# gpio_pad_ctrl

Fig. 1: gpio_pad_ctrl, the metal 1 layer
Drawn at 3 px/um.
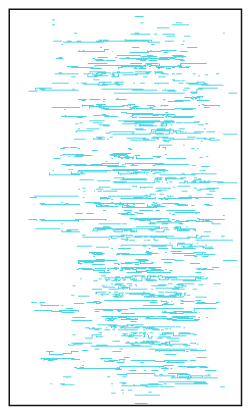
Fig. 2: gpio_pad_ctrl, selected gate families
Drawn at 3 px/um.
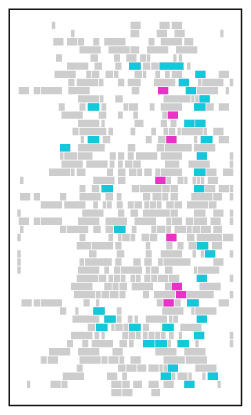
[src/rtl/gpio_pad_ctrl.sv]
// gpio_pad_ctrl -- APB3 GPIO controller for an array of bidirectional pad cells.
//
// Drives pad D/E per pin from the DATA_OUT/OE registers. Samples pad Y through
// a two-flop synchroniser plus a history flop. Per-pin rising/falling edges are
// latched into STATUS (write-1-to-clear). IRQ is the OR of STATUS.
//
// Ports:
//   PCLK, PRESETN              clock, synchronous active-low reset
//   PSEL/PENABLE/PWRITE        APB3 control
//   PADDR[7:0], PWDATA[31:0]   APB address (bits [1:0] ignored) / write data
//   PRDATA[31:0]               read data, combinational, 0 outside read access
//   PREADY, PSLVERR            always ready; error on unmapped address
//   GPIO_D, GPIO_E             to pad cells (E=1 drives the pin)
//   GPIO_Y                     from pad cells, asynchronous to PCLK
//   IRQ                        level interrupt, active-high
//
// Map: 0x00 DATA_OUT, 0x04 OE, 0x08 DATA_IN (RO), 0x0C RISE_EN, 0x10 FALL_EN,
//      0x14 STATUS (W1C). Anything above 0x14 is unmapped.
module gpio_pad_ctrl #(
  parameter int          NUM_PINS   = 8,
  parameter logic [31:0] DOUT_RESET = 32'd0,
  parameter logic [31:0] OE_RESET   = 32'd0
) (
  input  logic                PCLK,
  input  logic                PRESETN,
  input  logic                PSEL,
  input  logic                PENABLE,
  input  logic                PWRITE,
  input  logic [7:0]          PADDR,
  input  logic [31:0]         PWDATA,
  output logic [31:0]         PRDATA,
  output logic                PREADY,
  output logic                PSLVERR,
  output logic [NUM_PINS-1:0] GPIO_D,
  output logic [NUM_PINS-1:0] GPIO_E,
  input  logic [NUM_PINS-1:0] GPIO_Y,
  output logic                IRQ
);

  localparam logic [5:0] A_DOUT = 6'd0;
  localparam logic [5:0] A_OE   = 6'd1;
  localparam logic [5:0] A_DIN  = 6'd2;
  localparam logic [5:0] A_REN  = 6'd3;
  localparam logic [5:0] A_FEN  = 6'd4;
  localparam logic [5:0] A_STAT = 6'd5;

  logic [NUM_PINS-1:0] data_out, oe, rise_en, fall_en, status;
  logic [NUM_PINS-1:0] s1, s2, s3;
  logic [NUM_PINS-1:0] rise, fall, clr, rsel;
  logic [1:0]          arm_cnt;
  logic                armed;
  logic                acc, wr_acc, rd_acc, mapped;
  logic [5:0]          word;
  logic                unused_bits;

  assign word   = PADDR[7:2];
  assign acc    = PSEL & PENABLE;
  assign wr_acc = acc & PWRITE;
  assign rd_acc = acc & ~PWRITE;
  assign mapped = (word <= A_STAT);

  // Byte-lane bits and write-data bits above NUM_PINS carry no state.
  assign unused_bits = ^{PADDR[1:0], PWDATA};

  // Edge detection stays off until the synchroniser has flushed the reset
  // zeros, so pins held high through reset do not look like rising edges.
  assign armed = (arm_cnt == 2'd3);
  assign rise  = s2 & ~s3 & rise_en & {NUM_PINS{armed}};
  assign fall  = ~s2 & s3 & fall_en & {NUM_PINS{armed}};
  assign clr   = {NUM_PINS{wr_acc && (word == A_STAT)}} & PWDATA[NUM_PINS-1:0];

  always_ff @(posedge PCLK) begin
    if (!PRESETN) begin
      data_out <= DOUT_RESET[NUM_PINS-1:0];
      oe       <= OE_RESET[NUM_PINS-1:0];
      rise_en  <= '0;
      fall_en  <= '0;
      status   <= '0;
      s1       <= '0;
      s2       <= '0;
      s3       <= '0;
      arm_cnt  <= 2'd0;
    end else begin
      s1 <= GPIO_Y;
      s2 <= s1;
      s3 <= s2;
      if (!armed) arm_cnt <= arm_cnt + 2'd1;
      // A new edge beats a simultaneous W1C so no event is lost.
      status <= (status & ~clr) | rise | fall;
      if (wr_acc) begin
        case (word)
          A_DOUT:  data_out <= PWDATA[NUM_PINS-1:0];
          A_OE:    oe       <= PWDATA[NUM_PINS-1:0];
          A_REN:   rise_en  <= PWDATA[NUM_PINS-1:0];
          A_FEN:   fall_en  <= PWDATA[NUM_PINS-1:0];
          default: ;
        endcase
      end
    end
  end

  always_comb begin
    rsel = '0;
    case (word)
      A_DOUT:  rsel = data_out;
      A_OE:    rsel = oe;
      A_DIN:   rsel = s2;
      A_REN:   rsel = rise_en;
      A_FEN:   rsel = fall_en;
      A_STAT:  rsel = status;
      default: rsel = '0;
    endcase
  end

  // Bus outputs are held quiet while reset is asserted.
  assign PRDATA  = (rd_acc && PRESETN) ? 32'(rsel) : 32'd0;
  assign PSLVERR = acc & ~mapped & PRESETN;
  assign PREADY  = 1'b1;
  assign GPIO_D  = data_out;
  assign GPIO_E  = oe;
  assign IRQ     = |status;

endmodule

[config.mk]
export PLATFORM = sky130hd
export DESIGN_NAME = gpio_pad_ctrl
export DESIGN_NICKNAME = d
export VERILOG_FILES = /design/src/rtl/gpio_pad_ctrl.sv
export SDC_FILE = /design/constraint.sdc
export NUM_CORES = 1
export LEC_CHECK = 0
export CAP_MARGIN = 5
export CORE_ASPECT_RATIO = 1.75
export CORE_MARGIN = 2
export CORE_UTILIZATION = 35
export CTS_CLUSTER_DIAMETER = 100
export CTS_CLUSTER_SIZE = 24
export DETAILED_ROUTE_END_ITERATION = 10
export GPL_TIMING_DRIVEN = 1
export HOLD_SLACK_MARGIN = 0.03
export PLACE_DENSITY = 0.67
export SYNTH_ARGS = -nofsm -noshare
export SYNTH_HDL_FRONTEND = slang
export SYNTH_SLANG_ARGS = --single-unit
[constraint.sdc]
create_clock -name PCLK -period 3 [get_ports PCLK]
set_clock_uncertainty 0.2 [all_clocks]
set_input_delay 0.45 -clock PCLK [delete_from_list [all_inputs] [get_ports PCLK]]
set_output_delay 0.45 -clock PCLK [all_outputs]
set_load 0.01 [all_outputs]
==> impl_metrics.json <==
{
  "grt_pass1_vias": 2736,
  "dieWidth_um": 76.9,
  "cts_tree": "done",
  "ys_sh_adder_pct": 0.384,
  "fin_crit_sh_pct": 97.3,
  "vias_per_cell": 5.31,
  "critPathArrivalTime_ps": 2270,
  "clkPwrFrac_pct": 46.9,
  "startpoint_type": "input port",
  "power_combinational_uw": 195,
  "fp-utilization_pct": 36.0,
  "yosys_cells": 356,
  "core-area_um2": 9040,
  "syn-cell-area_um2": 3260,
  "hp-class": "register to register",
  "rrSetupSlack_ps": 1580,
  "clk_pin_slew_worst_paths_ps": 50,
  "worst_pin_slew_ps": 615,
  "n_fill_cell": 895,
  "timing_worst_setup_path_type": "input port to output pin",
  "firstDrtPassIters": 5,
  "insertion_delay_ps": 320,
  "place_inst": 530,
  "ioPinCount": 104,
  "critPathMaxFanout": 3,
  "common_cells": "dfxtp_1 (66), nand2_1 (34), nand3_1 (27)",
  "grt_most_used_layer": "met2",
  "status": "finished, final reports clean",
  "grt_start_max_net_pins": 59,
  "synth.cellmix.xorXnorShare_pct": 0.269,
  "yosys.area_share.simple_pct": 24.3,
  "synth.distinct_cells": 41
}
About Fig. 1:
share of all routed wire: 39%
wire length on this layer: 3460 um
main direction: horizontal
longest straight run: 23.5 um
nets with wire on the layer: 395

About Fig. 2:
[cyan] multiplexers | cells: 36 | most used: mux2_2
[magenta] AND-OR and OR-AND gates | cells: 8 | most used: a32o_1

## per-stage QoR
| stage | total power (uW) | area (um^2) |
|---|---|---|
| floorplan | 1050 | 3340 |
| global placement | 1110 | 3920 |
| detailed placement | 1120 | 3920 |
| CTS | 2090 | 4210 |
| global route | 2140 | 4240 |
| finish | 2080 | 4240 |
## area by class of cell
| cell class | instances | area [um^2] | area share [%] |
|---|---|---|---|
| Timing Repair Buffer | 87 | 785 | 18.5 |
| Sequential cell | 66 | 1320 | 31.2 |
| Inverter | 2 | 7.51 | 0.177 |
| Clock inverter | 2 | 10.0 | 0.236 |
| Tap cell | 120 | 150 | 3.54 |
| Multi-Input combinational cell | 258 | 1690 | 39.9 |
| Clock buffer | 14 | 274 | 6.46 |
## what timing repair did
item,4_1_cts,5_1_grt
setup endpoints to repair,8,1
gates resized,9,1
cloned,0,0
pin swaps,1,0
setup buffers,1,2
hold buffers,0,0
## cells in the final DEF (no fill, tap or decap), drive strengths merged, types with 16 or more instances in the layout
master and count:
dfxtp 66, clkdlybuf4s50 43, buf 36, nand2 34
nand3 29, nand4 25, and2 25, conb 25
mux2 18, a21oi 17, mux2i 17, o31ai 16

# instr_encoder

Fig. 3: instr_encoder, routing congestion
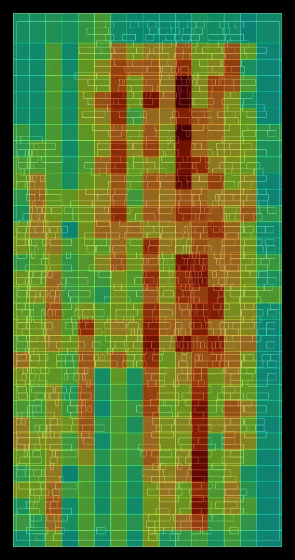
Fig. 4: instr_encoder, selected gate families
Drawn at 1.5 px/um.
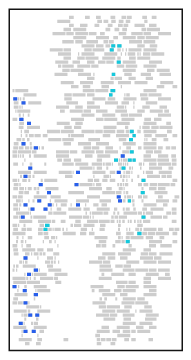
Fig. 5: instr_encoder, layout detail
Region (73, 157) to (98, 182) um. Cells in grey, sequential cells in the stronger grey; small squares are vias.
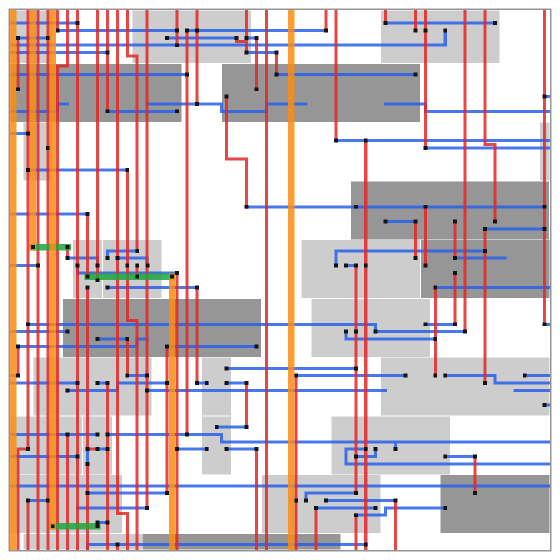
**src/rtl/encoder_pkg.sv**
```systemverilog
// RV32I encoder shared definitions: request kinds, opcodes, funct3/funct7 values.
// Latency: n/a (types and constants only).
// Backpressure: n/a.
//
// Shared with the control decoder so both sides agree on opcode and field values.
package encoder_pkg;

  // Request kind as presented on req_kind; codes 9..15 are illegal.
  typedef enum logic [3:0] {
    KIND_R      = 4'd0,
    KIND_I      = 4'd1,
    KIND_LOAD   = 4'd2,
    KIND_STORE  = 4'd3,
    KIND_BRANCH = 4'd4,
    KIND_LUI    = 4'd5,
    KIND_AUIPC  = 4'd6,
    KIND_JAL    = 4'd7,
    KIND_JALR   = 4'd8
  } kind_e;

  // Sequencer states of the encoder.
  typedef enum logic [1:0] {
    ST_IDLE  = 2'd0,
    ST_RUN   = 2'd1,
    ST_DRAIN = 2'd2,
    ST_DONE  = 2'd3
  } state_e;

  // Major opcodes (instr[6:0]).
  localparam logic [6:0] OP_R      = 7'h33;
  localparam logic [6:0] OP_I      = 7'h13;
  localparam logic [6:0] OP_LOAD   = 7'h03;
  localparam logic [6:0] OP_STORE  = 7'h23;
  localparam logic [6:0] OP_BRANCH = 7'h63;
  localparam logic [6:0] OP_LUI    = 7'h37;
  localparam logic [6:0] OP_AUIPC  = 7'h17;
  localparam logic [6:0] OP_JAL    = 7'h6F;
  localparam logic [6:0] OP_JALR   = 7'h67;

  // funct3 values that carry special meaning for encoding/legality.
  localparam logic [2:0] F3_ADD_SUB = 3'd0;
  localparam logic [2:0] F3_SLL     = 3'd1;
  localparam logic [2:0] F3_SR      = 3'd5;
  localparam logic [2:0] F3_JALR    = 3'd0;
  localparam logic [2:0] F3_LD      = 3'd3;  // no 64-bit load in RV32I
  localparam logic [2:0] F3_ST_MAX  = 3'd2;  // SB/SH/SW only
  localparam logic [2:0] F3_BR_RSV2 = 3'd2;
  localparam logic [2:0] F3_BR_RSV3 = 3'd3;

  // funct7 values for R-type / shift-immediate.
  localparam logic [6:0] F7_BASE = 7'h00;
  localparam logic [6:0] F7_ALT  = 7'h20;

  // Shift funct3 values take a shamt rather than a 12-bit immediate.
  function automatic logic is_shift(input logic [2:0] f3);
    return (f3 == F3_SLL) || (f3 == F3_SR);
  endfunction

endpackage

```
**src/rtl/enc_fifo.sv**
```systemverilog
// Generic synchronous FIFO with showahead head (head valid whenever !empty).
// Latency: a push is visible at head the cycle after it is written.
// Backpressure: push ignored when full unless a pop happens in the same cycle.
//
// Ports: clk, rst (async active-high), push/push_dat, pop, head_dat, full, empty.
module enc_fifo #(
  parameter int WIDTH = 32,
  parameter int DEPTH = 4
) (
  input  logic             clk,
  input  logic             rst,
  input  logic             push,
  input  logic [WIDTH-1:0] push_dat,
  input  logic             pop,
  output logic [WIDTH-1:0] head_dat,
  output logic             full,
  output logic             empty
);

  localparam int AW = (DEPTH > 1) ? $clog2(DEPTH) : 1;
  localparam int CW = AW + 1;

  logic [WIDTH-1:0] mem [DEPTH];
  logic [AW-1:0]    wr_ptr;
  logic [AW-1:0]    rd_ptr;
  logic [CW-1:0]    count;
  logic             do_push;
  logic             do_pop;

  assign full  = (count == CW'(DEPTH));
  assign empty = (count == '0);

  // When full, a simultaneous pop frees the slot being written, so the push is honoured.
  assign do_pop  = pop && !empty;
  assign do_push = push && (!full || do_pop);

  assign head_dat = mem[rd_ptr];

  always_ff @(posedge clk or posedge rst) begin
    if (rst) begin
      wr_ptr <= '0;
      rd_ptr <= '0;
      count  <= '0;
      for (int i = 0; i < DEPTH; i++) begin
        mem[i] <= '0;
      end
    end else begin
      if (do_push) begin
        mem[wr_ptr] <= push_dat;
        wr_ptr      <= wr_ptr + 1'b1;
      end
      if (do_pop) begin
        rd_ptr <= rd_ptr + 1'b1;
      end
      case ({do_push, do_pop})
        2'b10:   count <= count + 1'b1;
        2'b01:   count <= count - 1'b1;
        default: count <= count;
      endcase
    end
  end

endmodule

```
**src/rtl/instr_encoder.sv**
```systemverilog
// Encodes decoded RV32I fields into instruction words and streams them to instruction memory.
// Latency: word accepted at cycle N can be written at cycle N+1 at the earliest.
// Backpressure: req_ready drops while the buffer is full; imem_we/addr/din hold until imem_ready.
//
// Ports:
//   clk, rst                       clock, async active-high reset
//   req_valid/req_ready, req_*     decoded-field request (kind, func3, alt, rd, rs1, rs2, imm)
//   start, start_addr              begin a run at start_addr (IDLE only)
//   flush                          stop accepting and drain (RUN only)
//   imem_we/addr/din, imem_ready   instruction memory write port
//   done, err, words_written       drain-complete pulse, sticky illegal flag, write count
module instr_encoder
  import encoder_pkg::*;
#(
  parameter int ADDR_W     = 14,
  parameter int FIFO_DEPTH = 4
) (
  input  logic              clk,
  input  logic              rst,
  input  logic              req_valid,
  output logic              req_ready,
  input  logic [3:0]        req_kind,
  input  logic [2:0]        req_func3,
  input  logic              req_alt,
  input  logic [4:0]        req_rd,
  input  logic [4:0]        req_rs1,
  input  logic [4:0]        req_rs2,
  input  logic [31:0]       req_imm,
  input  logic              start,
  input  logic [ADDR_W-1:0] start_addr,
  input  logic              flush,
  output logic              imem_we,
  output logic [ADDR_W-1:0] imem_addr,
  output logic [31:0]       imem_din,
  input  logic              imem_ready,
  output logic              done,
  output logic              err,
  output logic [ADDR_W:0]   words_written
);

  state_e            state;
  state_e            state_nxt;
  logic [31:0]       enc_word;
  logic              enc_illegal;
  logic              req_accept;
  logic              fifo_push;
  logic              fifo_full;
  logic              fifo_empty;
  logic [31:0]       fifo_head;
  logic              wr_fire;
  logic [ADDR_W-1:0] wr_ptr;
  logic              start_go;

  // Immediate bits above bit 20 never land in any instruction format.
  logic unused_imm_hi;
  assign unused_imm_hi = ^req_imm[31:21];

  // ---------------------------------------------------------------------------
  // Field encoder: pure function of the request fields.
  // ---------------------------------------------------------------------------
  always_comb begin
    enc_word    = '0;
    enc_illegal = 1'b0;
    case (req_kind)
      KIND_R: begin
        enc_word    = {(req_alt ? F7_ALT : F7_BASE), req_rs2, req_rs1, req_func3, req_rd, OP_R};
        // Only SUB and SRA have an alternate form.
        enc_illegal = req_alt && (req_func3 != F3_ADD_SUB) && (req_func3 != F3_SR);
      end
      KIND_I: begin
        if (is_shift(req_func3)) begin
          // Shift immediates carry shamt in imm[4:0] and the SRAI select in imm[10].
          enc_word    = {1'b0, req_alt, 5'b0, req_imm[4:0], req_rs1, req_func3, req_rd, OP_I};
          enc_illegal = req_alt && (req_func3 == F3_SLL);
        end else begin
          enc_word = {req_imm[11:0], req_rs1, req_func3, req_rd, OP_I};
        end
      end
      KIND_LOAD: begin
        enc_word    = {req_imm[11:0], req_rs1, req_func3, req_rd, OP_LOAD};
        enc_illegal = (req_func3 == F3_LD) || (req_func3[2:1] == 2'b11);
      end
      KIND_STORE: begin
        enc_word    = {req_imm[11:5], req_rs2, req_rs1, req_func3, req_imm[4:0], OP_STORE};
        enc_illegal = (req_func3 > F3_ST_MAX);
      end
      KIND_BRANCH: begin
        enc_word    = {req_imm[12], req_imm[10:5], req_rs2, req_rs1, req_func3,
                       req_imm[4:1], req_imm[11], OP_BRANCH};
        // Branch targets are halfword aligned; an odd offset cannot be represented.
        enc_illegal = (req_func3 == F3_BR_RSV2) || (req_func3 == F3_BR_RSV3) || req_imm[0];
      end
      KIND_LUI: begin
        enc_word = {req_imm[19:0], req_rd, OP_LUI};
      end
      KIND_AUIPC: begin
        enc_word = {req_imm[19:0], req_rd, OP_AUIPC};
      end
      KIND_JAL: begin
        enc_word    = {req_imm[20], req_imm[10:1], req_imm[11], req_imm[19:12], req_rd, OP_JAL};
        enc_illegal = req_imm[0];
      end
      KIND_JALR: begin
        enc_word    = {req_imm[11:0], req_rs1, req_func3, req_rd, OP_JALR};
        enc_illegal = (req_func3 != F3_JALR);
      end
      default: begin
        enc_illegal = 1'b1;
      end
    endcase
  end

  // Illegal requests are consumed (handshake completes) but never buffered.
  assign req_accept = req_valid && req_ready;
  assign fifo_push  = req_accept && !enc_illegal;
  assign wr_fire    = imem_we && imem_ready;
  assign start_go   = (state == ST_IDLE) && start;

  enc_fifo #(
    .WIDTH (32),
    .DEPTH (FIFO_DEPTH)
  ) u_fifo (
    .clk      (clk),
    .rst      (rst),
    .push     (fifo_push),
    .push_dat (enc_word),
    .pop      (wr_fire),
    .head_dat (fifo_head),
    .full     (fifo_full),
    .empty    (fifo_empty)
  );

  // ---------------------------------------------------------------------------
  // Sequencer: state register / next state / outputs.
  // ---------------------------------------------------------------------------
  always_ff @(posedge clk or posedge rst) begin
    if (rst) begin
      state <= ST_IDLE;
    end else begin
      state <= state_nxt;
    end
  end

  always_comb begin
    state_nxt = state;
    case (state)
      ST_IDLE:  if (start) state_nxt = ST_RUN;
      ST_RUN:   if (flush) state_nxt = ST_DRAIN;
      // In DRAIN the write strobe is exactly !fifo_empty, so empty also means no write pending.
      ST_DRAIN: if (fifo_empty) state_nxt = ST_DONE;
      ST_DONE:  state_nxt = ST_IDLE;
      default:  state_nxt = ST_IDLE;
    endcase
  end

  always_comb begin
    req_ready = 1'b0;
    imem_we   = 1'b0;
    done      = 1'b0;
    case (state)
      ST_RUN: begin
        // Deliberately ignores a same-cycle pop when full.
        req_ready = !fifo_full;
        imem_we   = !fifo_empty;
      end
      ST_DRAIN: imem_we = !fifo_empty;
      ST_DONE:  done    = 1'b1;
      default:  ;
    endcase
  end

  // Head of the buffer drives the write data directly, so it holds until popped.
  assign imem_din  = fifo_head;
  assign imem_addr = wr_ptr;

  // ---------------------------------------------------------------------------
  // Write pointer, write counter and sticky error.
  // ---------------------------------------------------------------------------
  always_ff @(posedge clk or posedge rst) begin
    if (rst) begin
      wr_ptr        <= '0;
      words_written <= '0;
      err           <= 1'b0;
    end else begin
      if (start_go) begin
        wr_ptr        <= start_addr;
        words_written <= '0;
        err           <= 1'b0;
      end else begin
        if (wr_fire) begin
          // Wraps silently at the top of the address space.
          wr_ptr        <= wr_ptr + 1'b1;
          words_written <= words_written + 1'b1;
        end
        if (req_accept && enc_illegal) begin
          err <= 1'b1;
        end
      end
    end
  end

endmodule

```
**config.mk**
```make
export PLATFORM = sky130hd
export DESIGN_NAME = instr_encoder
export DESIGN_NICKNAME = d
export VERILOG_FILES = /design/src/rtl/encoder_pkg.sv /design/src/rtl/enc_fifo.sv /design/src/rtl/instr_encoder.sv
export SDC_FILE = /design/constraint.sdc
export NUM_CORES = 1
export LEC_CHECK = 0
export CAP_MARGIN = 20
export CORE_ASPECT_RATIO = 2
export CORE_UTILIZATION = 35
export CTS_CLUSTER_SIZE = 16
export DETAILED_ROUTE_END_ITERATION = 16
export GPL_TIMING_DRIVEN = 0
export HOLD_SLACK_MARGIN = 0.1
export PLACE_DENSITY = 0.58
export SYNTH_ARGS = -nofsm -noshare
export SYNTH_HDL_FRONTEND = slang
export SYNTH_SLANG_ARGS = --single-unit
```
**constraint.sdc**
```tcl
create_clock -name clk -period 5.3 [get_ports clk]
set_input_delay 1.06 -clock clk [delete_from_list [all_inputs] [get_ports clk]]
set_output_delay 1.06 -clock clk [all_outputs]
set_load 0.02 [all_outputs]
```
==> impl_metrics.json <==
{
  "yosys.area.top_type": "dfrtp_1",
  "placed_cell_area_um2": 10600,
  "worst_pin_slew_ps": 1030,
  "layout_top_cell": "dfrtp_1",
  "antenna_cells": 0,
  "core-area_um2": 24600,
  "cp-startpoint": "u_fifo.rd_ptr[0]$_DFFE_PP0P_",
  "vias_per_cell": 5.13,
  "critPathArrivalTime_ps": 2940,
  "yosys.area_share.simple_pct": 8.35,
  "firstDrtPassIters": 5,
  "edf_count": 0,
  "switchingPower_uw": 1880,
  "wl_met2_mm": 12.2,
  "num_rows": 81,
  "fp-utilization_pct": 35.8,
  "lay_top_cells": "dfrtp_1 (163), clkdlybuf4s50_1 (128), mux2_4 (116)",
  "first_iter_violations": 198,
  "syn-cell-area_um2": 8820,
  "path_cells": "clkbuf_1, buf_1, mux4_2, clkdlybuf4s50_1",
  "seqPwrFrac_pct": 35.5,
  "dieWidth_um": 114,
  "fin_skew_ps": 6.78,
  "status": "finished, final reports clean",
  "chip_area_um2": 25900,
  "synth.avg_cell_area_um2": 13.6,
  "clk_pin_slew_worst_paths_ps": 60,
  "p_int_uw": 3750,
  "ioPinCount": 140,
  "vias": 5863
}
## Picture notes: Fig. 3
GRT Overall Usage: 19.2%
met3 usage: 4.60%
Routed WL per cell: 20.4 um
grt met1 use: 20.4%
met2 usage: 33.4%

## Picture notes: Fig. 4
[blue] XOR/XNOR gates | cells: 35 | most used: xor2_1
[cyan] AND-OR and OR-AND gates | cells: 23 | most used: a22o_1

## Picture notes: Fig. 5
[red] met2
[blue] met1
[orange] met4
[green] met3
most frequent: mux2_4 (8), dfrtp_1 (6), nand2_1 (4)
sequential cells in the window: 6
netlist names of flops here include: u_fifo.mem (6)
cells with their middle in the window: 22

[cells by family after synthesis]
logic type      count (synthesis)
simple gates                  135
flops                         163
buf+inv                        54
xor+xnor                       35
mux                           161
compound gates                 85
fa+ha+maj                      14
[flip-flops by register name, summed over array words and instances, names as in the netlist]
register and cells:
u_fifo.mem 124, u_fifo.count 3, imem_addr 14, words_written 15, u_fifo.rd_ptr 2, err 1, u_fifo.wr_ptr 2, state 2
[stage by stage]
stage	power, uW	setup WS, ps
6_report	5630	1300
5_1_grt	5950	1060
4_1_cts	5720	1160
3_5_place_dp	4470	1120
3_3_place_gp	4430	586
2_1_floorplan	3580	2060
[cell type report]
type                    count  area, um^2
fillers                  2260       13500
multi-input cells         430        4430
flip-flops and latches    163        4080
repair buffers            133        1370
clock buffers              23         488
well taps                 332         415
plain buffers              39         256
clock inverters             8        77.6
inverters                  15        60.1
[power groups by stage]
stage | logic [uW] | registers (uW) | clock network (uW)
finish | 2430 | 2000 | 1200
CTS | 2480 | 2000 | 1240
global placement | 2430 | 2000 | 0
global route | 2610 | 2050 | 1290
floorplan | 1590 | 1990 | 0
detailed placement | 2460 | 2010 | 0

# key_ctrl_flat

### src/rtl/tetris_pkg.sv
// Shared definitions for the tetris keypad front end: key bit positions,
// per-key state encoding and counter sizing helpers.
package tetris_pkg;

    localparam int NUM_KEYS  = 4;

    localparam int KEY_UP    = 0;
    localparam int KEY_DOWN  = 1;
    localparam int KEY_LEFT  = 2;
    localparam int KEY_RIGHT = 3;

    typedef enum logic [1:0] {
        KEY_IDLE   = 2'd0,
        KEY_DELAY  = 2'd1,
        KEY_REPEAT = 2'd2
    } key_state_t;

    // Bits needed to hold the values 0..max_val, never less than one bit.
    function automatic int cnt_width(input int max_val);
        if (max_val < 1) begin
            return 1;
        end
        return $clog2(max_val + 1);
    endfunction

    function automatic int max_int(input int a, input int b);
        return (a > b) ? a : b;
    endfunction

endpackage

### src/rtl/key_ctrl_if.sv
// Keypad bundle between the raw buttons/consumer (master) and key_ctrl (slave).
interface key_ctrl_if;
    import tetris_pkg::*;

    logic [NUM_KEYS-1:0] key_raw;
    logic                key_ack;
    logic [NUM_KEYS-1:0] op_keys;
    logic [NUM_KEYS-1:0] key_level;

    modport master (
        output key_raw,
        output key_ack,
        input  op_keys,
        input  key_level
    );

    modport slave (
        input  key_raw,
        input  key_ack,
        output op_keys,
        output key_level
    );

endinterface

### src/rtl/key_debounce.sv
// One button: two-flop synchronizer followed by a stable-time debouncer.
// The debounced level only moves once the synchronized input has disagreed
// with it for DEBOUNCE_CYCLES consecutive cycles; any agreeing cycle restarts
// the count. A DEBOUNCE_CYCLES below 1 behaves like 1.
module key_debounce
    import tetris_pkg::*;
#(
    parameter int DEBOUNCE_CYCLES = 250000
) (
    input  logic vga_clk,
    input  logic rst,
    input  logic key_raw,
    output logic key_level
);

    localparam int DB_W        = cnt_width(DEBOUNCE_CYCLES);
    localparam int DB_LAST_INT = (DEBOUNCE_CYCLES > 1) ? DEBOUNCE_CYCLES - 1 : 0;
    localparam logic [DB_W-1:0] DB_LAST = DB_W'(DB_LAST_INT);

    logic [1:0]      sync_q;
    logic [DB_W-1:0] db_cnt_q;
    logic            level_q;

    // Bring the asynchronous button into the vga_clk domain.
    always_ff @(posedge vga_clk or posedge rst) begin
        if (rst) begin
            sync_q <= '0;
        end else begin
            sync_q <= {sync_q[0], key_raw};
        end
    end

    // Count consecutive disagreeing cycles; flip the level on the last one.
    always_ff @(posedge vga_clk or posedge rst) begin
        if (rst) begin
            db_cnt_q <= '0;
            level_q  <= 1'b0;
        end else if (sync_q[1] != level_q) begin
            if (db_cnt_q >= DB_LAST) begin
                level_q  <= sync_q[1];
                db_cnt_q <= '0;
            end else begin
                db_cnt_q <= db_cnt_q + DB_W'(1);
            end
        end else begin
            db_cnt_q <= '0;
        end
    end

    assign key_level = level_q;

endmodule

### src/rtl/key_ctrl.sv
// Keypad controller: four debounced buttons, a press/auto-repeat FSM per key
// and a sticky event register that the consumer clears with key_ack.
// Optional feature macro: KEY_CTRL_AUTOREPEAT_EN enables auto-repeat
// (first repeat REPEAT_DELAY cycles after the press, then every
// REPEAT_RATE cycles). Without it each debounced press yields one event.
module key_ctrl
    import tetris_pkg::*;
#(
    parameter int DEBOUNCE_CYCLES = 250000,
    parameter int REPEAT_DELAY    = 6250000,
    parameter int REPEAT_RATE     = 2500000
) (
    input  logic       vga_clk,
    input  logic       rst,
    key_ctrl_if.slave  bus
);

    logic [NUM_KEYS-1:0] level_w;
    logic [NUM_KEYS-1:0] event_w;
    logic [NUM_KEYS-1:0] rpt_due_w;
    logic [NUM_KEYS-1:0] op_q;
    key_state_t          state_q [NUM_KEYS];

    // Reject timing parameters that would make the counters meaningless.
    if (DEBOUNCE_CYCLES < 1 || REPEAT_DELAY < 1 || REPEAT_RATE < 1) begin : g_bad_params
        $error("key_ctrl: DEBOUNCE_CYCLES, REPEAT_DELAY and REPEAT_RATE must be at least 1");
    end

    for (genvar k = 0; k < NUM_KEYS; k++) begin : g_key
        key_debounce #(
            .DEBOUNCE_CYCLES (DEBOUNCE_CYCLES)
        ) u_debounce (
            .vga_clk   (vga_clk),
            .rst       (rst),
            .key_raw   (bus.key_raw[k]),
            .key_level (level_w[k])
        );
    end

`ifdef KEY_CTRL_AUTOREPEAT_EN
    localparam int RPT_W          = cnt_width(max_int(REPEAT_DELAY, REPEAT_RATE));
    localparam int DELAY_LAST_INT = (REPEAT_DELAY > 1) ? REPEAT_DELAY - 1 : 0;
    localparam int RATE_LAST_INT  = (REPEAT_RATE > 1) ? REPEAT_RATE - 1 : 0;
    localparam logic [RPT_W-1:0] DELAY_LAST = RPT_W'(DELAY_LAST_INT);
    localparam logic [RPT_W-1:0] RATE_LAST  = RPT_W'(RATE_LAST_INT);

    logic [RPT_W-1:0] rpt_cnt_q [NUM_KEYS];

    // A repeat falls due on the last cycle of the current DELAY/REPEAT interval.
    always_comb begin
        rpt_due_w = '0;
        for (int i = 0; i < NUM_KEYS; i++) begin
            case (state_q[i])
                KEY_DELAY:  rpt_due_w[i] = (rpt_cnt_q[i] >= DELAY_LAST);
                KEY_REPEAT: rpt_due_w[i] = (rpt_cnt_q[i] >= RATE_LAST);
                default:    rpt_due_w[i] = 1'b0;
            endcase
        end
    end

    // Interval counters: restart on every event, clear when idle or released, saturate otherwise.
    always_ff @(posedge vga_clk or posedge rst) begin
        if (rst) begin
            for (int i = 0; i < NUM_KEYS; i++) begin
                rpt_cnt_q[i] <= '0;
            end
        end else begin
            for (int i = 0; i < NUM_KEYS; i++) begin
                if (state_q[i] == KEY_IDLE || !level_w[i] || rpt_due_w[i]) begin
                    rpt_cnt_q[i] <= '0;
                end else if (rpt_cnt_q[i] != '1) begin
                    rpt_cnt_q[i] <= rpt_cnt_q[i] + RPT_W'(1);
                end
            end
        end
    end
`else
    assign rpt_due_w = '0;
`endif

    // Events: the press itself from IDLE, and due repeats while still held.
    always_comb begin
        event_w = '0;
        for (int i = 0; i < NUM_KEYS; i++) begin
            case (state_q[i])
                KEY_IDLE:   event_w[i] = level_w[i];
                KEY_DELAY,
                KEY_REPEAT: event_w[i] = level_w[i] & rpt_due_w[i];
                default:    event_w[i] = 1'b0;
            endcase
        end
    end

    // Per-key FSMs and the sticky event register; a same-cycle event beats key_ack.
    always_ff @(posedge vga_clk or posedge rst) begin
        if (rst) begin
            for (int i = 0; i < NUM_KEYS; i++) begin
                state_q[i] <= KEY_IDLE;
            end
            op_q <= '0;
        end else begin
            for (int i = 0; i < NUM_KEYS; i++) begin
                case (state_q[i])
                    KEY_IDLE: begin
                        if (level_w[i]) begin
                            state_q[i] <= KEY_DELAY;
                        end
                    end
                    KEY_DELAY: begin
                        if (!level_w[i]) begin
                            state_q[i] <= KEY_IDLE;
                        end else if (rpt_due_w[i]) begin
                            state_q[i] <= KEY_REPEAT;
                        end
                    end
                    KEY_REPEAT: begin
                        if (!level_w[i]) begin
                            state_q[i] <= KEY_IDLE;
                        end
                    end
                    default: state_q[i] <= KEY_IDLE;
                endcase
            end
            op_q <= (op_q & ~{NUM_KEYS{bus.key_ack}}) | event_w;
        end
    end

    assign bus.op_keys   = op_q;
    assign bus.key_level = level_w;

endmodule

### src/flat_wrapper.sv
// flat-port wrapper written by rule: the top's interface ports become plain ports
module key_ctrl_flat import tetris_pkg::*;
#(
    parameter int DEBOUNCE_CYCLES = 250000,
    parameter int REPEAT_DELAY    = 6250000,
    parameter int REPEAT_RATE     = 2500000
)
  (vga_clk, rst, bus_key_raw, bus_key_ack, bus_op_keys, bus_key_level);
  key_ctrl_if bus_i ();
  input  logic vga_clk;
  input  logic rst;
  input wire logic [$bits(bus_i.key_raw)-1:0] bus_key_raw;
  input wire logic [$bits(bus_i.key_ack)-1:0] bus_key_ack;
  output wire logic [$bits(bus_i.op_keys)-1:0] bus_op_keys;
  output wire logic [$bits(bus_i.key_level)-1:0] bus_key_level;
  assign bus_i.key_raw = bus_key_raw;
  assign bus_i.key_ack = bus_key_ack;
  assign bus_op_keys = bus_i.op_keys;
  assign bus_key_level = bus_i.key_level;
  key_ctrl #(.DEBOUNCE_CYCLES(DEBOUNCE_CYCLES), .REPEAT_DELAY(REPEAT_DELAY), .REPEAT_RATE(REPEAT_RATE)) u_core (.vga_clk(vga_clk), .rst(rst), .bus(bus_i));
endmodule
### config.mk
export PLATFORM = sky130hd
export DESIGN_NAME = key_ctrl_flat
export DESIGN_NICKNAME = d
export VERILOG_FILES = /design/src/rtl/tetris_pkg.sv /design/src/rtl/key_ctrl_if.sv /design/src/rtl/key_debounce.sv /design/src/rtl/key_ctrl.sv /design/src/flat_wrapper.sv
export SDC_FILE = /design/constraint.sdc
export NUM_CORES = 1
export LEC_CHECK = 0
export CORE_MARGIN = 2
export CORE_UTILIZATION = 54
export CTS_BUF_LIST = sky130_fd_sc_hd__clkbuf_8
export DETAILED_ROUTE_END_ITERATION = 6
export PLACE_DENSITY = 0.8
export SLEW_MARGIN = 10
export SYNTH_ARGS = -nofsm -noshare
export SYNTH_HDL_FRONTEND = slang
export SYNTH_SLANG_ARGS = --single-unit
### constraint.sdc
create_clock -name vga_clk -period 2.6 [get_ports vga_clk]
set_clock_uncertainty 0.1 [all_clocks]
set_input_delay 0.26 -clock vga_clk [delete_from_list [all_inputs] [get_ports vga_clk]]
set_output_delay 0.26 -clock vga_clk [all_outputs]
set_load 0.01 [all_outputs]
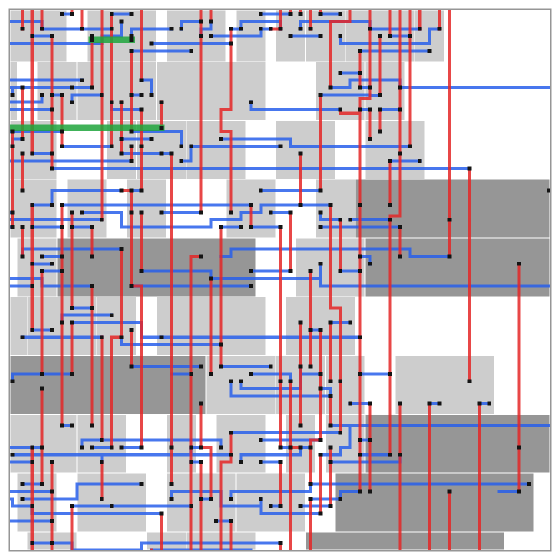
Fig. 6. Layout detail (key_ctrl_flat).
Region (59, 59) to (84, 84) um. Cells in grey, sequential cells in the stronger grey; small squares are vias.
[green] met3
[blue] met1
[red] met2
cells with their middle in the window: 50
netlist names of flops here include: u_core.g_key.u_debounce.db_cnt_q (6)
most frequent: nor3_1 (6), xor2_1 (6), dfrtp_1 (6)
sequential cells in the window: 6

==> impl_metrics.json <==
{
  "ant_nets": 0,
  "cts_buffers": 9,
  "largestClassByArea": "sequential cells",
  "startpoint_type": "register",
  "hold_viol_final": 0,
  "grt_pass1_vias": 3126,
  "ys_seq_elements": 92,
  "status": "finished, final reports clean",
  "first_iter_violations": 179,
  "insertion_delay_ps": 350,
  "ys_sh_adder_pct": 2.25,
  "critPathMaxFanout": 12,
  "critPathArrivalTime_ps": 2570,
  "cp_top_family": "AND-OR/OR-AND gates",
  "comb_cells": 295,
  "dp_slack_ps": 67.5,
  "met3_usage_pct": 4.71,
  "critPathBufInv": 1,
  "synth.cellmix.xorXnorShare_pct": 11.0,
  "ff_count": 92,
  "grt_start_max_net_pins": 45,
  "stdcell_area_um2": 4930,
  "rsz0062_at_grt": "no"
}
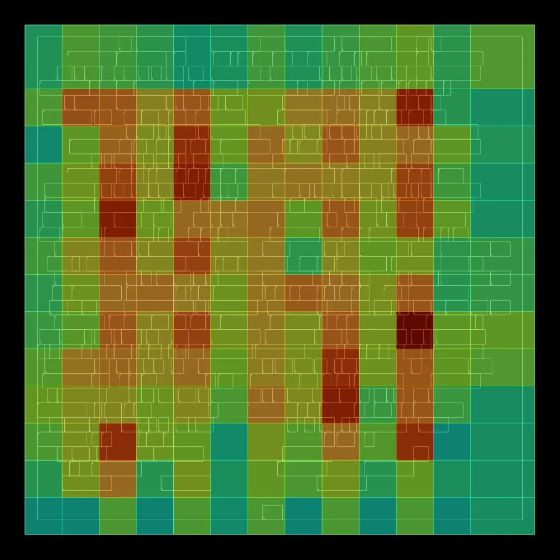
Fig. 7. Routing congestion (key_ctrl_flat).
met2 usage: 31.6%
final core occ: 61.0%

[cells in the final DEF, fill, tap and decap left out, drive strengths merged, types with 5 or more instances in the layout]
master | Yosys | layout
dfrtp | 92 | 92
nor3 | 63 | 63
xnor2 | 31 | 31
xor2 | 25 | 25
inv | 20 | 22
nand2 | 21 | 21
nand4 | 19 | 19
o21ai | 16 | 16
nand3 | 14 | 14
clkdlybuf4s50 | 0 | 14
a211oi | 14 | 14
and4 | 13 | 13
buf | 5 | 12
or3 | 10 | 10
clkbuf | 13 | 10
and3 | 9 | 9
ha | 8 | 8
nor2 | 6 | 6
or4 | 6 | 6
nor3b | 5 | 5
a21o | 5 | 5
[power groups by stage]
| stage | clock (uW) | combinational (uW) | sequential (uW) |
|---|---|---|---|
| final | 924 | 95.1 | 1470 |
| after global routing | 1020 | 111 | 1470 |
| after CTS | 959 | 98.7 | 1470 |
| after detailed placement | 0 | 98.4 | 1500 |
| after global placement | 0 | 95.5 | 1500 |
| after floorplan | 0 | 63.0 | 1490 |
[worst reg2reg max path, cell delays in order (launching register included)]
cell	delay [ps]
dfrtp_1	410
ha_1	240
and3_1	220
o41ai_1	380
a31oi_1	470
buf_4	320
nor3b_1	180

# hsi_encoder

### config.mk
export PLATFORM = sky130hd
export DESIGN_NAME = hsi_encoder
export DESIGN_NICKNAME = d
export VERILOG_FILES = /design/src/rtl/hsi_encoder.sv
export SDC_FILE = /design/constraint.sdc
export NUM_CORES = 1
export LEC_CHECK = 0
export CAP_MARGIN = 20
export CORE_MARGIN = 2
export CORE_UTILIZATION = 45
export CTS_BUF_LIST = sky130_fd_sc_hd__clkbuf_8
export DETAILED_ROUTE_END_ITERATION = 10
export PLACE_DENSITY_LB_ADDON = 0.1
export SLEW_MARGIN = 15
export SYNTH_ARGS = -nofsm -noshare
export SYNTH_HDL_FRONTEND = slang
export SYNTH_SLANG_ARGS = --single-unit
### constraint.sdc
create_clock -name clk -period 3.1 [get_ports clk]
set_input_delay 0.62 -clock clk [delete_from_list [all_inputs] [get_ports clk]]
set_output_delay 0.62 -clock clk [all_outputs]
set_load 0.005 [all_outputs]
### src/rtl/hsi_encoder.sv
// rtl/hsi_encoder.sv - HSI serial frame encoder: start, 8 data bits, odd parity, stop
//
// Parameters:
//   BIT_TICKS   clk_en ticks per line bit (2..15)
//   FIFO_DEPTH  input FIFO entries, power of two >= 2 (used only with HSI_ENC_FIFO_EN)
// Ports:
//   clk         system clock
//   n_rst       asynchronous active-low reset
//   clk_en      bit-timing tick; FSM, bit timer and q advance only when high
//   d/d_vld     byte to transmit and its valid
//   d_rdy       storage can take a byte; loads happen on any clk edge (not gated by clk_en)
//   q           registered serial line, idles at 1
//   busy        frame in progress or byte pending
//   frame_done  one-clk pulse after the edge that ends a stop bit
// Build option:
//   HSI_ENC_FIFO_EN  defined: FIFO_DEPTH-entry input FIFO; undefined: single holding register
// Bit order follows `ML_FST / `LSB (hsi_config.vh); LSB-first when those are not provided.

`ifndef LSB
`define LSB 0
`endif
`ifndef MSB
`define MSB 1
`endif
`ifndef ML_FST
`define ML_FST `LSB
`endif

module hsi_encoder #(
  parameter int BIT_TICKS  = 8,
  parameter int FIFO_DEPTH = 4
) (
  input  logic       clk,
  input  logic       n_rst,
  input  logic       clk_en,
  input  logic [7:0] d,
  input  logic       d_vld,
  output logic       d_rdy,
  output logic       q,
  output logic       busy,
  output logic       frame_done
);

  typedef enum logic [2:0] {IDLE, START, DATA, PARITY, STOP} state_t;

  localparam logic [3:0] TICK_LAST = 4'(BIT_TICKS - 1);
  localparam bit         LSB_FIRST = (`ML_FST == `LSB);

  if (BIT_TICKS < 2 || BIT_TICKS > 15 || FIFO_DEPTH < 2 ||
      (FIFO_DEPTH & (FIFO_DEPTH - 1)) != 0) begin : g_param_check
    $error("hsi_encoder: BIT_TICKS must be 2..15 and FIFO_DEPTH a power of two >= 2");
  end

  state_t     state, state_nx;
  logic [3:0] tick_cnt;
  logic [2:0] bit_idx;
  logic [7:0] shreg;
  logic [7:0] head;
  logic       pending;
  logic       push;
  logic       pop;
  logic       boundary;

  function automatic logic line_bit(input logic [7:0] b, input logic [2:0] idx);
    return LSB_FIRST ? b[idx] : b[3'd7 - idx];
  endfunction

  assign push = d_vld & d_rdy;

`ifdef HSI_ENC_FIFO_EN
  localparam int AW = $clog2(FIFO_DEPTH);

  logic [7:0]    mem [FIFO_DEPTH];
  logic [AW-1:0] wr_ptr;
  logic [AW-1:0] rd_ptr;
  logic [AW:0]   count;

  assign pending = (count != '0);
  assign d_rdy   = (count != (AW + 1)'(FIFO_DEPTH));
  assign head    = mem[rd_ptr];

  always_ff @(posedge clk) begin
    if (push) mem[wr_ptr] <= d;
  end

  // Pointers wrap naturally because the depth is a power of two.
  always_ff @(posedge clk or negedge n_rst) begin
    if (!n_rst) begin
      wr_ptr <= '0;
      rd_ptr <= '0;
      count  <= '0;
    end else begin
      if (push) wr_ptr <= wr_ptr + 1'b1;
      if (pop)  rd_ptr <= rd_ptr + 1'b1;
      if (push && !pop)      count <= count + 1'b1;
      else if (pop && !push) count <= count - 1'b1;
    end
  end
`else
  logic       hold_vld;
  logic [7:0] hold_data;

  assign pending = hold_vld;
  assign d_rdy   = ~hold_vld;
  assign head    = hold_data;

  // Push needs hold_vld=0 and pop needs hold_vld=1, so they never coincide.
  always_ff @(posedge clk or negedge n_rst) begin
    if (!n_rst) begin
      hold_vld  <= 1'b0;
      hold_data <= '0;
    end else if (push) begin
      hold_vld  <= 1'b1;
      hold_data <= d;
    end else if (pop) begin
      hold_vld  <= 1'b0;
    end
  end
`endif

  assign boundary = clk_en && (tick_cnt == TICK_LAST);
  assign busy     = (state != IDLE) | pending;

  always_comb begin
    state_nx = state;
    pop      = 1'b0;
    case (state)
      IDLE: begin
        if (clk_en && pending) begin
          state_nx = START;
          pop      = 1'b1;
        end
      end
      START:  if (boundary) state_nx = DATA;
      DATA:   if (boundary && bit_idx == 3'd7) state_nx = PARITY;
      PARITY: if (boundary) state_nx = STOP;
      STOP: begin
        if (boundary) begin
          if (pending) begin
            state_nx = START;
            pop      = 1'b1;
          end else begin
            state_nx = IDLE;
          end
        end
      end
      default: state_nx = IDLE;
    endcase
  end

  // q is loaded with the value of the bit that starts on this edge, so the
  // line changes exactly on bit boundaries (or on the pop edge for START).
  always_ff @(posedge clk or negedge n_rst) begin
    if (!n_rst) begin
      state      <= IDLE;
      tick_cnt   <= '0;
      bit_idx    <= '0;
      shreg      <= '0;
      q          <= 1'b1;
      frame_done <= 1'b0;
    end else begin
      frame_done <= (state == STOP) && boundary;
      state      <= state_nx;
      if (clk_en) begin
        tick_cnt <= (state == IDLE || boundary) ? 4'd0 : tick_cnt + 4'd1;
        if (state == DATA && boundary) bit_idx <= bit_idx + 3'd1;
        if (pop) begin
          shreg <= head;
          q     <= 1'b0;
        end else if (boundary) begin
          case (state)
            START:   q <= line_bit(shreg, 3'd0);
            DATA:    q <= (bit_idx == 3'd7) ? ~(^shreg) : line_bit(shreg, bit_idx + 3'd1);
            default: q <= 1'b1;
          endcase
        end
      end
    end
  end

endmodule

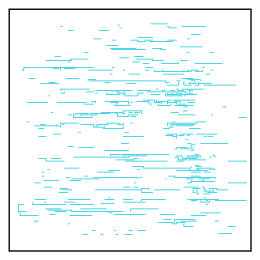
Fig. 8. The metal 1 layer (hsi_encoder).
Drawn at 4 px/um.
main direction: horizontal
share of all routed wire: 43%

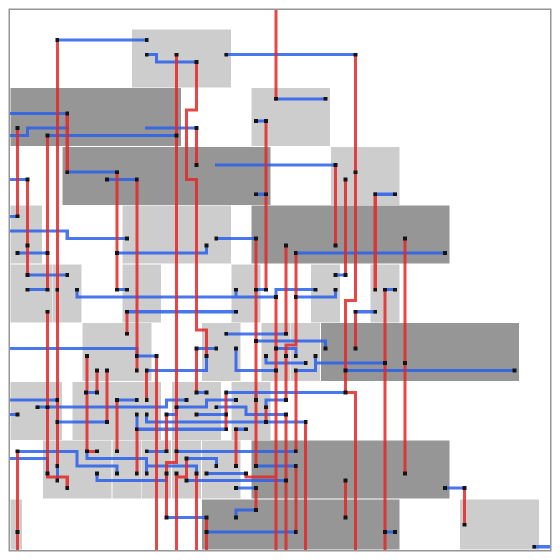
Fig. 9. Layout detail (hsi_encoder).
Region (33, 33) to (58, 58) um. Cells in grey, sequential cells in the stronger grey; small squares are vias.
[red] met2
[blue] met1
netlist names of flops here include: state (3)
cells with their middle in the window: 29
sequential cells in the window: 6
most frequent: nor2_1 (6), dfrtp_1 (5), nand2_1 (3)

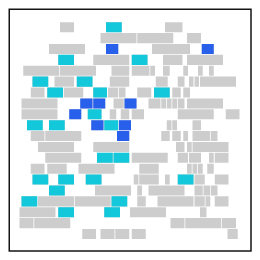
Fig. 10. Selected gate families (hsi_encoder).
Drawn at 4 px/um.
[blue] XOR/XNOR gates | cells: 9 | most used: xnor2_1
[cyan] multiplexers | cells: 23 | most used: mux2_2

==> impl_metrics.json <==
{
  "status": "finished, final reports clean",
  "yosys_warnings": 0,
  "setup_tns_ps": 0,
  "r2r-start": "bit_idx[0]$_DFFE_PN0P_",
  "fp-utilization_pct": 46.7,
  "final-instance-count-excl-fill": 183,
  "power_sequential_uw": 675,
  "period_needed_ps": 2240,
  "cts_hold_buf": 0,
  "seq_area_um2": 727,
  "cts_tree": "done",
  "path_depth": 3,
  "comb_cells": 84,
  "grt_pass1_vias": 921,
  "ff_count": 29,
  "syn-cell-area_um2": 1420,
  "switching_share_pct": 30.7,
  "ys_seq_share_pct": 51.4,
  "whs_endpoint": "head[6]$_DFFE_PN0P_",
  "cts_buffer_depth": 2,
  "lay_top_cells": "dfrtp_1 (28), mux2_2 (20), clkdlybuf4s50_1 (15)",
  "maxCapViolCount": 0,
  "fin_hold_ws_ps": 500,
  "yosysChipArea_um2": 1420,
  "startpoint_type": "register",
  "nNetsFinal": 153,
  "grt_pass1_wl_mm": 4.03,
  "layout-drive-gt1-share_pct": 23.0,
  "logic_area_um2": 648,
  "ys_sh_aoi_pct": 5.92,
  "ant_nets": 0,
  "firstDrtPassIters": 4,
  "drv_slew": 0,
  "ys_seq_elements": 29,
  "yosys-mux-area-fraction_pct": 18.0,
  "die_h_um": 60.1,
  "drc": 0,
  "hp-class": "register to register",
  "p_int_uw": 1050,
  "chip_area_um2": 3610,
  "clk_pin_slew_worst_paths_ps": 60,
  "hold_start": "head[6]$_DFFE_PN0P_",
  "peakVddDrop_uv": 467,
  "ys_sh_adder_pct": 2.65,
  "switchingPower_uw": 467
}
## cells in the mapped netlist (2+ instances only)
| cell type | number | area share (%) |
|---|---|---|
| dfrtp_1 | 28 | 50 |
| mux2_2 | 20 | 16 |
| nor2_1 | 11 | 2.9 |
| nand2_1 | 8 | 2.1 |
| xnor2_1 | 8 | 5.0 |
| o21ai_0 | 5 | 1.8 |
| nand3_1 | 4 | 1.4 |
| clkbuf_1 | 3 | 0.80 |
| ha_1 | 3 | 2.7 |
| mux2i_1 | 3 | 2.1 |
| nand3b_1 | 3 | 1.6 |
| nor2b_1 | 3 | 1.3 |
| a311oi_1 | 2 | 1.2 |
| buf_2 | 2 | 0.71 |
| inv_1 | 2 | 0.53 |
## worst register-to-register path, cell delays in order (launching register included)
cell and delay [ps]:
dfrtp_1 480, ha_1 250, ha_1 340, nand3b_1 120
nand3_1 60, or4b_1 460, a311oi_1 240
## metal layers
layer | share of wire [%] | routed length (um) | up-vias | GRT usage (%)
met5 | 0 | 0 | - | 0
met4 | 0.82 | 19 | 0 | 4.76
met3 | 4.4 | 102 | 2 | 6.49
met2 | 52 | 1190 | 18 | 25.9
met1 | 43 | 997 | 472 | 17.5
li1 | - | - | 459 | -

# irq_controller_flat

Fig. 11: irq_controller_flat, clock distribution
Drawn at 3 px/um.
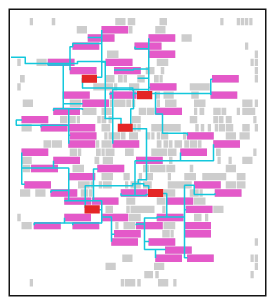
Fig. 12: irq_controller_flat, layout detail
Region (51, 59) to (76, 84) um. Cells in grey, sequential cells in the stronger grey; small squares are vias.
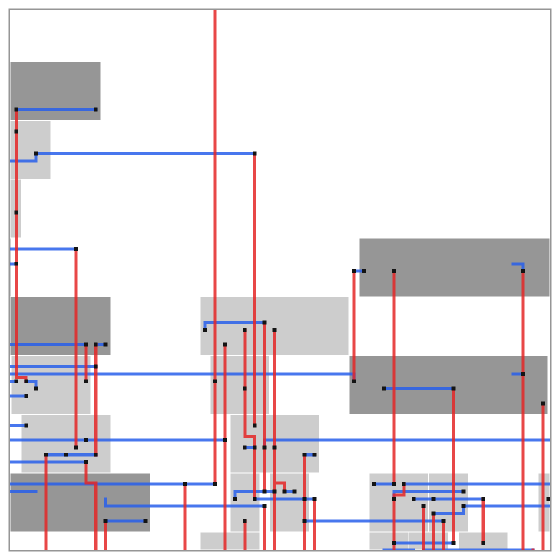
$ cat config.mk
export PLATFORM = sky130hd
export DESIGN_NAME = irq_controller_flat
export DESIGN_NICKNAME = d
export VERILOG_FILES = /design/src/rtl/irq_controller_if.sv /design/src/rtl/irq_controller.sv /design/src/flat_wrapper.sv
export SDC_FILE = /design/constraint.sdc
export NUM_CORES = 1
export LEC_CHECK = 0
export CAP_MARGIN = 20
export CORE_AREA = 2 2 83 93
export DETAILED_ROUTE_END_ITERATION = 8
export DIE_AREA = 0 0 85 95
export PLACE_DENSITY = 0.66
export SETUP_SLACK_MARGIN = 0.3
export SLEW_MARGIN = 10
export SYNTH_ARGS = -nofsm -noshare
export SYNTH_HDL_FRONTEND = slang
export SYNTH_SLANG_ARGS = --single-unit
$ cat constraint.sdc
create_clock -name clk -period 2.76 [get_ports clk]
set_input_delay 0.414 -clock clk [delete_from_list [all_inputs] [get_ports clk]]
set_output_delay 0.414 -clock clk [all_outputs]
set_load 0.03 [all_outputs]
$ cat src/rtl/irq_controller_if.sv
// irq_controller_if
// Groups the CPU-facing signals of the interrupt controller: the 4-word
// config window on the data bus and the IRQ/IRQn/IRQAck handshake.
//   cfgWrEn    - config write strobe, one cycle per write
//   cfgAddr    - config word select (0 ENABLE, 1 PENDING, 2 EDGE, 3 STATUS/EOI)
//   cfgDataIn  - config write data
//   cfgDataOut - config read data, combinational from cfgAddr
//   IRQ        - interrupt request to the core
//   IRQn       - 12-bit handler vector, valid while IRQ is high
//   IRQAck     - acknowledge from the core
// The master modport is the CPU side; the slave modport is the controller.
interface irq_controller_if;
  logic        cfgWrEn;
  logic [1:0]  cfgAddr;
  logic [31:0] cfgDataIn;
  logic [31:0] cfgDataOut;
  logic        IRQ;
  logic [11:0] IRQn;
  logic        IRQAck;

  modport master (
    output cfgWrEn, cfgAddr, cfgDataIn, IRQAck,
    input  cfgDataOut, IRQ, IRQn
  );

  modport slave (
    input  cfgWrEn, cfgAddr, cfgDataIn, IRQAck,
    output cfgDataOut, IRQ, IRQn
  );
endinterface

$ cat src/rtl/irq_controller.sv
// irq_controller
// Priority interrupt controller for up to 16 peripheral lines. Each line is
// synchronized, latched into PENDING (edge or level mode), masked by ENABLE,
// and the lowest-numbered candidate is presented to the core as IRQ plus a
// 12-bit vector. No new request is issued until software writes STATUS (EOI).
// Ports:
//   clk    - system clock (shared with the core)
//   nRst   - asynchronous active-low reset
//   irqSrc - raw interrupt lines, asynchronous to clk
//   bus    - config window and IRQ handshake (slave side)
module irq_controller #(
  parameter int unsigned NSRC       = 8,
  parameter logic [11:0] VEC_BASE   = 12'h010,
  parameter logic [11:0] VEC_STRIDE = 12'h004
) (
  input  logic            clk,
  input  logic            nRst,
  input  logic [NSRC-1:0] irqSrc,
  irq_controller_if.slave bus
);

  typedef enum logic [1:0] {
    ST_IDLE,
    ST_REQ,
    ST_SERVICE
  } state_t;

  state_t          state_q, state_d;
  logic [NSRC-1:0] s1_q, s2_q, s3_q;
  logic [NSRC-1:0] enable_q, enable_d;
  logic [NSRC-1:0] pending_q, pending_d;
  logic [NSRC-1:0] edge_mode_q, edge_mode_d;
  logic [3:0]      idx_q, idx_d;
  logic            eoi_seen_q, eoi_seen_d;
  logic            irq_q, irq_d;
  logic [11:0]     irqn_q, irqn_d;

  logic [NSRC-1:0] cand;
  logic [NSRC-1:0] rise;
  logic [NSRC-1:0] w1c_mask;
  logic [NSRC-1:0] ack_clr;
  logic [3:0]      win_idx;
  logic [11:0]     win_vec;
  logic            wr_enable, wr_pending, wr_edge, wr_eoi;
  logic [31:0]     rd_data;
  logic            unused_cfg_bits;

  assign wr_enable  = bus.cfgWrEn && (bus.cfgAddr == 2'd0);
  assign wr_pending = bus.cfgWrEn && (bus.cfgAddr == 2'd1);
  assign wr_edge    = bus.cfgWrEn && (bus.cfgAddr == 2'd2);
  assign wr_eoi     = bus.cfgWrEn && (bus.cfgAddr == 2'd3);

  // Data bits above the implemented sources are ignored on write.
  assign unused_cfg_bits = ^bus.cfgDataIn;

  assign rise     = s2_q & ~s3_q;
  assign cand     = pending_q & enable_q;
  assign w1c_mask = wr_pending ? bus.cfgDataIn[NSRC-1:0] : '0;

  // The acknowledged source is the latched idx, not the current winner.
  always_comb begin
    ack_clr = '0;
    if (state_q == ST_REQ && bus.IRQAck) begin
      for (int i = 0; i < int'(NSRC); i++) begin
        if (idx_q == 4'(i)) ack_clr[i] = 1'b1;
      end
    end
  end

  // Lowest set index wins; scanning downward leaves the lowest one last.
  always_comb begin
    win_idx = '0;
    for (int i = int'(NSRC) - 1; i >= 0; i--) begin
      if (cand[i]) win_idx = 4'(i);
    end
    win_vec = VEC_BASE + 12'(win_idx) * VEC_STRIDE;
  end

  // Edge bits: a new edge beats both W1C and the ack clear.
  // Level bits simply follow the synchronized line.
  always_comb begin
    pending_d   = (edge_mode_q & ((pending_q & ~(w1c_mask | ack_clr)) | rise))
                | (~edge_mode_q & s2_q);
    enable_d    = wr_enable ? bus.cfgDataIn[NSRC-1:0] : enable_q;
    edge_mode_d = wr_edge   ? bus.cfgDataIn[NSRC-1:0] : edge_mode_q;
  end

  // Request state machine: IRQ and IRQn are registered so they stay stable
  // for the whole REQ state regardless of ENABLE or PENDING changes.
  always_comb begin
    state_d    = state_q;
    idx_d      = idx_q;
    irq_d      = irq_q;
    irqn_d     = irqn_q;
    eoi_seen_d = eoi_seen_q;
    case (state_q)
      ST_IDLE: begin
        if (|cand) begin
          idx_d   = win_idx;
          irq_d   = 1'b1;
          irqn_d  = win_vec;
          state_d = ST_REQ;
        end
      end
      ST_REQ: begin
        if (bus.IRQAck) begin
          irq_d   = 1'b0;
          state_d = ST_SERVICE;
        end
      end
      ST_SERVICE: begin
        // An EOI that lands while the core still holds IRQAck is remembered
        // so the controller leaves SERVICE once the ack drops.
        if (wr_eoi || eoi_seen_q) begin
          if (bus.IRQAck) begin
            eoi_seen_d = 1'b1;
          end else begin
            eoi_seen_d = 1'b0;
            state_d    = ST_IDLE;
          end
        end
      end
      default: state_d = ST_IDLE;
    endcase
  end

  always_ff @(posedge clk or negedge nRst) begin
    if (!nRst) begin
      s1_q        <= '0;
      s2_q        <= '0;
      s3_q        <= '0;
      enable_q    <= '0;
      pending_q   <= '0;
      edge_mode_q <= '0;
      state_q     <= ST_IDLE;
      idx_q       <= '0;
      eoi_seen_q  <= 1'b0;
      irq_q       <= 1'b0;
      irqn_q      <= '0;
    end else begin
      s1_q        <= irqSrc;
      s2_q        <= s1_q;
      s3_q        <= s2_q;
      enable_q    <= enable_d;
      pending_q   <= pending_d;
      edge_mode_q <= edge_mode_d;
      state_q     <= state_d;
      idx_q       <= idx_d;
      eoi_seen_q  <= eoi_seen_d;
      irq_q       <= irq_d;
      irqn_q      <= irqn_d;
    end
  end

  // Zero-latency read mux; unimplemented bits read as 0.
  always_comb begin
    rd_data = '0;
    case (bus.cfgAddr)
      2'd0: rd_data[NSRC-1:0] = enable_q;
      2'd1: rd_data[NSRC-1:0] = pending_q;
      2'd2: rd_data[NSRC-1:0] = edge_mode_q;
      default: rd_data = {(state_q != ST_IDLE), 27'b0, idx_q};
    endcase
  end

  assign bus.cfgDataOut = rd_data;
  assign bus.IRQ        = irq_q;
  assign bus.IRQn       = irqn_q;

endmodule

$ cat src/flat_wrapper.sv
// flat-port wrapper written by rule: the top's interface ports become plain ports
module irq_controller_flat 
#(
  parameter int unsigned NSRC       = 8,
  parameter logic [11:0] VEC_BASE   = 12'h010,
  parameter logic [11:0] VEC_STRIDE = 12'h004
)
  (clk, nRst, irqSrc, bus_cfgWrEn, bus_cfgAddr, bus_cfgDataIn, bus_IRQAck, bus_cfgDataOut, bus_IRQ, bus_IRQn);
  irq_controller_if bus_i ();
  input  logic clk;
  input  logic nRst;
  input  logic [NSRC-1:0] irqSrc;
  input wire logic [$bits(bus_i.cfgWrEn)-1:0] bus_cfgWrEn;
  input wire logic [$bits(bus_i.cfgAddr)-1:0] bus_cfgAddr;
  input wire logic [$bits(bus_i.cfgDataIn)-1:0] bus_cfgDataIn;
  input wire logic [$bits(bus_i.IRQAck)-1:0] bus_IRQAck;
  output wire logic [$bits(bus_i.cfgDataOut)-1:0] bus_cfgDataOut;
  output wire logic [$bits(bus_i.IRQ)-1:0] bus_IRQ;
  output wire logic [$bits(bus_i.IRQn)-1:0] bus_IRQn;
  assign bus_i.cfgWrEn = bus_cfgWrEn;
  assign bus_i.cfgAddr = bus_cfgAddr;
  assign bus_i.cfgDataIn = bus_cfgDataIn;
  assign bus_i.IRQAck = bus_IRQAck;
  assign bus_cfgDataOut = bus_i.cfgDataOut;
  assign bus_IRQ = bus_i.IRQ;
  assign bus_IRQn = bus_i.IRQn;
  irq_controller #(.NSRC(NSRC), .VEC_BASE(VEC_BASE), .VEC_STRIDE(VEC_STRIDE)) u_core (.clk(clk), .nRst(nRst), .irqSrc(irqSrc), .bus(bus_i));
endmodule
==> impl_metrics.json <==
{
  "synth.cellmix.xorXnorShare_pct": 0,
  "synth.avg_cell_area_um2": 12.1,
  "slowest_stage": "clkdlybuf4s50_1",
  "dr_wl_met3_um": 327,
  "yosys_cells": 209,
  "layout_top_cell": "dfrtp_1",
  "wl_met2_mm": 2.42,
  "first_iter_violations": 82,
  "path_depth": 6,
  "status": "finished, final reports clean",
  "fp-utilization_pct": 34.9,
  "grt_pass1_vias": 1598,
  "post-cts-setup-buffer-count": 0,
  "gr-usage-met1_pct": 17.4,
  "timing_worst_setup_path_type": "input port to output pin",
  "post_drt_wl_per_cell_um": 14.5,
  "timing.final.ws_setup_ps": 427,
  "yosys-mux-area-fraction_pct": 12.4,
  "ys_seq_elements": 56,
  "drv_slew": 0,
  "final-instance-count-excl-fill": 341,
  "cp-startpoint": "bus_cfgAddr[0]"
}
Notes on Fig. 11 above:
[red] cells driving clock nets | count: 5
[cyan] clock wires | length: 662 um
[magenta] flip-flops | count: 56
routed clock nets: 6

Notes on Fig. 12 above:
[blue] met1
[red] met2
cells with their middle in the window: 13
most frequent: dfrtp_1 (4)
sequential cells in the window: 4

synthesized netlist by cell type (2+ instances only):
library cell   n  area (um^2)
dfrtp_1       56         1400
buf_4         32          240
nand2_1       31          116
mux2_1        13          146
o21ai_1        9         45.0
a21o_1         7         52.6
nor2_1         7         26.3
a221oi_1       6         52.6
mux2i_1        5         50.1
a21oi_1        4         20.0
inv_1          4         15.0
a22o_1         3         26.3
mux2_2         3         33.8
mux4_2         3         67.6
nand3_1        3         15.0
a32oi_1        2         17.5
nand2b_1       2         12.5
nor2b_1        2         12.5
o21a_1         2         15.0
repair_timing:
item                       in CTS  in global routing
cloned                          0                  0
setup endpoints to repair       3                  6
gates resized                   3                  2
where the power goes:
| group | internal (uW) | switching (uW) | total, uW |
|---|---|---|---|
| Combinational | 337 | 453 | 790 |
| Clock | 205 | 263 | 467 |
| Sequential | 962 | 143 | 1100 |
| Total | 1500 | 858 | 2360 |
cell type report:
class	instances	area share [%]
sequential	56	47.3
multi-input combinational	145	32.7
timing repair buffer	41	12.6
tap	87	3.67
clock buffer	7	2.91
inverter	4	0.507
clock inverter	1	0.253

# branch_predictor

===== config.mk =====
export PLATFORM = sky130hd
export DESIGN_NAME = branch_predictor
export DESIGN_NICKNAME = d
export VERILOG_FILES = /design/src/rtl/branch_predictor.sv
export SDC_FILE = /design/constraint.sdc
export NUM_CORES = 2
export LEC_CHECK = 0
export CAP_MARGIN = 20
export CORE_MARGIN = 1
export CORE_UTILIZATION = 45
export CTS_CLUSTER_DIAMETER = 200
export DETAILED_ROUTE_END_ITERATION = 6
export PLACE_DENSITY = 0.72
export SLEW_MARGIN = 20
export SYNTH_ARGS = -nofsm -noshare
export SYNTH_HDL_FRONTEND = slang
export SYNTH_SLANG_ARGS = --single-unit

===== constraint.sdc =====
create_clock -name CLK -period 5.11 [get_ports CLK]
set_input_delay 0.511 -clock CLK [delete_from_list [all_inputs] [get_ports CLK]]
set_output_delay 0.511 -clock CLK [all_outputs]
set_load 0.01 [all_outputs]

===== src/rtl/branch_predictor.sv =====
// Direct-mapped branch target buffer with 2-bit saturating direction counters.
// Lookup is combinational from registered state; training is applied on the clock edge.
module branch_predictor #(
  parameter int unsigned ENTRIES = 16
) (
  input  logic        CLK,
  input  logic        RST,
  input  logic [31:0] fetch_pc,
  output logic        pred_hit,
  output logic        pred_taken,
  output logic [31:0] pred_target,
  input  logic        upd_en,
  input  logic [31:0] upd_pc,
  input  logic        upd_taken,
  input  logic [31:0] upd_target,
  input  logic        upd_mispred,
  input  logic        clr,
  output logic [31:0] br_count,
  output logic [31:0] mispred_count
);

  localparam int unsigned IDX_W = $clog2(ENTRIES);
  localparam int unsigned TAG_W = 30 - IDX_W;

  logic             valid_q [ENTRIES];
  logic [TAG_W-1:0] tag_q   [ENTRIES];
  logic [29:0]      tgt_q   [ENTRIES];
  logic [1:0]       ctr_q   [ENTRIES];

  logic [31:0] br_count_q, br_count_d;
  logic [31:0] mispred_count_q, mispred_count_d;

  logic [IDX_W-1:0] f_idx, u_idx;
  logic [TAG_W-1:0] f_tag, u_tag;
  logic             u_hit;
  logic             tbl_we;
  logic             alloc;
  logic [1:0]       ctr_d;

  // PC[1:0] never participates in indexing, tagging or stored targets.
  logic unused_pc_lsbs;
  assign unused_pc_lsbs = ^{fetch_pc[1:0], upd_pc[1:0], upd_target[1:0]};

  assign f_idx = fetch_pc[IDX_W+1:2];
  assign f_tag = fetch_pc[31:IDX_W+2];
  assign u_idx = upd_pc[IDX_W+1:2];
  assign u_tag = upd_pc[31:IDX_W+2];

  always_comb begin
    pred_hit    = valid_q[f_idx] && (tag_q[f_idx] == f_tag);
    pred_taken  = pred_hit && ctr_q[f_idx][1];
    pred_target = pred_hit ? {tgt_q[f_idx], 2'b00} : '0;
  end

  always_comb begin
    u_hit  = valid_q[u_idx] && (tag_q[u_idx] == u_tag);
    ctr_d  = ctr_q[u_idx];
    tbl_we = 1'b0;
    alloc  = 1'b0;
    if (upd_en && !clr) begin
      if (u_hit) begin
        tbl_we = 1'b1;
        if (upd_taken) ctr_d = (ctr_q[u_idx] == 2'd3) ? 2'd3 : ctr_q[u_idx] + 2'd1;
        else           ctr_d = (ctr_q[u_idx] == 2'd0) ? 2'd0 : ctr_q[u_idx] - 2'd1;
      end else if (upd_taken) begin
        tbl_we = 1'b1;
        alloc  = 1'b1;
        ctr_d  = 2'd2;
      end
    end
  end

  // Statistics count every strobe, including ones dropped from the table by clr.
  always_comb begin
    br_count_d      = br_count_q;
    mispred_count_d = mispred_count_q;
    if (upd_en) begin
      br_count_d = br_count_q + 32'd1;
      if (upd_mispred) mispred_count_d = mispred_count_q + 32'd1;
    end
  end

  always_ff @(posedge CLK) begin
    if (RST) begin
      for (int unsigned i = 0; i < ENTRIES; i++) begin
        valid_q[i[IDX_W-1:0]] <= 1'b0;
        tag_q[i[IDX_W-1:0]]   <= '0;
        tgt_q[i[IDX_W-1:0]]   <= '0;
        ctr_q[i[IDX_W-1:0]]   <= '0;
      end
      br_count_q      <= '0;
      mispred_count_q <= '0;
    end else begin
      br_count_q      <= br_count_d;
      mispred_count_q <= mispred_count_d;
      if (clr) begin
        for (int unsigned i = 0; i < ENTRIES; i++) valid_q[i[IDX_W-1:0]] <= 1'b0;
      end else if (tbl_we) begin
        ctr_q[u_idx] <= ctr_d;
        if (upd_taken) tgt_q[u_idx] <= upd_target[31:2];
        if (alloc) begin
          valid_q[u_idx] <= 1'b1;
          tag_q[u_idx]   <= u_tag;
        end
      end
    end
  end

  assign br_count      = br_count_q;
  assign mispred_count = mispred_count_q;

endmodule


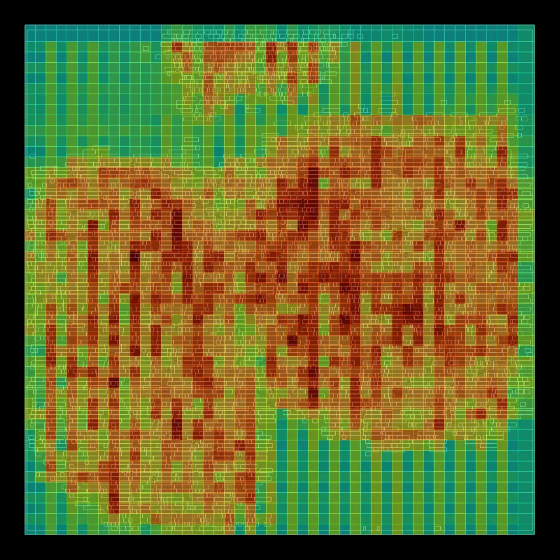
Fig. 13. Routing congestion (branch_predictor).
Top Usage Layer GRT: met2
grt met1 use: 34.5%
met2 usage: 42.7%
final core occ: 52.8%
GRT Overall Usage: 26.1%

==> impl_metrics.json <==
{
  "post-cts-setup-buffer-count": 0,
  "r2r_cells": 9,
  "portBuffers": 191,
  "first_iter_violations": 4181,
  "cts_tree": "done",
  "grt_pass1_vias": 31259,
  "place_hpwl_mm": 81.1,
  "clock.fmax_mhz": 201,
  "place_congestion": 0.837,
  "grt_start_max_net_pins": 110,
  "place_inst": 4841,
  "yosys_cells": 3371,
  "maxCapViolCount": 0,
  "nNetsFinal": 3577,
  "setup_tns_ps": 0,
  "peakVddDrop_uv": 281,
  "path_cells": "mux4_2, mux4_2, xnor2_1, nand4_1, nor4_2, buf_12, and3_1, clkdlybuf4s50_1",
  "worst_pin_slew_ps": 1020,
  "ys_sh_aoi_pct": 2.07,
  "ioPinCount": 200,
  "hold_viol_final": 0,
  "slowest_stage": "clkdlybuf4s50_1",
  "yosys_warnings": 0,
  "path_depth": 8,
  "critPathBufInv": 2,
  "layout-drive-gt1-share_pct": 21.6,
  "cts.repair.resized": 0,
  "antenna_found_initial": 15,
  "vias": 31680,
  "netlist.area_leader.share_pct": 55.8,
  "yosys-mux-area-fraction_pct": 18.7,
  "synth.distinct_cells": 62,
  "layout_top_cell": "edfxtp_1",
  "critPathMaxFanout": 31,
  "common_cells": "edfxtp_1 (928), and2_1 (503), and3_1 (467), mux4_2 (384), clkbuf_1 (275)",
  "clkSinkCount": 1008,
  "cp_top_family": "simple AND/OR/NAND/NOR gates",
  "top_cells_by_area": "edfxtp_1 (56%), mux4_2 (17%), and2_1 (6.3%)",
  "syn-cell-area_um2": 49900,
  "status": "finished, final reports clean",
  "cts_hold_buf": 0,
  "rsz0062_at_grt": "no",
  "dieWidth_um": 335
}
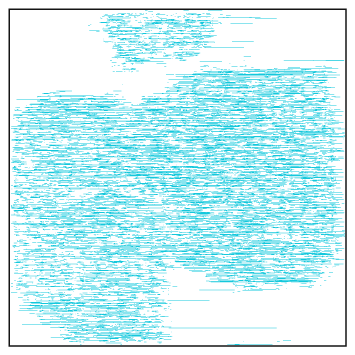
Fig. 14. The metal 1 layer (branch_predictor).
Drawn at 1 px/um.
nets with wire on the layer: 3458
main direction: horizontal
longest straight run: 108 um

==> layout make-up <==
cell class                 instances  area, um^2  area share (%)
sequential                      1008       29500            51.0
clock inverter                    53         651            1.13
multi-input combinational       2003       19300            33.4
antenna                            5        12.5          0.0216
clock buffer                     139        2890            5.00
inverter                          10        37.5          0.0649
tap                             1476        1850            3.19
timing repair buffer             344        3590            6.21
==> where the power goes <==
part           internal [uW]  switching (uW)  total [uW]
Sequential              9380             160        9540
Clock                   4510            3350        7850
Combinational            818             992        1810
==> routing by layer <==
metal / vias to the layer above / share of wire (%) / GRT usage (%)
li1: 13181 / - / -
met1: 16013 / 37 / 34.5
met2: 2088 / 48 / 42.7
met3: 386 / 11 / 4.71
met4: 12 / 4.2 / 10.5
met5: - / 0.052 / 0
==> sequential cells by signal, summed over array words and instances (netlist names) <==
name,count
mispred_count,32
ctr_q,32
valid_q,16
tag_q,416
br_count,32
tgt_q,480
==> stage by stage <==
stage	cell area, um^2	utilization (%)	hold WS [ps]	setup WS (ps)
2_1_floorplan	49900	-	438	708
3_3_place_gp	54300	49.6	459	366
3_5_place_dp	54300	49.6	462	401
4_1_cts	57800	52.8	423	67.3
5_1_grt	57800	52.8	471	31.5
6_report	57800	52.8	464	134

# meas_pair_scheduler

Fig. 15: meas_pair_scheduler, selected gate families
Drawn at 2 px/um.
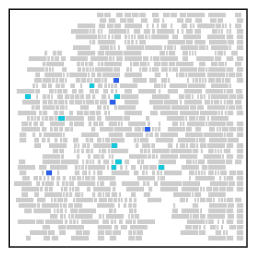
### config.mk
export PLATFORM = sky130hd
export DESIGN_NAME = meas_pair_scheduler
export DESIGN_NICKNAME = d
export VERILOG_FILES = /design/src/rtl/meas_pair_scheduler.sv
export SDC_FILE = /design/constraint.sdc
export NUM_CORES = 1
export LEC_CHECK = 0
export CORE_UTILIZATION = 45
export CTS_CLUSTER_SIZE = 8
export DETAILED_ROUTE_END_ITERATION = 8
export PLACE_DENSITY_LB_ADDON = 0.25
export SETUP_SLACK_MARGIN = 0.2
export SKIP_LAST_GASP = 1
export SYNTH_ARGS = -nofsm -noshare
export SYNTH_HDL_FRONTEND = slang
export SYNTH_SLANG_ARGS = --single-unit
export TNS_END_PERCENT = 20
### constraint.sdc
create_clock -name clk -period 2.25 [get_ports clk]
set_input_delay 0.45 -clock clk [delete_from_list [all_inputs] [get_ports clk]]
set_output_delay 0.45 -clock clk [all_outputs]
set_load 0.02 [all_outputs]
### src/rtl/meas_pair_scheduler.sv
// meas_pair_scheduler: frame sequencer for the ECT demodulation path.
// Walks every excitation/detection electrode pair (Det fastest), programs the
// analogue switch selects, waits a number of Sync periods for settling,
// enables the demod channel, collects the I/Q result and offers it to the
// upload FIFO over a valid/ack handshake.
//
// Ports:
//   clk, rst_n      system clock, asynchronous active-low reset
//   start_i         1-cycle pulse, begins a frame when idle
//   stop_i          level, aborts the frame at the next state boundary
//   sync_i          1-cycle strobe, once per excitation period
//   demod_rdy_i     demod result ready (level)
//   res_i_i/res_q_i in-phase / quadrature accumulator results
//   overflow_i      ADC overflow indicator
//   exc_sel_o       excitation electrode select
//   det_sel_o       detection electrode select
//   ch_en_o         demod channel enable
//   pair_idx_o      index of current/returned pair
//   data_i_o/data_q_o latched I/Q result
//   res_err_o       bit0 timeout, bit1 overflow seen during pair
//   res_valid_o     result valid, held until res_ack_i
//   res_ack_i       consumer accepts result
//   frame_busy_o    high from start accept to frame end/abort
//   frame_done_o    1-cycle pulse after the last pair is accepted
module meas_pair_scheduler #(
  parameter int unsigned N_ELEC      = 12,
  parameter logic [7:0]  SETTLE_P    = 8'd4,
  parameter logic [15:0] TIMEOUT_CYC = 16'd50000
) (
  input  logic        clk,
  input  logic        rst_n,
  input  logic        start_i,
  input  logic        stop_i,
  input  logic        sync_i,
  input  logic        demod_rdy_i,
  input  logic [31:0] res_i_i,
  input  logic [31:0] res_q_i,
  input  logic        overflow_i,
  output logic [3:0]  exc_sel_o,
  output logic [3:0]  det_sel_o,
  output logic        ch_en_o,
  output logic [6:0]  pair_idx_o,
  output logic [31:0] data_i_o,
  output logic [31:0] data_q_o,
  output logic [1:0]  res_err_o,
  output logic        res_valid_o,
  input  logic        res_ack_i,
  output logic        frame_busy_o,
  output logic        frame_done_o
);

  localparam int unsigned NPAIR     = N_ELEC * (N_ELEC - 1) / 2;
  localparam logic [6:0]  LAST_PAIR = 7'(NPAIR - 1);
  localparam logic [3:0]  LAST_ELEC = 4'(N_ELEC - 1);

  typedef enum logic [2:0] {
    S_IDLE,
    S_SWITCH,
    S_SETTLE,
    S_ENABLE,
    S_WAIT_RES,
    S_OUTPUT,
    S_NEXT
  } state_e;

  state_e      state_q;
  logic [3:0]  exc_q;
  logic [3:0]  det_q;
  logic [7:0]  settle_q;
  logic [15:0] to_q;
  logic        ovf_seen_q;

  logic [3:0]  exc_sel_q;
  logic [3:0]  det_sel_q;
  logic        ch_en_q;
  logic [6:0]  pair_idx_q;
  logic [31:0] data_i_q;
  logic [31:0] data_q_q;
  logic [1:0]  res_err_q;
  logic        res_valid_q;
  logic        busy_q;
  logic        frame_done_q;

  // Sequencer; every output is a register updated here.
  always_ff @(posedge clk or negedge rst_n) begin
    if (!rst_n) begin
      state_q      <= S_IDLE;
      exc_q        <= '0;
      det_q        <= '0;
      settle_q     <= '0;
      to_q         <= '0;
      ovf_seen_q   <= 1'b0;
      exc_sel_q    <= '0;
      det_sel_q    <= '0;
      ch_en_q      <= 1'b0;
      pair_idx_q   <= '0;
      data_i_q     <= '0;
      data_q_q     <= '0;
      res_err_q    <= '0;
      res_valid_q  <= 1'b0;
      busy_q       <= 1'b0;
      frame_done_q <= 1'b0;
    end else begin
      frame_done_q <= 1'b0;
      case (state_q)
        S_IDLE: begin
          ch_en_q <= 1'b0;
          busy_q  <= 1'b0;
          // Stop has priority over a simultaneous Start.
          if (start_i && !stop_i) begin
            exc_q      <= 4'd0;
            det_q      <= 4'd1;
            pair_idx_q <= 7'd0;
            busy_q     <= 1'b1;
            state_q    <= S_SWITCH;
          end
        end

        S_SWITCH: begin
          if (stop_i) begin
            ch_en_q <= 1'b0;
            busy_q  <= 1'b0;
            state_q <= S_IDLE;
          end else begin
            exc_sel_q <= exc_q;
            det_sel_q <= det_q;
            settle_q  <= 8'd0;
            state_q   <= S_SETTLE;
          end
        end

        S_SETTLE: begin
          if (stop_i) begin
            ch_en_q <= 1'b0;
            busy_q  <= 1'b0;
            state_q <= S_IDLE;
          end else if (sync_i) begin
            settle_q <= settle_q + 8'd1;
            // Leave on the Sync that completes the settle count.
            if (settle_q + 8'd1 == SETTLE_P) begin
              ch_en_q <= 1'b1;
              state_q <= S_ENABLE;
            end
          end
        end

        S_ENABLE: begin
          if (stop_i) begin
            ch_en_q <= 1'b0;
            busy_q  <= 1'b0;
            state_q <= S_IDLE;
          end else begin
            to_q       <= 16'd0;
            ovf_seen_q <= 1'b0;
            state_q    <= S_WAIT_RES;
          end
        end

        S_WAIT_RES: begin
          if (stop_i) begin
            ch_en_q <= 1'b0;
            busy_q  <= 1'b0;
            state_q <= S_IDLE;
          end else begin
            ovf_seen_q <= ovf_seen_q | overflow_i;
            to_q       <= to_q + 16'd1;
            // A ready result beats a coincident timeout.
            if (demod_rdy_i) begin
              data_i_q    <= res_i_i;
              data_q_q    <= res_q_i;
              res_err_q   <= {ovf_seen_q | overflow_i, 1'b0};
              res_valid_q <= 1'b1;
              ch_en_q     <= 1'b0;
              state_q     <= S_OUTPUT;
            end else if (to_q + 16'd1 == TIMEOUT_CYC) begin
              data_i_q    <= 32'd0;
              data_q_q    <= 32'd0;
              res_err_q   <= {ovf_seen_q, 1'b1};
              res_valid_q <= 1'b1;
              ch_en_q     <= 1'b0;
              state_q     <= S_OUTPUT;
            end
          end
        end

        S_OUTPUT: begin
          // The pending result always completes its handshake, even under Stop.
          if (res_ack_i && res_valid_q) begin
            res_valid_q <= 1'b0;
            if (stop_i) begin
              busy_q  <= 1'b0;
              state_q <= S_IDLE;
            end else begin
              state_q <= S_NEXT;
            end
          end
        end

        S_NEXT: begin
          if (stop_i) begin
            ch_en_q <= 1'b0;
            busy_q  <= 1'b0;
            state_q <= S_IDLE;
          end else if (pair_idx_q == LAST_PAIR) begin
            frame_done_q <= 1'b1;
            busy_q       <= 1'b0;
            state_q      <= S_IDLE;
          end else begin
            // Det runs fastest; on wrap the excitation moves up by one.
            if (det_q == LAST_ELEC) begin
              exc_q <= exc_q + 4'd1;
              det_q <= exc_q + 4'd2;
            end else begin
              det_q <= det_q + 4'd1;
            end
            pair_idx_q <= pair_idx_q + 7'd1;
            state_q    <= S_SWITCH;
          end
        end

        default: begin
          ch_en_q     <= 1'b0;
          busy_q      <= 1'b0;
          res_valid_q <= 1'b0;
          state_q     <= S_IDLE;
        end
      endcase
    end
  end

  assign exc_sel_o    = exc_sel_q;
  assign det_sel_o    = det_sel_q;
  assign ch_en_o      = ch_en_q;
  assign pair_idx_o   = pair_idx_q;
  assign data_i_o     = data_i_q;
  assign data_q_o     = data_q_q;
  assign res_err_o    = res_err_q;
  assign res_valid_o  = res_valid_q;
  assign frame_busy_o = busy_q;
  assign frame_done_o = frame_done_q;

endmodule

==> impl_metrics.json <==
{
  "timing.final.ws_setup_ps": -102,
  "layout_top_cell": "nand2_1",
  "period_needed_ps": 2350,
  "fin_skew_ps": 5.86,
  "top_cells_by_area": "dfrtp_1 (50%), nand2_1 (10%), o21ai_2 (7.2%)",
  "clock.fmax_mhz": 425,
  "warnings": 32,
  "synth_cells": 656,
  "synthMostInstantiatedCell": "nand2_1",
  "firstDrtPassIters": 5,
  "antenna_cells": 0,
  "final_util_pct": 68.1,
  "ys_sh_aoi_pct": 21.0,
  "final-instance-count-excl-fill": 1048,
  "path_cells": "buf_4, nand2_2, or4_4, a211oi_2, o2111ai_2, nor2_4, buf_6, buf_8, clkbuf_16, o21ai_2",
  "cp-end-kind": "register",
  "r2r-start": "to_q[1]$_DFFE_PN0P_",
  "hp-class": "input port to asynchronous set/reset pin",
  "vias_per_cell": 5.40,
  "async_flop_share_pct": 100,
  "critPathMaxFanout": 5,
  "grt_start_max_net_pins": 66,
  "fin_crit_sh_pct": 105,
  "vias": 5655,
  "setup_viol": 59,
  "stdcell_area_um2": 8990,
  "ys_seq_share_pct": 49.9,
  "die_h_um": 118,
  "syn_nets": 737,
  "setup.worst_path.end": "data_i_o[3]$_DFFE_PN0P_",
  "nNetsFinal": 940,
  "num_rows": 42,
  "place_inst": 1000,
  "yosys-mux-area-fraction_pct": 1.98,
  "core-area_um2": 13200,
  "critPathArrivalTime_ps": 2660,
  "drc": 0,
  "portBuffers": 156,
  "dieWidth_um": 118,
  "synth.cellmix.xorXnorShare_pct": 0.577,
  "track_usage_pct": 24.5,
  "htreeDepth": 4,
  "fin_hold_ws_ps": 30.2,
  "maxCapViolCount": 0,
  "failed_checks": "negative setup slack",
  "status": "complete, but fails checks",
  "dp_slack_ps": -124,
  "timing_worst_setup_path_type": "register to register",
  "ant_nets": 0,
  "yosysChipArea_um2": 6070,
  "ys_sh_adder_pct": 1.86,
  "startpoint_type": "register",
  "layout-drive-gt1-share_pct": 19.5,
  "cp.required_ps": 2550,
  "yosys.area.top_type": "dfrtp_1"
}
## Picture notes: Fig. 15
[cyan] AND-OR and OR-AND gates | cells: 8 | most used: a22o_1 | where: centre
[blue] XOR/XNOR gates | cells: 4 | where: centre

==> cell type report <==
class,count,area [um^2]
Clock buffer,24,462
Clock inverter,8,120
Fill cell,967,4200
Inverter,13,48.8
Multi-Input combinational cell,486,2840
Sequential cell,121,3030
Tap cell,176,220
Timing Repair Buffer,220,2270
==> kinds of logic after synthesis <==
group | after synthesis
xor+xnor | 4
compound gates | 189
flops | 121
fa+ha+maj | 9
mux | 11
simple gates | 273
buf+inv | 49
==> per-layer routing <==
metal	global-route usage [%]	routed length, um	vias up
met5	0	0	-
met4	9.70	244	0
met1	32.1	7360	2752
li1	-	-	2694
met3	4.31	865	23
met2	40.3	8120	186
==> flip-flops by register name, summed over array words and instances (netlist names), 2 cells and up <==
register and count:
det_sel_o 4, res_err_o 2, exc_q 4, det_q 4, to_q 16, settle_q 8, pair_idx_o 7, data_q_o 32
exc_sel_o 4, data_i_o 32, state_q 3
==> power breakdown <==
| group | leakage [uW] | switching [uW] | internal, uW |
|---|---|---|---|
| registers | 0.00164 | 210 | 2460 |
| logic | 0.00186 | 800 | 827 |
| clock network | 0.000278 | 952 | 1760 |

# uart_tx_fifo

Fig. 16: uart_tx_fifo, routing congestion
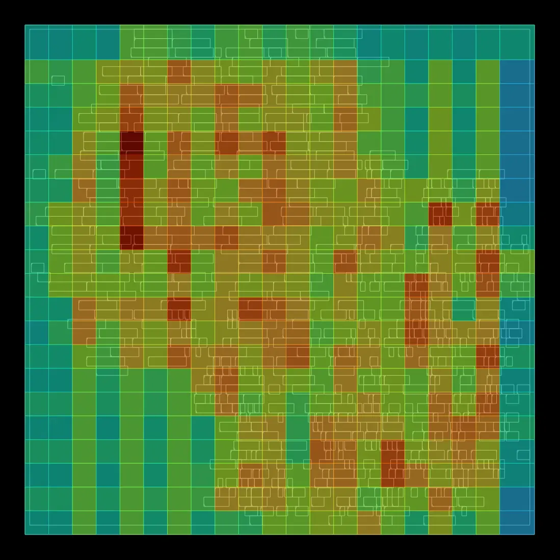
Fig. 17: uart_tx_fifo, register map, names as in the netlist
Drawn at 3 px/um. Other sequential cells in the stronger grey, the rest of the logic in the fainter grey.
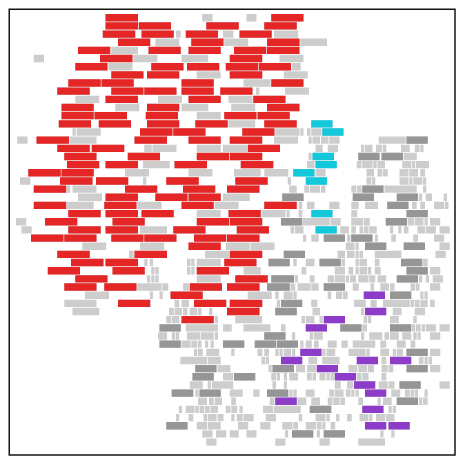
===== config.mk =====
export PLATFORM = sky130hd
export DESIGN_NAME = uart_tx_fifo
export DESIGN_NICKNAME = d
export VERILOG_FILES = /design/src/rtl/uart_pkg.sv /design/src/rtl/uart_sync_fifo.sv /design/src/rtl/uart_tx_fifo.sv
export SDC_FILE = /design/constraint.sdc
export NUM_CORES = 1
export LEC_CHECK = 0
export CORE_MARGIN = 1
export CORE_UTILIZATION = 39
export DETAILED_ROUTE_END_ITERATION = 12
export PLACE_DENSITY = 0.6
export SYNTH_ARGS = -nofsm -noshare
export SYNTH_HDL_FRONTEND = slang
export SYNTH_SLANG_ARGS = --single-unit

===== constraint.sdc =====
create_clock -name clock -period 4.6 [get_ports clock]
set_input_delay 0.92 -clock clock [delete_from_list [all_inputs] [get_ports clock]]
set_output_delay 0.92 -clock clock [all_outputs]
set_load 0.01 [all_outputs]

===== src/rtl/uart_pkg.sv =====
// Shared types, constants and helpers for the configurable UART transmitter.
package uart_pkg;

  typedef enum logic [2:0] {
    ST_IDLE,
    ST_START,
    ST_DATA,
    ST_PARITY,
    ST_STOP
  } tx_state_t;

  typedef enum logic [1:0] {
    PAR_NONE,
    PAR_EVEN,
    PAR_ODD
  } parity_mode_t;

  localparam int MIN_DATA_BITS = 5;

  function automatic logic [3:0] clamp_data_bits(input logic [3:0] req,
                                                 input logic [3:0] max_bits);
    if (req < 4'(MIN_DATA_BITS)) return 4'(MIN_DATA_BITS);
    if (req > max_bits) return max_bits;
    return req;
  endfunction

  function automatic parity_mode_t parity_mode(input logic en, input logic odd);
    if (!en) return PAR_NONE;
    return odd ? PAR_ODD : PAR_EVEN;
  endfunction

  // Clocks per frame: start + data + optional parity + one or two stops.
  function automatic int unsigned frame_clocks(input int unsigned div,
                                               input int unsigned nbits,
                                               input logic parity_en,
                                               input logic stop2);
    return (div + 1) * (2 + nbits + 32'(parity_en) + 32'(stop2));
  endfunction

endpackage


===== src/rtl/uart_sync_fifo.sv =====
// Synchronous FIFO with first-word-fall-through read data and an occupancy count.
module uart_sync_fifo #(
  parameter int DATA_WIDTH = 8,
  parameter int FIFO_DEPTH = 16
) (
  input  logic                          clock,
  input  logic                          reset,
  input  logic                          push,
  input  logic                          pop,
  input  logic [DATA_WIDTH-1:0]         din,
  output logic [DATA_WIDTH-1:0]         dout,
  output logic                          full,
  output logic                          empty,
  output logic [$clog2(FIFO_DEPTH):0]   level
);

  localparam int AW = $clog2(FIFO_DEPTH);
  localparam int LW = AW + 1;

  logic [DATA_WIDTH-1:0] mem [FIFO_DEPTH];
  logic [AW-1:0]         wr_ptr;
  logic [AW-1:0]         rd_ptr;
  logic                  do_push;
  logic                  do_pop;

  assign full    = (level == LW'(FIFO_DEPTH));
  assign empty   = (level == '0);
  assign do_push = push && !full;
  assign do_pop  = pop && !empty;
  assign dout    = mem[rd_ptr];

  always_ff @(posedge clock) begin
    if (do_push) mem[wr_ptr] <= din;
  end

  // Depth is a power of two, so the pointers wrap naturally.
  always_ff @(posedge clock) begin
    if (reset) begin
      wr_ptr <= '0;
      rd_ptr <= '0;
      level  <= '0;
    end else begin
      if (do_push) wr_ptr <= wr_ptr + 1'b1;
      if (do_pop)  rd_ptr <= rd_ptr + 1'b1;
      case ({do_push, do_pop})
        2'b10:   level <= level + 1'b1;
        2'b01:   level <= level - 1'b1;
        default: level <= level;
      endcase
    end
  end

endmodule


===== src/rtl/uart_tx_fifo.sv =====
// UART transmitter with runtime baud divisor, 5..DATA_WIDTH data bits, optional
// parity, one or two stop bits, and an input FIFO decoupling the producer.
module uart_tx_fifo
  import uart_pkg::*;
#(
  parameter int DATA_WIDTH = 8,
  parameter int FIFO_DEPTH = 16,
  parameter int DIV_WIDTH  = 16
) (
  input  logic                          clock,
  input  logic                          reset,
  input  logic [DATA_WIDTH-1:0]         din,
  input  logic                          din_valid,
  output logic                          din_ready,
  output logic                          tx,
  output logic                          busy,
  output logic [$clog2(FIFO_DEPTH):0]   fifo_level,
  input  logic [DIV_WIDTH-1:0]          cfg_div,
  input  logic [3:0]                    cfg_data_bits,
  input  logic                          cfg_parity_en,
  input  logic                          cfg_parity_odd,
  input  logic                          cfg_stop2
);

  localparam logic [3:0] MAX_BITS = 4'(DATA_WIDTH);

  tx_state_t             state, state_next;
  logic [DIV_WIDTH-1:0]  baud_cnt, baud_cnt_next;
  logic [DIV_WIDTH-1:0]  div_q, div_q_next;
  logic [3:0]            bit_cnt, bit_cnt_next;
  logic [3:0]            nbits_q, nbits_q_next;
  logic [DATA_WIDTH-1:0] shift_q, shift_next;
  parity_mode_t          par_q, par_next;
  logic                  stop2_q, stop2_next;
  logic                  stop_cnt, stop_cnt_next;
  logic                  par_acc, par_acc_next;
  logic                  tx_next;
  logic                  bit_end;
  logic                  load;
  logic                  fifo_pop;
  logic                  fifo_empty;
  logic                  fifo_full;
  logic [DATA_WIDTH-1:0] fifo_dout;

  uart_sync_fifo #(
    .DATA_WIDTH(DATA_WIDTH),
    .FIFO_DEPTH(FIFO_DEPTH)
  ) u_fifo (
    .clock (clock),
    .reset (reset),
    .push  (din_valid),
    .pop   (fifo_pop),
    .din   (din),
    .dout  (fifo_dout),
    .full  (fifo_full),
    .empty (fifo_empty),
    .level (fifo_level)
  );

  assign din_ready = !fifo_full;
  assign busy      = (state != ST_IDLE);
  assign bit_end   = (baud_cnt == div_q);

  always_comb begin
    state_next    = state;
    baud_cnt_next = bit_end ? '0 : baud_cnt + 1'b1;
    div_q_next    = div_q;
    bit_cnt_next  = bit_cnt;
    nbits_q_next  = nbits_q;
    shift_next    = shift_q;
    par_next      = par_q;
    stop2_next    = stop2_q;
    stop_cnt_next = stop_cnt;
    par_acc_next  = par_acc;
    load          = 1'b0;
    fifo_pop      = 1'b0;
    tx_next       = 1'b1;

    case (state)
      ST_IDLE: begin
        baud_cnt_next = '0;
        if (!fifo_empty) load = 1'b1;
      end
      ST_START: begin
        if (bit_end) state_next = ST_DATA;
      end
      ST_DATA: begin
        if (bit_end) begin
          shift_next   = shift_q >> 1;
          par_acc_next = par_acc ^ shift_q[0];
          if (bit_cnt == nbits_q - 4'd1) begin
            bit_cnt_next = '0;
            state_next   = (par_q == PAR_NONE) ? ST_STOP : ST_PARITY;
          end else begin
            bit_cnt_next = bit_cnt + 4'd1;
          end
        end
      end
      ST_PARITY: begin
        if (bit_end) state_next = ST_STOP;
      end
      ST_STOP: begin
        if (bit_end) begin
          if (stop_cnt == stop2_q) begin
            stop_cnt_next = 1'b0;
            if (!fifo_empty) load = 1'b1;
            else state_next = ST_IDLE;
          end else begin
            stop_cnt_next = 1'b1;
          end
        end
      end
      default: state_next = ST_IDLE;
    endcase

    // Frame start: pop the next word and freeze the configuration for this frame.
    if (load) begin
      fifo_pop      = 1'b1;
      state_next    = ST_START;
      baud_cnt_next = '0;
      bit_cnt_next  = '0;
      stop_cnt_next = 1'b0;
      par_acc_next  = 1'b0;
      shift_next    = fifo_dout;
      div_q_next    = cfg_div;
      nbits_q_next  = clamp_data_bits(cfg_data_bits, MAX_BITS);
      par_next      = parity_mode(cfg_parity_en, cfg_parity_odd);
      stop2_next    = cfg_stop2;
    end

    // tx is registered, so it is computed from the state about to be entered.
    case (state_next)
      ST_START:  tx_next = 1'b0;
      ST_DATA:   tx_next = shift_next[0];
      ST_PARITY: tx_next = par_acc_next ^ (par_q == PAR_ODD);
      default:   tx_next = 1'b1;
    endcase
  end

  always_ff @(posedge clock) begin
    if (reset) begin
      state    <= ST_IDLE;
      baud_cnt <= '0;
      div_q    <= '0;
      bit_cnt  <= '0;
      nbits_q  <= 4'(MIN_DATA_BITS);
      shift_q  <= '0;
      par_q    <= PAR_NONE;
      stop2_q  <= 1'b0;
      stop_cnt <= 1'b0;
      par_acc  <= 1'b0;
      tx       <= 1'b1;
    end else begin
      state    <= state_next;
      baud_cnt <= baud_cnt_next;
      div_q    <= div_q_next;
      bit_cnt  <= bit_cnt_next;
      nbits_q  <= nbits_q_next;
      shift_q  <= shift_next;
      par_q    <= par_next;
      stop2_q  <= stop2_next;
      stop_cnt <= stop_cnt_next;
      par_acc  <= par_acc_next;
      tx       <= tx_next;
    end
  end

endmodule


==> impl_metrics.json <==
{
  "gr-total-overflow": 0,
  "common_cells": "edfxtp_1 (128), dfxtp_1 (74), nor2_1 (63), nand2_1 (59), mux4_2 (40)",
  "netlist.area_leader.share_pct": 46.2,
  "r2r-start": "baud_cnt[7]$_SDFF_PP0_",
  "cp-end-kind": "register",
  "warnings": 29,
  "ys_seq_share_pct": 64.0,
  "power_sequential_uw": 2330,
  "place_inst": 889,
  "ioPinCount": 42,
  "fin_hold_ws_ps": 469,
  "final-instance-count-excl-fill": 927,
  "yosys_warnings": 0,
  "vias_per_cell": 5.14,
  "syn_nets": 645,
  "place_hpwl_mm": 10.4,
  "fin_crit_sh_pct": 77.2,
  "clkPwrFrac_pct": 31.4,
  "period_needed_ps": 3550,
  "wirelength_mm": 16.2,
  "cts_buffers": 22,
  "setup_viol": 0,
  "p_int_uw": 3860,
  "place_congestion": 0.839,
  "synth_cells": 598,
  "dieWidth_um": 148,
  "firstDrtPassIters": 4,
  "ys_seq_elements": 202,
  "core-area_um2": 21000,
  "yosysChipArea_um2": 8330,
  "insertion_delay_ps": 510,
  "maxCapViolCount": 0,
  "max_stage_delay_ps": 570,
  "rrSetupSlack_ps": 1050,
  "whs_endpoint": "div_q[14]$_SDFFE_PP0N_",
  "clk_pin_slew_worst_paths_ps": 60,
  "yosys_cells": 598,
  "yosys_most_used_dff": "edfxtp_1",
  "dp_slack_ps": 1020,
  "placed_cell_area_um2": 8980,
  "status": "finished, final reports clean",
  "logic_area_um2": 2810,
  "p_leak_uw": 0.00321,
  "setup.worst_path.end": "u_fifo.level[4]$_SDFFE_PP0P_",
  "antenna_found_initial": 0,
  "timing_worst_setup_path_type": "register to register",
  "area_growth_pct": 16.4,
  "post_drt_wl_per_cell_um": 17.5,
  "drv_slew": 0,
  "path_cells": "xnor2_2, nand4_1, nor4_4, a21boi_2, or2_1, inv_2, ha_1, ha_1, a21o_1, a21oi_1, xor2_1, or3_1, a21oi_1",
  "cts-root-buf": "clkbuf_16",
  "lay_top_cells": "edfxtp_1 (128), dfxtp_1 (72), nor2_1 (63)"
}
Notes on Fig. 16 above:
final core occ: 46.3%
GRT Overall Usage: 15.4%
Top Usage Layer GRT: met2
grt met1 use: 19.5%

Notes on Fig. 17 above:
[cyan] shift_q | sequential cells: 8
[red] u_fifo.mem | sequential cells: 128
[purple] baud_cnt | sequential cells: 16 | where: lower right
not coloured: 50

-- final cells by class --
class	instances	share of cell area [%]
Multi-Input combinational cell	354	29.0
Clock buffer	24	5.76
Inverter	9	0.348
Tap cell	275	3.55
Timing Repair Buffer	49	4.80
Clock inverter	14	1.60
Sequential cell	202	55.0
-- flip-flops by register name (all words and copies together) (netlist names), named ones only --
name           flops
baud_cnt          16
bit_cnt            4
div_q             16
nbits_q            4
par_acc            1
par_q              2
shift_q            8
state              3
stop2_q            1
stop_cnt           1
tx                 1
u_fifo.level       5
u_fifo.mem       128
u_fifo.rd_ptr      4
u_fifo.wr_ptr      4
-- per-layer routing --
layer / up-vias / part of all wire, %
li1: 2270 / -
met1: 2378 / 43
met2: 95 / 50
met3: 25 / 4.6
met4: 0 / 1.6
met5: - / 0
-- critical path: cells and delay by family (launching register included) --
kind	cells	cell delay, ps
xor+xnor	2	250
fa+ha+maj	2	620
buf+inv	1	130
simple gates	4	1330
flops	1	480
compound gates	4	680
-- cells by family after synthesis --
| group | synth area share, % |
|---|---|
| compound gates | 4.34 |
| fa+ha+maj | 2.04 |
| simple gates | 10.2 |
| buf+inv | 2.28 |
| flops | 64.0 |
| mux | 12.0 |
| xor+xnor | 5.12 |

# vault_run_monitor_flat

--- src/rtl/vault_run_monitor_if.sv ---
// Signal bundle between the vault puzzle top (master) and its run monitor (slave).
// Strobes are single-cycle pulses with no back-pressure; each is consumed on the rising edge where it is seen.
interface vault_run_monitor_if #(
   parameter int CNT_W = 16
);
   logic             start;
   logic [4:0]       phase_done;
   logic             phase_fail;
   logic             vault_escape;
   logic             all_done;
   logic             alarm_ack;
   logic [2:0]       current_phase;
   logic [CNT_W-1:0] elapsed;
   logic [3:0]       fail_count;
   logic             escaped;
   logic [CNT_W-1:0] escape_time;
   logic             alarm;
   logic [1:0]       alarm_cause;
   logic             locked;
   // Debug view of the monitor state: 0 idle, 1 run, 2 escaped, 3 alarm, 4 lockout.
   logic [2:0]       state_dbg;

   modport master (
      output start, phase_done, phase_fail, vault_escape, all_done, alarm_ack,
      input  current_phase, elapsed, fail_count, escaped, escape_time,
             alarm, alarm_cause, locked, state_dbg
   );

   modport slave (
      input  start, phase_done, phase_fail, vault_escape, all_done, alarm_ack,
      output current_phase, elapsed, fail_count, escaped, escape_time,
             alarm, alarm_cause, locked, state_dbg
   );
endinterface

--- src/rtl/vault_run_monitor.sv ---
// Run supervisor for the five-phase vault puzzle: times each run, tracks phase order
// and failures, and raises alarm, lockout or escape outcomes with registered outputs.
module vault_run_monitor #(
   parameter int TIME_LIMIT     = 1000,
   parameter int MAX_FAILS      = 3,
   parameter int LOCKOUT_CYCLES = 200,
   parameter int CNT_W          = 16
) (
   input logic               clk,
   input logic               rst,
   vault_run_monitor_if.slave mon
);

   typedef enum logic [2:0] {
      S_IDLE    = 3'd0,
      S_RUN     = 3'd1,
      S_ESCAPED = 3'd2,
      S_ALARM   = 3'd3,
      S_LOCKOUT = 3'd4
   } state_t;

   localparam int               LK_W        = (LOCKOUT_CYCLES > 1) ? $clog2(LOCKOUT_CYCLES) : 1;
   localparam logic [CNT_W-1:0] ELAPSED_MAX = {CNT_W{1'b1}};
   localparam logic [CNT_W-1:0] TIMEOUT_AT  = CNT_W'(TIME_LIMIT - 1);
   localparam logic [3:0]       FAIL_LIMIT  = 4'(MAX_FAILS);
   localparam logic [LK_W-1:0]  LK_LOAD     = LK_W'(LOCKOUT_CYCLES - 1);

   state_t           state_q, state_d;
   logic [2:0]       phase_q, phase_d;
   logic [CNT_W-1:0] elapsed_q, elapsed_d;
   logic [CNT_W-1:0] esc_time_q, esc_time_d;
   logic [3:0]       fail_q, fail_d;
   logic [1:0]       cause_q, cause_d;
   logic             escaped_q, escaped_d;
   logic             alarm_q, alarm_d;
   logic             locked_q, locked_d;
   logic [LK_W-1:0]  lk_cnt_q, lk_cnt_d;

   logic [4:0] expect_done;
   logic       phase_ok;
   logic       seq_err;
   logic       tamper;
   logic       valid_esc;
   logic [2:0] phase_upd;
   logic [3:0] fail_upd;

   // Event decode against the phase expected next; phase 5 accepts no further strobes.
   always_comb begin
      expect_done = 5'b00001 << phase_q;
      phase_ok    = (phase_q < 3'd5) && (mon.phase_done == expect_done);
      seq_err     = (phase_q < 3'd5) && (mon.phase_done != 5'd0) && !phase_ok;
      tamper      = mon.vault_escape && (phase_q < 3'd5);
      valid_esc   = mon.vault_escape && mon.all_done && (phase_q == 3'd5);
      phase_upd   = phase_ok ? phase_q + 3'd1 : phase_q;
      fail_upd    = (mon.phase_fail && (fail_q != 4'hF)) ? fail_q + 4'd1 : fail_q;
   end

   always_comb begin
      state_d    = state_q;
      phase_d    = phase_q;
      elapsed_d  = elapsed_q;
      fail_d     = fail_q;
      cause_d    = cause_q;
      esc_time_d = esc_time_q;
      lk_cnt_d   = lk_cnt_q;

      unique case (state_q)
         S_IDLE, S_ESCAPED: begin
            if (mon.start) begin
               state_d   = S_RUN;
               phase_d   = 3'd0;
               elapsed_d = '0;
               fail_d    = 4'd0;
               cause_d   = 2'b00;
            end
         end
         S_RUN: begin
            phase_d = phase_upd;
            fail_d  = fail_upd;
            if (valid_esc) begin
               state_d    = S_ESCAPED;
               esc_time_d = elapsed_q;
            end else if (tamper) begin
               state_d = S_ALARM;
               cause_d = 2'b10;
            end else if (seq_err) begin
               state_d = S_ALARM;
               cause_d = 2'b11;
            end else if (fail_upd == FAIL_LIMIT) begin
               state_d  = S_LOCKOUT;
               lk_cnt_d = LK_LOAD;
            end else if (elapsed_q == TIMEOUT_AT) begin
               state_d = S_ALARM;
               cause_d = 2'b01;
            end else if (elapsed_q != ELAPSED_MAX) begin
               // Exit edges leave elapsed frozen at the last in-run count.
               elapsed_d = elapsed_q + CNT_W'(1);
            end
         end
         S_ALARM: begin
            if (mon.alarm_ack) begin
               state_d = S_IDLE;
               cause_d = 2'b00;
            end
         end
         S_LOCKOUT: begin
            if (lk_cnt_q == '0) begin
               state_d = S_IDLE;
            end else begin
               lk_cnt_d = lk_cnt_q - LK_W'(1);
            end
         end
         default: state_d = S_IDLE;
      endcase

      escaped_d = (state_d == S_ESCAPED);
      alarm_d   = (state_d == S_ALARM);
      locked_d  = (state_d == S_LOCKOUT);
   end

   always_ff @(posedge clk or posedge rst) begin
      if (rst) begin
         state_q    <= S_IDLE;
         phase_q    <= 3'd0;
         elapsed_q  <= '0;
         fail_q     <= 4'd0;
         cause_q    <= 2'b00;
         esc_time_q <= '0;
         lk_cnt_q   <= '0;
         escaped_q  <= 1'b0;
         alarm_q    <= 1'b0;
         locked_q   <= 1'b0;
      end else begin
         state_q    <= state_d;
         phase_q    <= phase_d;
         elapsed_q  <= elapsed_d;
         fail_q     <= fail_d;
         cause_q    <= cause_d;
         esc_time_q <= esc_time_d;
         lk_cnt_q   <= lk_cnt_d;
         escaped_q  <= escaped_d;
         alarm_q    <= alarm_d;
         locked_q   <= locked_d;
      end
   end

   assign mon.current_phase = phase_q;
   assign mon.elapsed       = elapsed_q;
   assign mon.fail_count    = fail_q;
   assign mon.escaped       = escaped_q;
   assign mon.escape_time   = esc_time_q;
   assign mon.alarm         = alarm_q;
   assign mon.alarm_cause   = cause_q;
   assign mon.locked        = locked_q;
   assign mon.state_dbg     = state_q;

endmodule

--- src/flat_wrapper.sv ---
// flat-port wrapper written by rule: the top's interface ports become plain ports
module vault_run_monitor_flat 
#(
   parameter int TIME_LIMIT     = 1000,
   parameter int MAX_FAILS      = 3,
   parameter int LOCKOUT_CYCLES = 200,
   parameter int CNT_W          = 16
)
  (clk, rst, mon_start, mon_phase_done, mon_phase_fail, mon_vault_escape, mon_all_done, mon_alarm_ack, mon_current_phase, mon_elapsed, mon_fail_count, mon_escaped, mon_escape_time, mon_alarm, mon_alarm_cause, mon_locked, mon_state_dbg);
  vault_run_monitor_if #(.CNT_W(CNT_W)) mon_i ();
  input logic clk;
  input logic rst;
  input wire logic [$bits(mon_i.start)-1:0] mon_start;
  input wire logic [$bits(mon_i.phase_done)-1:0] mon_phase_done;
  input wire logic [$bits(mon_i.phase_fail)-1:0] mon_phase_fail;
  input wire logic [$bits(mon_i.vault_escape)-1:0] mon_vault_escape;
  input wire logic [$bits(mon_i.all_done)-1:0] mon_all_done;
  input wire logic [$bits(mon_i.alarm_ack)-1:0] mon_alarm_ack;
  output wire logic [$bits(mon_i.current_phase)-1:0] mon_current_phase;
  output wire logic [$bits(mon_i.elapsed)-1:0] mon_elapsed;
  output wire logic [$bits(mon_i.fail_count)-1:0] mon_fail_count;
  output wire logic [$bits(mon_i.escaped)-1:0] mon_escaped;
  output wire logic [$bits(mon_i.escape_time)-1:0] mon_escape_time;
  output wire logic [$bits(mon_i.alarm)-1:0] mon_alarm;
  output wire logic [$bits(mon_i.alarm_cause)-1:0] mon_alarm_cause;
  output wire logic [$bits(mon_i.locked)-1:0] mon_locked;
  output wire logic [$bits(mon_i.state_dbg)-1:0] mon_state_dbg;
  assign mon_i.start = mon_start;
  assign mon_i.phase_done = mon_phase_done;
  assign mon_i.phase_fail = mon_phase_fail;
  assign mon_i.vault_escape = mon_vault_escape;
  assign mon_i.all_done = mon_all_done;
  assign mon_i.alarm_ack = mon_alarm_ack;
  assign mon_current_phase = mon_i.current_phase;
  assign mon_elapsed = mon_i.elapsed;
  assign mon_fail_count = mon_i.fail_count;
  assign mon_escaped = mon_i.escaped;
  assign mon_escape_time = mon_i.escape_time;
  assign mon_alarm = mon_i.alarm;
  assign mon_alarm_cause = mon_i.alarm_cause;
  assign mon_locked = mon_i.locked;
  assign mon_state_dbg = mon_i.state_dbg;
  vault_run_monitor #(.TIME_LIMIT(TIME_LIMIT), .MAX_FAILS(MAX_FAILS), .LOCKOUT_CYCLES(LOCKOUT_CYCLES), .CNT_W(CNT_W)) u_core (.clk(clk), .rst(rst), .mon(mon_i));
endmodule
--- config.mk ---
export PLATFORM = sky130hd
export DESIGN_NAME = vault_run_monitor_flat
export DESIGN_NICKNAME = d
export VERILOG_FILES = /design/src/rtl/vault_run_monitor_if.sv /design/src/rtl/vault_run_monitor.sv /design/src/flat_wrapper.sv
export SDC_FILE = /design/constraint.sdc
export NUM_CORES = 1
export LEC_CHECK = 0
export CAP_MARGIN = 20
export CORE_MARGIN = 4
export CORE_UTILIZATION = 47
export DETAILED_ROUTE_END_ITERATION = 6
export PLACE_DENSITY = 0.76
export SETUP_SLACK_MARGIN = 0.2
export SYNTH_ARGS = -nofsm -noshare
export SYNTH_HDL_FRONTEND = slang
export SYNTH_SLANG_ARGS = --single-unit
export TNS_END_PERCENT = 1
--- constraint.sdc ---
create_clock -name clk -period 2.79 [get_ports clk]
set_clock_uncertainty 0.15 [all_clocks]
set_input_delay 0.6975 -clock clk [delete_from_list [all_inputs] [get_ports clk]]
set_output_delay 0.6975 -clock clk [all_outputs]
set_load 0.005 [all_outputs]
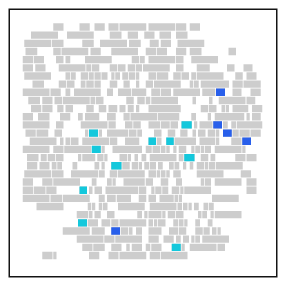
Fig. 18. Selected gate families (vault_run_monitor_flat).
Drawn at 3 px/um.
[blue] XOR/XNOR gates | cells: 5 | most used: xnor2_1 | where: middle right
[cyan] AND-OR and OR-AND gates | cells: 10 | where: centre

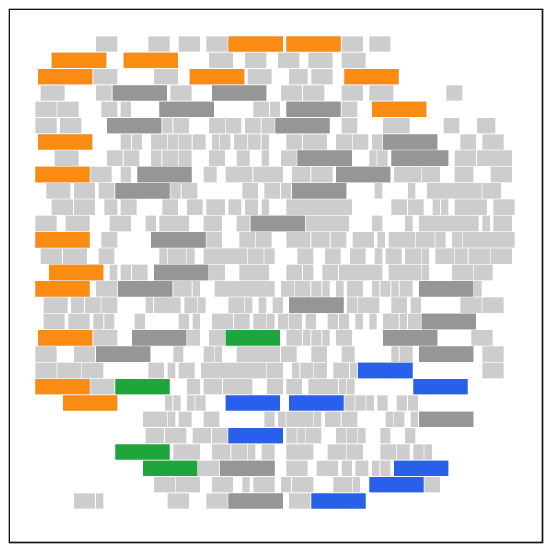
Fig. 19. Register map, names as in the netlist (vault_run_monitor_flat).
Drawn at 6 px/um. Other sequential cells in the stronger grey, the rest of the logic in the fainter grey.
[orange] u_core.mon.escape_time | sequential cells: 16
[green] u_core.mon.fail_count | sequential cells: 4 | where: lower left
[blue] u_core.lk_cnt_q | sequential cells: 8
not coloured: 27

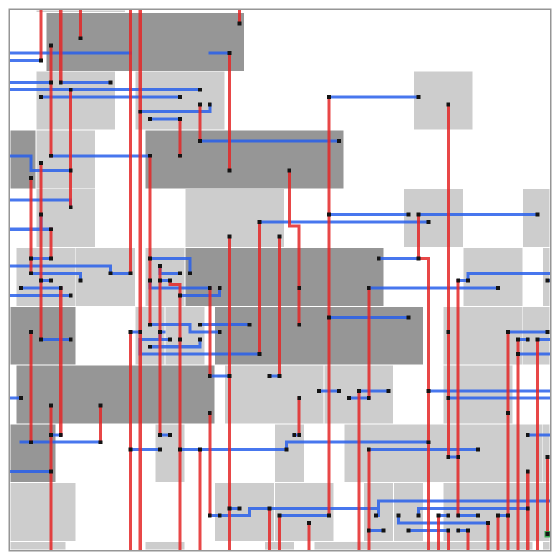
Fig. 20. Layout detail (vault_run_monitor_flat).
Region (54, 54) to (79, 79) um. Cells in grey, sequential cells in the stronger grey; small squares are vias.
[blue] met1
[red] met2
[green] met3
netlist names of flops here include: u_core.mon.current_phase (3), u_core.mon.escape_time (2)
most frequent: buf_4 (8), dfrtp_1 (4)
sequential cells in the window: 5
cells with their middle in the window: 30

==> impl_metrics.json <==
{
  "switching_share_pct": 36.2,
  "seq_share_pct": 33.1,
  "hp-class": "register to register",
  "yosys.area_share.simple_pct": 20.3,
  "cp-end-kind": "register",
  "p_leak_uw": 0.00176,
  "first_iter_violations": 171,
  "status": "finished, final reports clean",
  "r2r_end": "u_core.mon.elapsed[11]$_DFFE_PP0P_",
  "clk_pin_slew_worst_paths_ps": 100,
  "comb_cells": 225,
  "ff_count": 55,
  "cts-root-buf": "clkbuf_8",
  "r2r-start": "u_core.mon.current_phase[0]$_DFFE_PP0P_",
  "r2r_cells": 9,
  "cts_tree": "done",
  "grt_start_max_net_pins": 36,
  "edf_count": 0,
  "chip_area_um2": 7860,
  "area_growth_pct": 36.2,
  "max_slew_margin_pct": 68.2,
  "place_congestion": 0.896,
  "final-nonclk-buf-share_pct": 21.7,
  "path_cells": "buf_4, ha_4, nor4b_4, a32oi_2, a2111oi_4, o21ai_2, buf_12, or4_4, a21oi_2",
  "nNetsFinal": 417,
  "p_int_uw": 1910,
  "ant_nets": 0,
  "seqPwrFrac_pct": 35.8,
  "dieWidth_um": 88.6
}
[critical path, delay by kind of cell (launching register included)]
family,cells,cell delay [ps]
AND/OR/NAND/NOR,2,740
adder cells (fa/ha/maj),1,170
flip-flops,1,440
buffers and inverters,2,310
AND-OR/OR-AND,4,760
[routing by layer]
layer | vias up | part of all wire, % | track usage [%]
li1 | 1324 | - | -
met1 | 1297 | 45 | 28.2
met2 | 76 | 47 | 31.1
met3 | 9 | 6.5 | 4.47
met4 | 0 | 1.2 | 4.95
met5 | - | 0 | 0
[power by group through the flow]
stage / Clock, uW / Combinational, uW / Sequential [uW]
6_report: 622 / 1300 / 1070
5_1_grt: 663 / 1430 / 1100
4_1_cts: 635 / 1280 / 1070
3_5_place_dp: 0 / 1270 / 1080
3_3_place_gp: 0 / 1230 / 1080
2_1_floorplan: 0 / 716 / 1060
[sequential cells by signal, summed over array words and instances (netlist names)]
signal,count
u_core.mon.escaped,1
u_core.mon.state_dbg,3
u_core.mon.current_phase,3
u_core.mon.elapsed,16
u_core.lk_cnt_q,8
u_core.mon.escape_time,16
u_core.mon.fail_count,4
u_core.mon.alarm,1
u_core.mon.alarm_cause,2
u_core.mon.locked,1

# key_schedule_rev

## src/rtl/present_pkg.sv

```systemverilog
// Shared constants, S-box tables and FSM state type for the PRESENT-80 key schedule.
package present_pkg;

   localparam int KEY_W    = 80;
   localparam int RK_W     = 64;
   localparam int ROUNDS   = 31;
   localparam int NUM_KEYS = 32;
   localparam int CTR_W    = 5;
   localparam int IDX_W    = 6;

   localparam logic [CTR_W-1:0] LAST_CTR  = CTR_W'(ROUNDS);
   localparam logic [IDX_W-1:0] FIRST_IDX = IDX_W'(NUM_KEYS);

   localparam logic [3:0] SBOX [16] = '{
      4'hC, 4'h5, 4'h6, 4'hB, 4'h9, 4'h0, 4'hA, 4'hD,
      4'h3, 4'hE, 4'hF, 4'h8, 4'h4, 4'h7, 4'h1, 4'h2
   };

   localparam logic [3:0] INV_SBOX [16] = '{
      4'h5, 4'hE, 4'hF, 4'h8, 4'hC, 4'h1, 4'h2, 4'hD,
      4'hB, 4'h4, 4'h6, 4'h3, 4'h0, 4'h7, 4'h9, 4'hA
   };

   typedef enum logic [1:0] {
      ST_IDLE,
      ST_FWD,
      ST_EMIT
   } state_t;

endpackage

```

## src/rtl/key_schedule.sv

```systemverilog
// Forward PRESENT-80 key-register update: rotate left 61, S-box top nibble, xor round counter.
module key_schedule
   import present_pkg::*;
(
   input  logic [KEY_W-1:0] x,
   input  logic [CTR_W-1:0] i,
   output logic [KEY_W-1:0] r
);

   logic [KEY_W-1:0] rot;

   always_comb begin
      rot       = {x[18:0], x[79:19]};
      r         = rot;
      r[79:76]  = SBOX[rot[79:76]];
      r[19:15]  = rot[19:15] ^ i;
   end

endmodule

```

## src/rtl/key_schedule_inv.sv

```systemverilog
// Inverse PRESENT-80 key-register update; undoes key_schedule for the same counter value.
module key_schedule_inv
   import present_pkg::*;
(
   input  logic [KEY_W-1:0] x,
   input  logic [CTR_W-1:0] i,
   output logic [KEY_W-1:0] r
);

   logic [KEY_W-1:0] t;

   always_comb begin
      t         = x;
      t[19:15]  = x[19:15] ^ i;
      t[79:76]  = INV_SBOX[x[79:76]];
      r         = {t[60:0], t[79:61]};
   end

endmodule

```

## src/rtl/key_schedule_rev.sv

```systemverilog
// Reverse-order PRESENT-80 round-key streamer (K32..K1) over valid/ready.
// Optional final-state cache enabled by defining KEY_SCHEDULE_REV_REUSE_EN.
module key_schedule_rev
   import present_pkg::*;
(
   input  logic             clk,
   input  logic             rst,
   input  logic             req,
   input  logic [KEY_W-1:0] x,
   output logic             busy,
   output logic [RK_W-1:0]  k,
   output logic [IDX_W-1:0] k_idx,
   output logic             k_valid,
   input  logic             k_ready,
   output logic             done
);

   state_t           state_q, state_d;
   logic [KEY_W-1:0] key_q, key_d;
   logic [CTR_W-1:0] ctr_q, ctr_d;
   logic [IDX_W-1:0] k_idx_q, k_idx_d;
   logic [RK_W-1:0]  k_q, k_d;
   logic             busy_q, busy_d;
   logic             k_valid_q, k_valid_d;
   logic             done_q, done_d;

   logic [KEY_W-1:0] f_out, g_out;
   logic [CTR_W-1:0] g_i;

`ifdef KEY_SCHEDULE_REV_REUSE_EN
   logic [KEY_W-1:0] mkey_q, mkey_d;
   logic [KEY_W-1:0] cache_key_q, cache_key_d;
   logic [KEY_W-1:0] cache_reg_q, cache_reg_d;
   logic             cache_vld_q, cache_vld_d;
   logic             cache_hit;
`endif

   // Low five bits of k_idx minus one give k_idx-1 for 32 as well (0-1 wraps to 31).
   assign g_i = k_idx_q[CTR_W-1:0] - CTR_W'(1);

   key_schedule     u_fwd (.x(key_q), .i(ctr_q), .r(f_out));
   key_schedule_inv u_inv (.x(key_q), .i(g_i),   .r(g_out));

   always_comb begin
      state_d = state_q;
      key_d   = key_q;
      ctr_d   = ctr_q;
      k_idx_d = k_idx_q;
      done_d  = 1'b0;
`ifdef KEY_SCHEDULE_REV_REUSE_EN
      mkey_d      = mkey_q;
      cache_key_d = cache_key_q;
      cache_reg_d = cache_reg_q;
      cache_vld_d = cache_vld_q;
      cache_hit   = cache_vld_q && (x == cache_key_q);
`endif

      case (state_q)
         ST_IDLE: begin
            if (req) begin
`ifdef KEY_SCHEDULE_REV_REUSE_EN
               if (cache_hit) begin
                  key_d   = cache_reg_q;
                  ctr_d   = '0;
                  k_idx_d = FIRST_IDX;
                  state_d = ST_EMIT;
               end else begin
                  key_d   = x;
                  mkey_d  = x;
                  ctr_d   = CTR_W'(1);
                  state_d = ST_FWD;
               end
`else
               key_d   = x;
               ctr_d   = CTR_W'(1);
               state_d = ST_FWD;
`endif
            end
         end
         ST_FWD: begin
            key_d = f_out;
            if (ctr_q == LAST_CTR) begin
               ctr_d   = '0;
               k_idx_d = FIRST_IDX;
               state_d = ST_EMIT;
`ifdef KEY_SCHEDULE_REV_REUSE_EN
               cache_key_d = mkey_q;
               cache_reg_d = f_out;
               cache_vld_d = 1'b1;
`endif
            end else begin
               ctr_d = ctr_q + CTR_W'(1);
            end
         end
         ST_EMIT: begin
            if (k_ready) begin
               if (k_idx_q == IDX_W'(1)) begin
                  k_idx_d = '0;
                  done_d  = 1'b1;
                  state_d = ST_IDLE;
               end else begin
                  key_d   = g_out;
                  k_idx_d = k_idx_q - IDX_W'(1);
               end
            end
         end
         default: state_d = ST_IDLE;
      endcase

      busy_d    = (state_d != ST_IDLE);
      k_valid_d = (state_d == ST_EMIT);
      k_d       = k_valid_d ? key_d[KEY_W-1:KEY_W-RK_W] : '0;
   end

   always_ff @(posedge clk) begin
      if (rst) begin
         state_q   <= ST_IDLE;
         key_q     <= '0;
         ctr_q     <= '0;
         k_idx_q   <= '0;
         k_q       <= '0;
         busy_q    <= 1'b0;
         k_valid_q <= 1'b0;
         done_q    <= 1'b0;
`ifdef KEY_SCHEDULE_REV_REUSE_EN
         mkey_q      <= '0;
         cache_key_q <= '0;
         cache_reg_q <= '0;
         cache_vld_q <= 1'b0;
`endif
      end else begin
         state_q   <= state_d;
         key_q     <= key_d;
         ctr_q     <= ctr_d;
         k_idx_q   <= k_idx_d;
         k_q       <= k_d;
         busy_q    <= busy_d;
         k_valid_q <= k_valid_d;
         done_q    <= done_d;
`ifdef KEY_SCHEDULE_REV_REUSE_EN
         mkey_q      <= mkey_d;
         cache_key_q <= cache_key_d;
         cache_reg_q <= cache_reg_d;
         cache_vld_q <= cache_vld_d;
`endif
      end
   end

   assign busy    = busy_q;
   assign k       = k_q;
   assign k_idx   = k_idx_q;
   assign k_valid = k_valid_q;
   assign done    = done_q;

endmodule
```

## config.mk

```make
export PLATFORM = sky130hd
export DESIGN_NAME = key_schedule_rev
export DESIGN_NICKNAME = d
export VERILOG_FILES = /design/src/rtl/present_pkg.sv /design/src/rtl/key_schedule.sv /design/src/rtl/key_schedule_inv.sv /design/src/rtl/key_schedule_rev.sv
export SDC_FILE = /design/constraint.sdc
export NUM_CORES = 1
export LEC_CHECK = 0
export ABC_AREA = 1
export CAP_MARGIN = 20
export CORE_MARGIN = 5
export CORE_UTILIZATION = 40
export DETAILED_ROUTE_END_ITERATION = 10
export GPL_TIMING_DRIVEN = 0
export PLACE_DENSITY_LB_ADDON = 0.15
export SLEW_MARGIN = 20
export SYNTH_ARGS = -nofsm -noshare
export SYNTH_HDL_FRONTEND = slang
export SYNTH_SLANG_ARGS = --single-unit
```

## constraint.sdc

```tcl
create_clock -name clk -period 1.83 [get_ports clk]
set_input_delay 0.2745 -clock clk [delete_from_list [all_inputs] [get_ports clk]]
set_output_delay 0.2745 -clock clk [all_outputs]
set_load 0.1 [all_outputs]
```

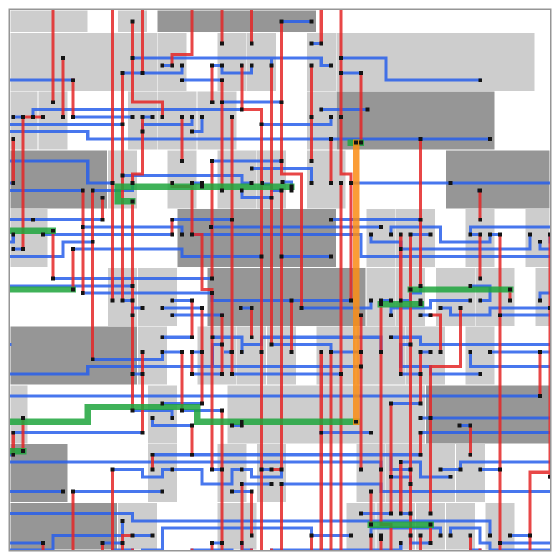
Fig. 21. Layout detail (key_schedule_rev).
Region (93, 93) to (118, 118) um. Cells in grey, sequential cells in the stronger grey; small squares are vias.
[green] met3
[red] met2
[blue] met1
[orange] met4
cells with their middle in the window: 60
most frequent: nand2_1 (19), nor2_1 (12), dfxtp_1 (8)
sequential cells in the window: 8
netlist names of flops here include: key_q (8)

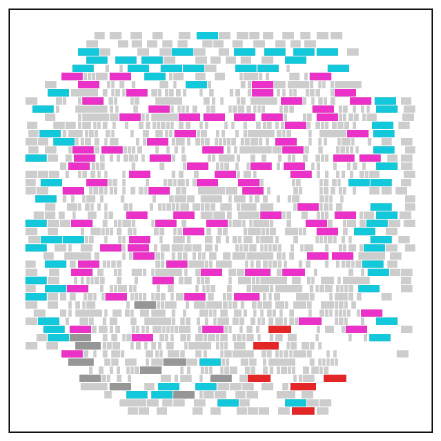
Fig. 22. Register map, names as in the netlist (key_schedule_rev).
Drawn at 3 px/um. Other sequential cells in the stronger grey, the rest of the logic in the fainter grey.
[red] k_idx | sequential cells: 6
[magenta] key_q | sequential cells: 80
[cyan] k | sequential cells: 64 | where: widely spread

==> impl_metrics.json <==
{
  "status": "finished, final reports clean",
  "worst_pin_slew_ps": 739,
  "p_clk_uw": 3550,
  "ant_nets": 0,
  "antenna_cells": 0,
  "post_drt_wl_per_cell_um": 18.5,
  "fin_crit_sh_pct": 98.2,
  "inv_count": 44,
  "stdcell_area_um2": 9960,
  "chip_area_um2": 19700,
  "power_combinational_uw": 1170,
  "seq_share_pct": 32.5,
  "gr-total-overflow": 0,
  "hold_viol_final": 0,
  "combPwrFrac_pct": 13.8
}
-- sequential cells by signal, indices dropped and copies added (netlist names) --
| register | flops |
|---|---|
| k_idx | 6 |
| state_q | 2 |
| k | 64 |
| done | 1 |
| key_q | 80 |
| k_valid | 1 |
| busy | 1 |
| ctr_q | 5 |
-- worst register-to-register path, stage by stage, from the launching register on --
cell and delay, ps:
dfxtp_4 370, inv_1 80, ha_1 330, or2_2 340
nand3_1 90, o21ai_1 80, nand2_1 60, nand3_1 80
nor2_2 180, nor2_1 50
-- worst max path at each step --
stage	slack [ps]	start	to
after global placement	-310	k_ready	k[40]$_SDFF_PP0_
after global routing	-8	state_q[0]$_SDFF_PP0_	key_q[62]$_SDFF_PP0_
after detailed placement	-340	k_ready	k[40]$_SDFF_PP0_
final	30	key_q[76]$_SDFF_PP0_	key_q[17]$_SDFF_PP0_
after floorplan	10	k_idx[4]$_SDFFE_PP0P_	key_q[0]$_SDFFE_PP0P_
after CTS	5	ctr_q[1]$_SDFFE_PP0P_	k[18]$_SDFF_PP0_


==> layout pictures side by side <==
The metal 1 layer.
(a)
Drawn at 1.5 px/um.
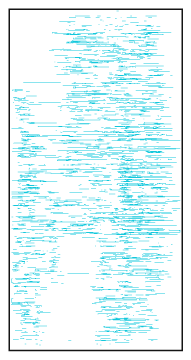
(b)
Drawn at 3 px/um.
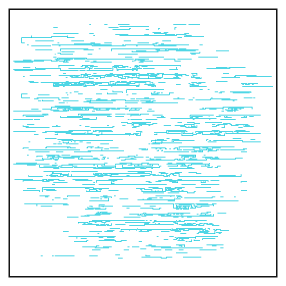
(c)
Drawn at 2 px/um.
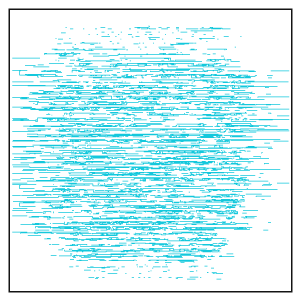
(d)
Drawn at 3 px/um.
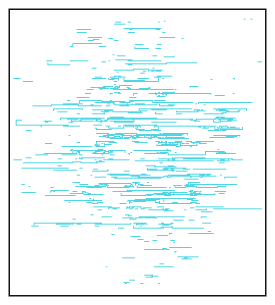
(e)
Drawn at 2 px/um.
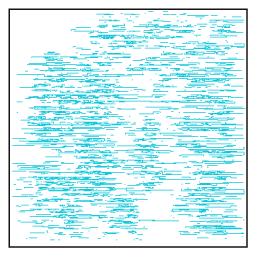
(f)
Drawn at 3 px/um.
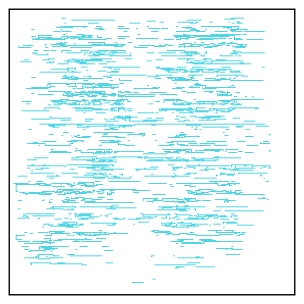
- largest die: (a)
instr_encoder is (a).
meas_pair_scheduler is (e).
irq_controller_flat is (d).
key_schedule_rev is (c).
vault_run_monitor_flat is (b).
key_ctrl_flat is (f).

Key to (f):
main direction: horizontal
share of all routed wire: 46%
longest straight run: 43.2 um
wire length on this layer: 3740 um
nets with wire on the layer: 419


==> screenshots <==
Routing congestion.
panel A
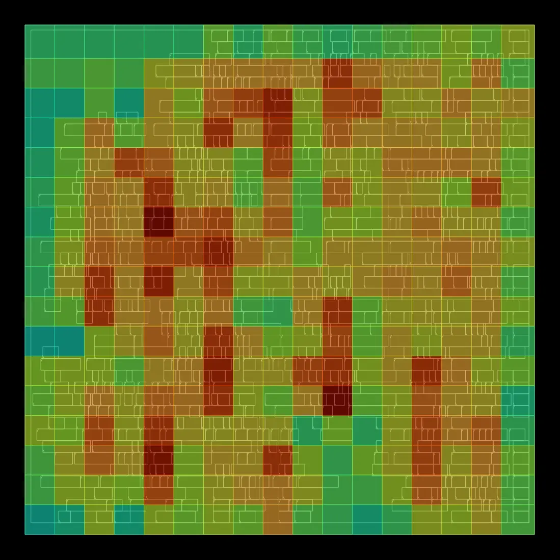
panel B
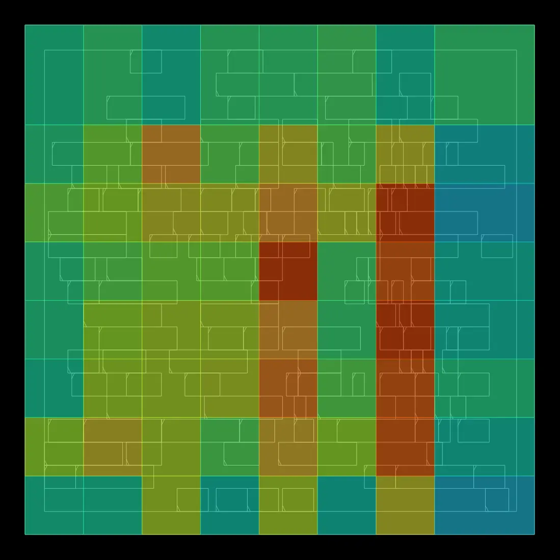
panel C
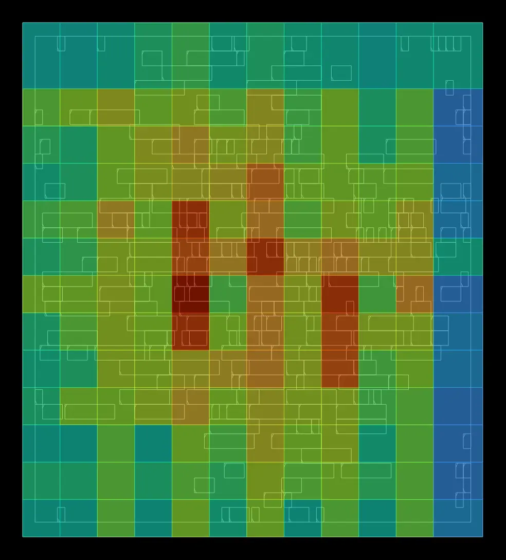
panel D
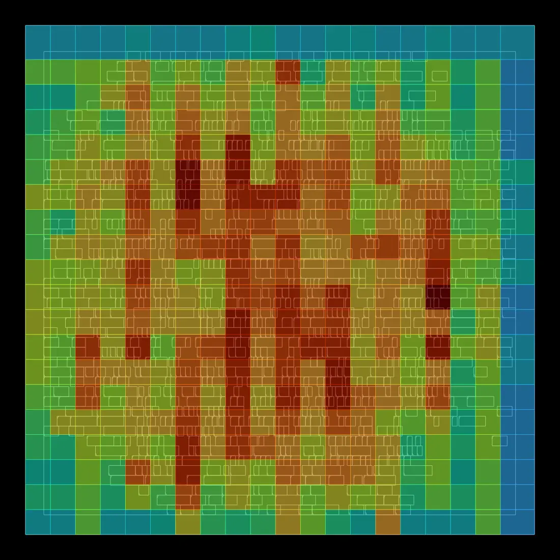
panel E
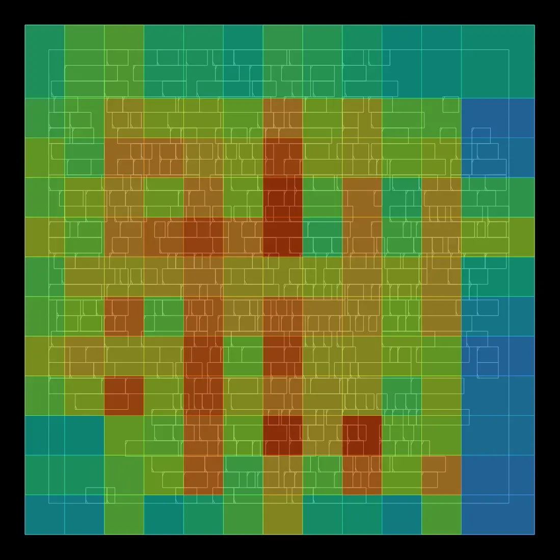
panel F
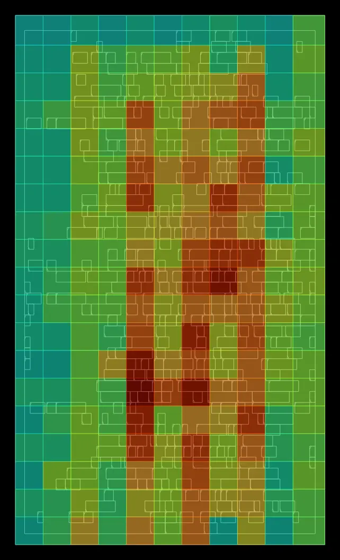
- hsi_encoder = panel B
- irq_controller_flat = panel C
- vault_run_monitor_flat = panel E
- meas_pair_scheduler = panel A
- gpio_pad_ctrl = panel F
- key_schedule_rev = panel D
- lowest track usage: panel C
- least wire per cell: panel B

Power and IR drop assume default switching activity.
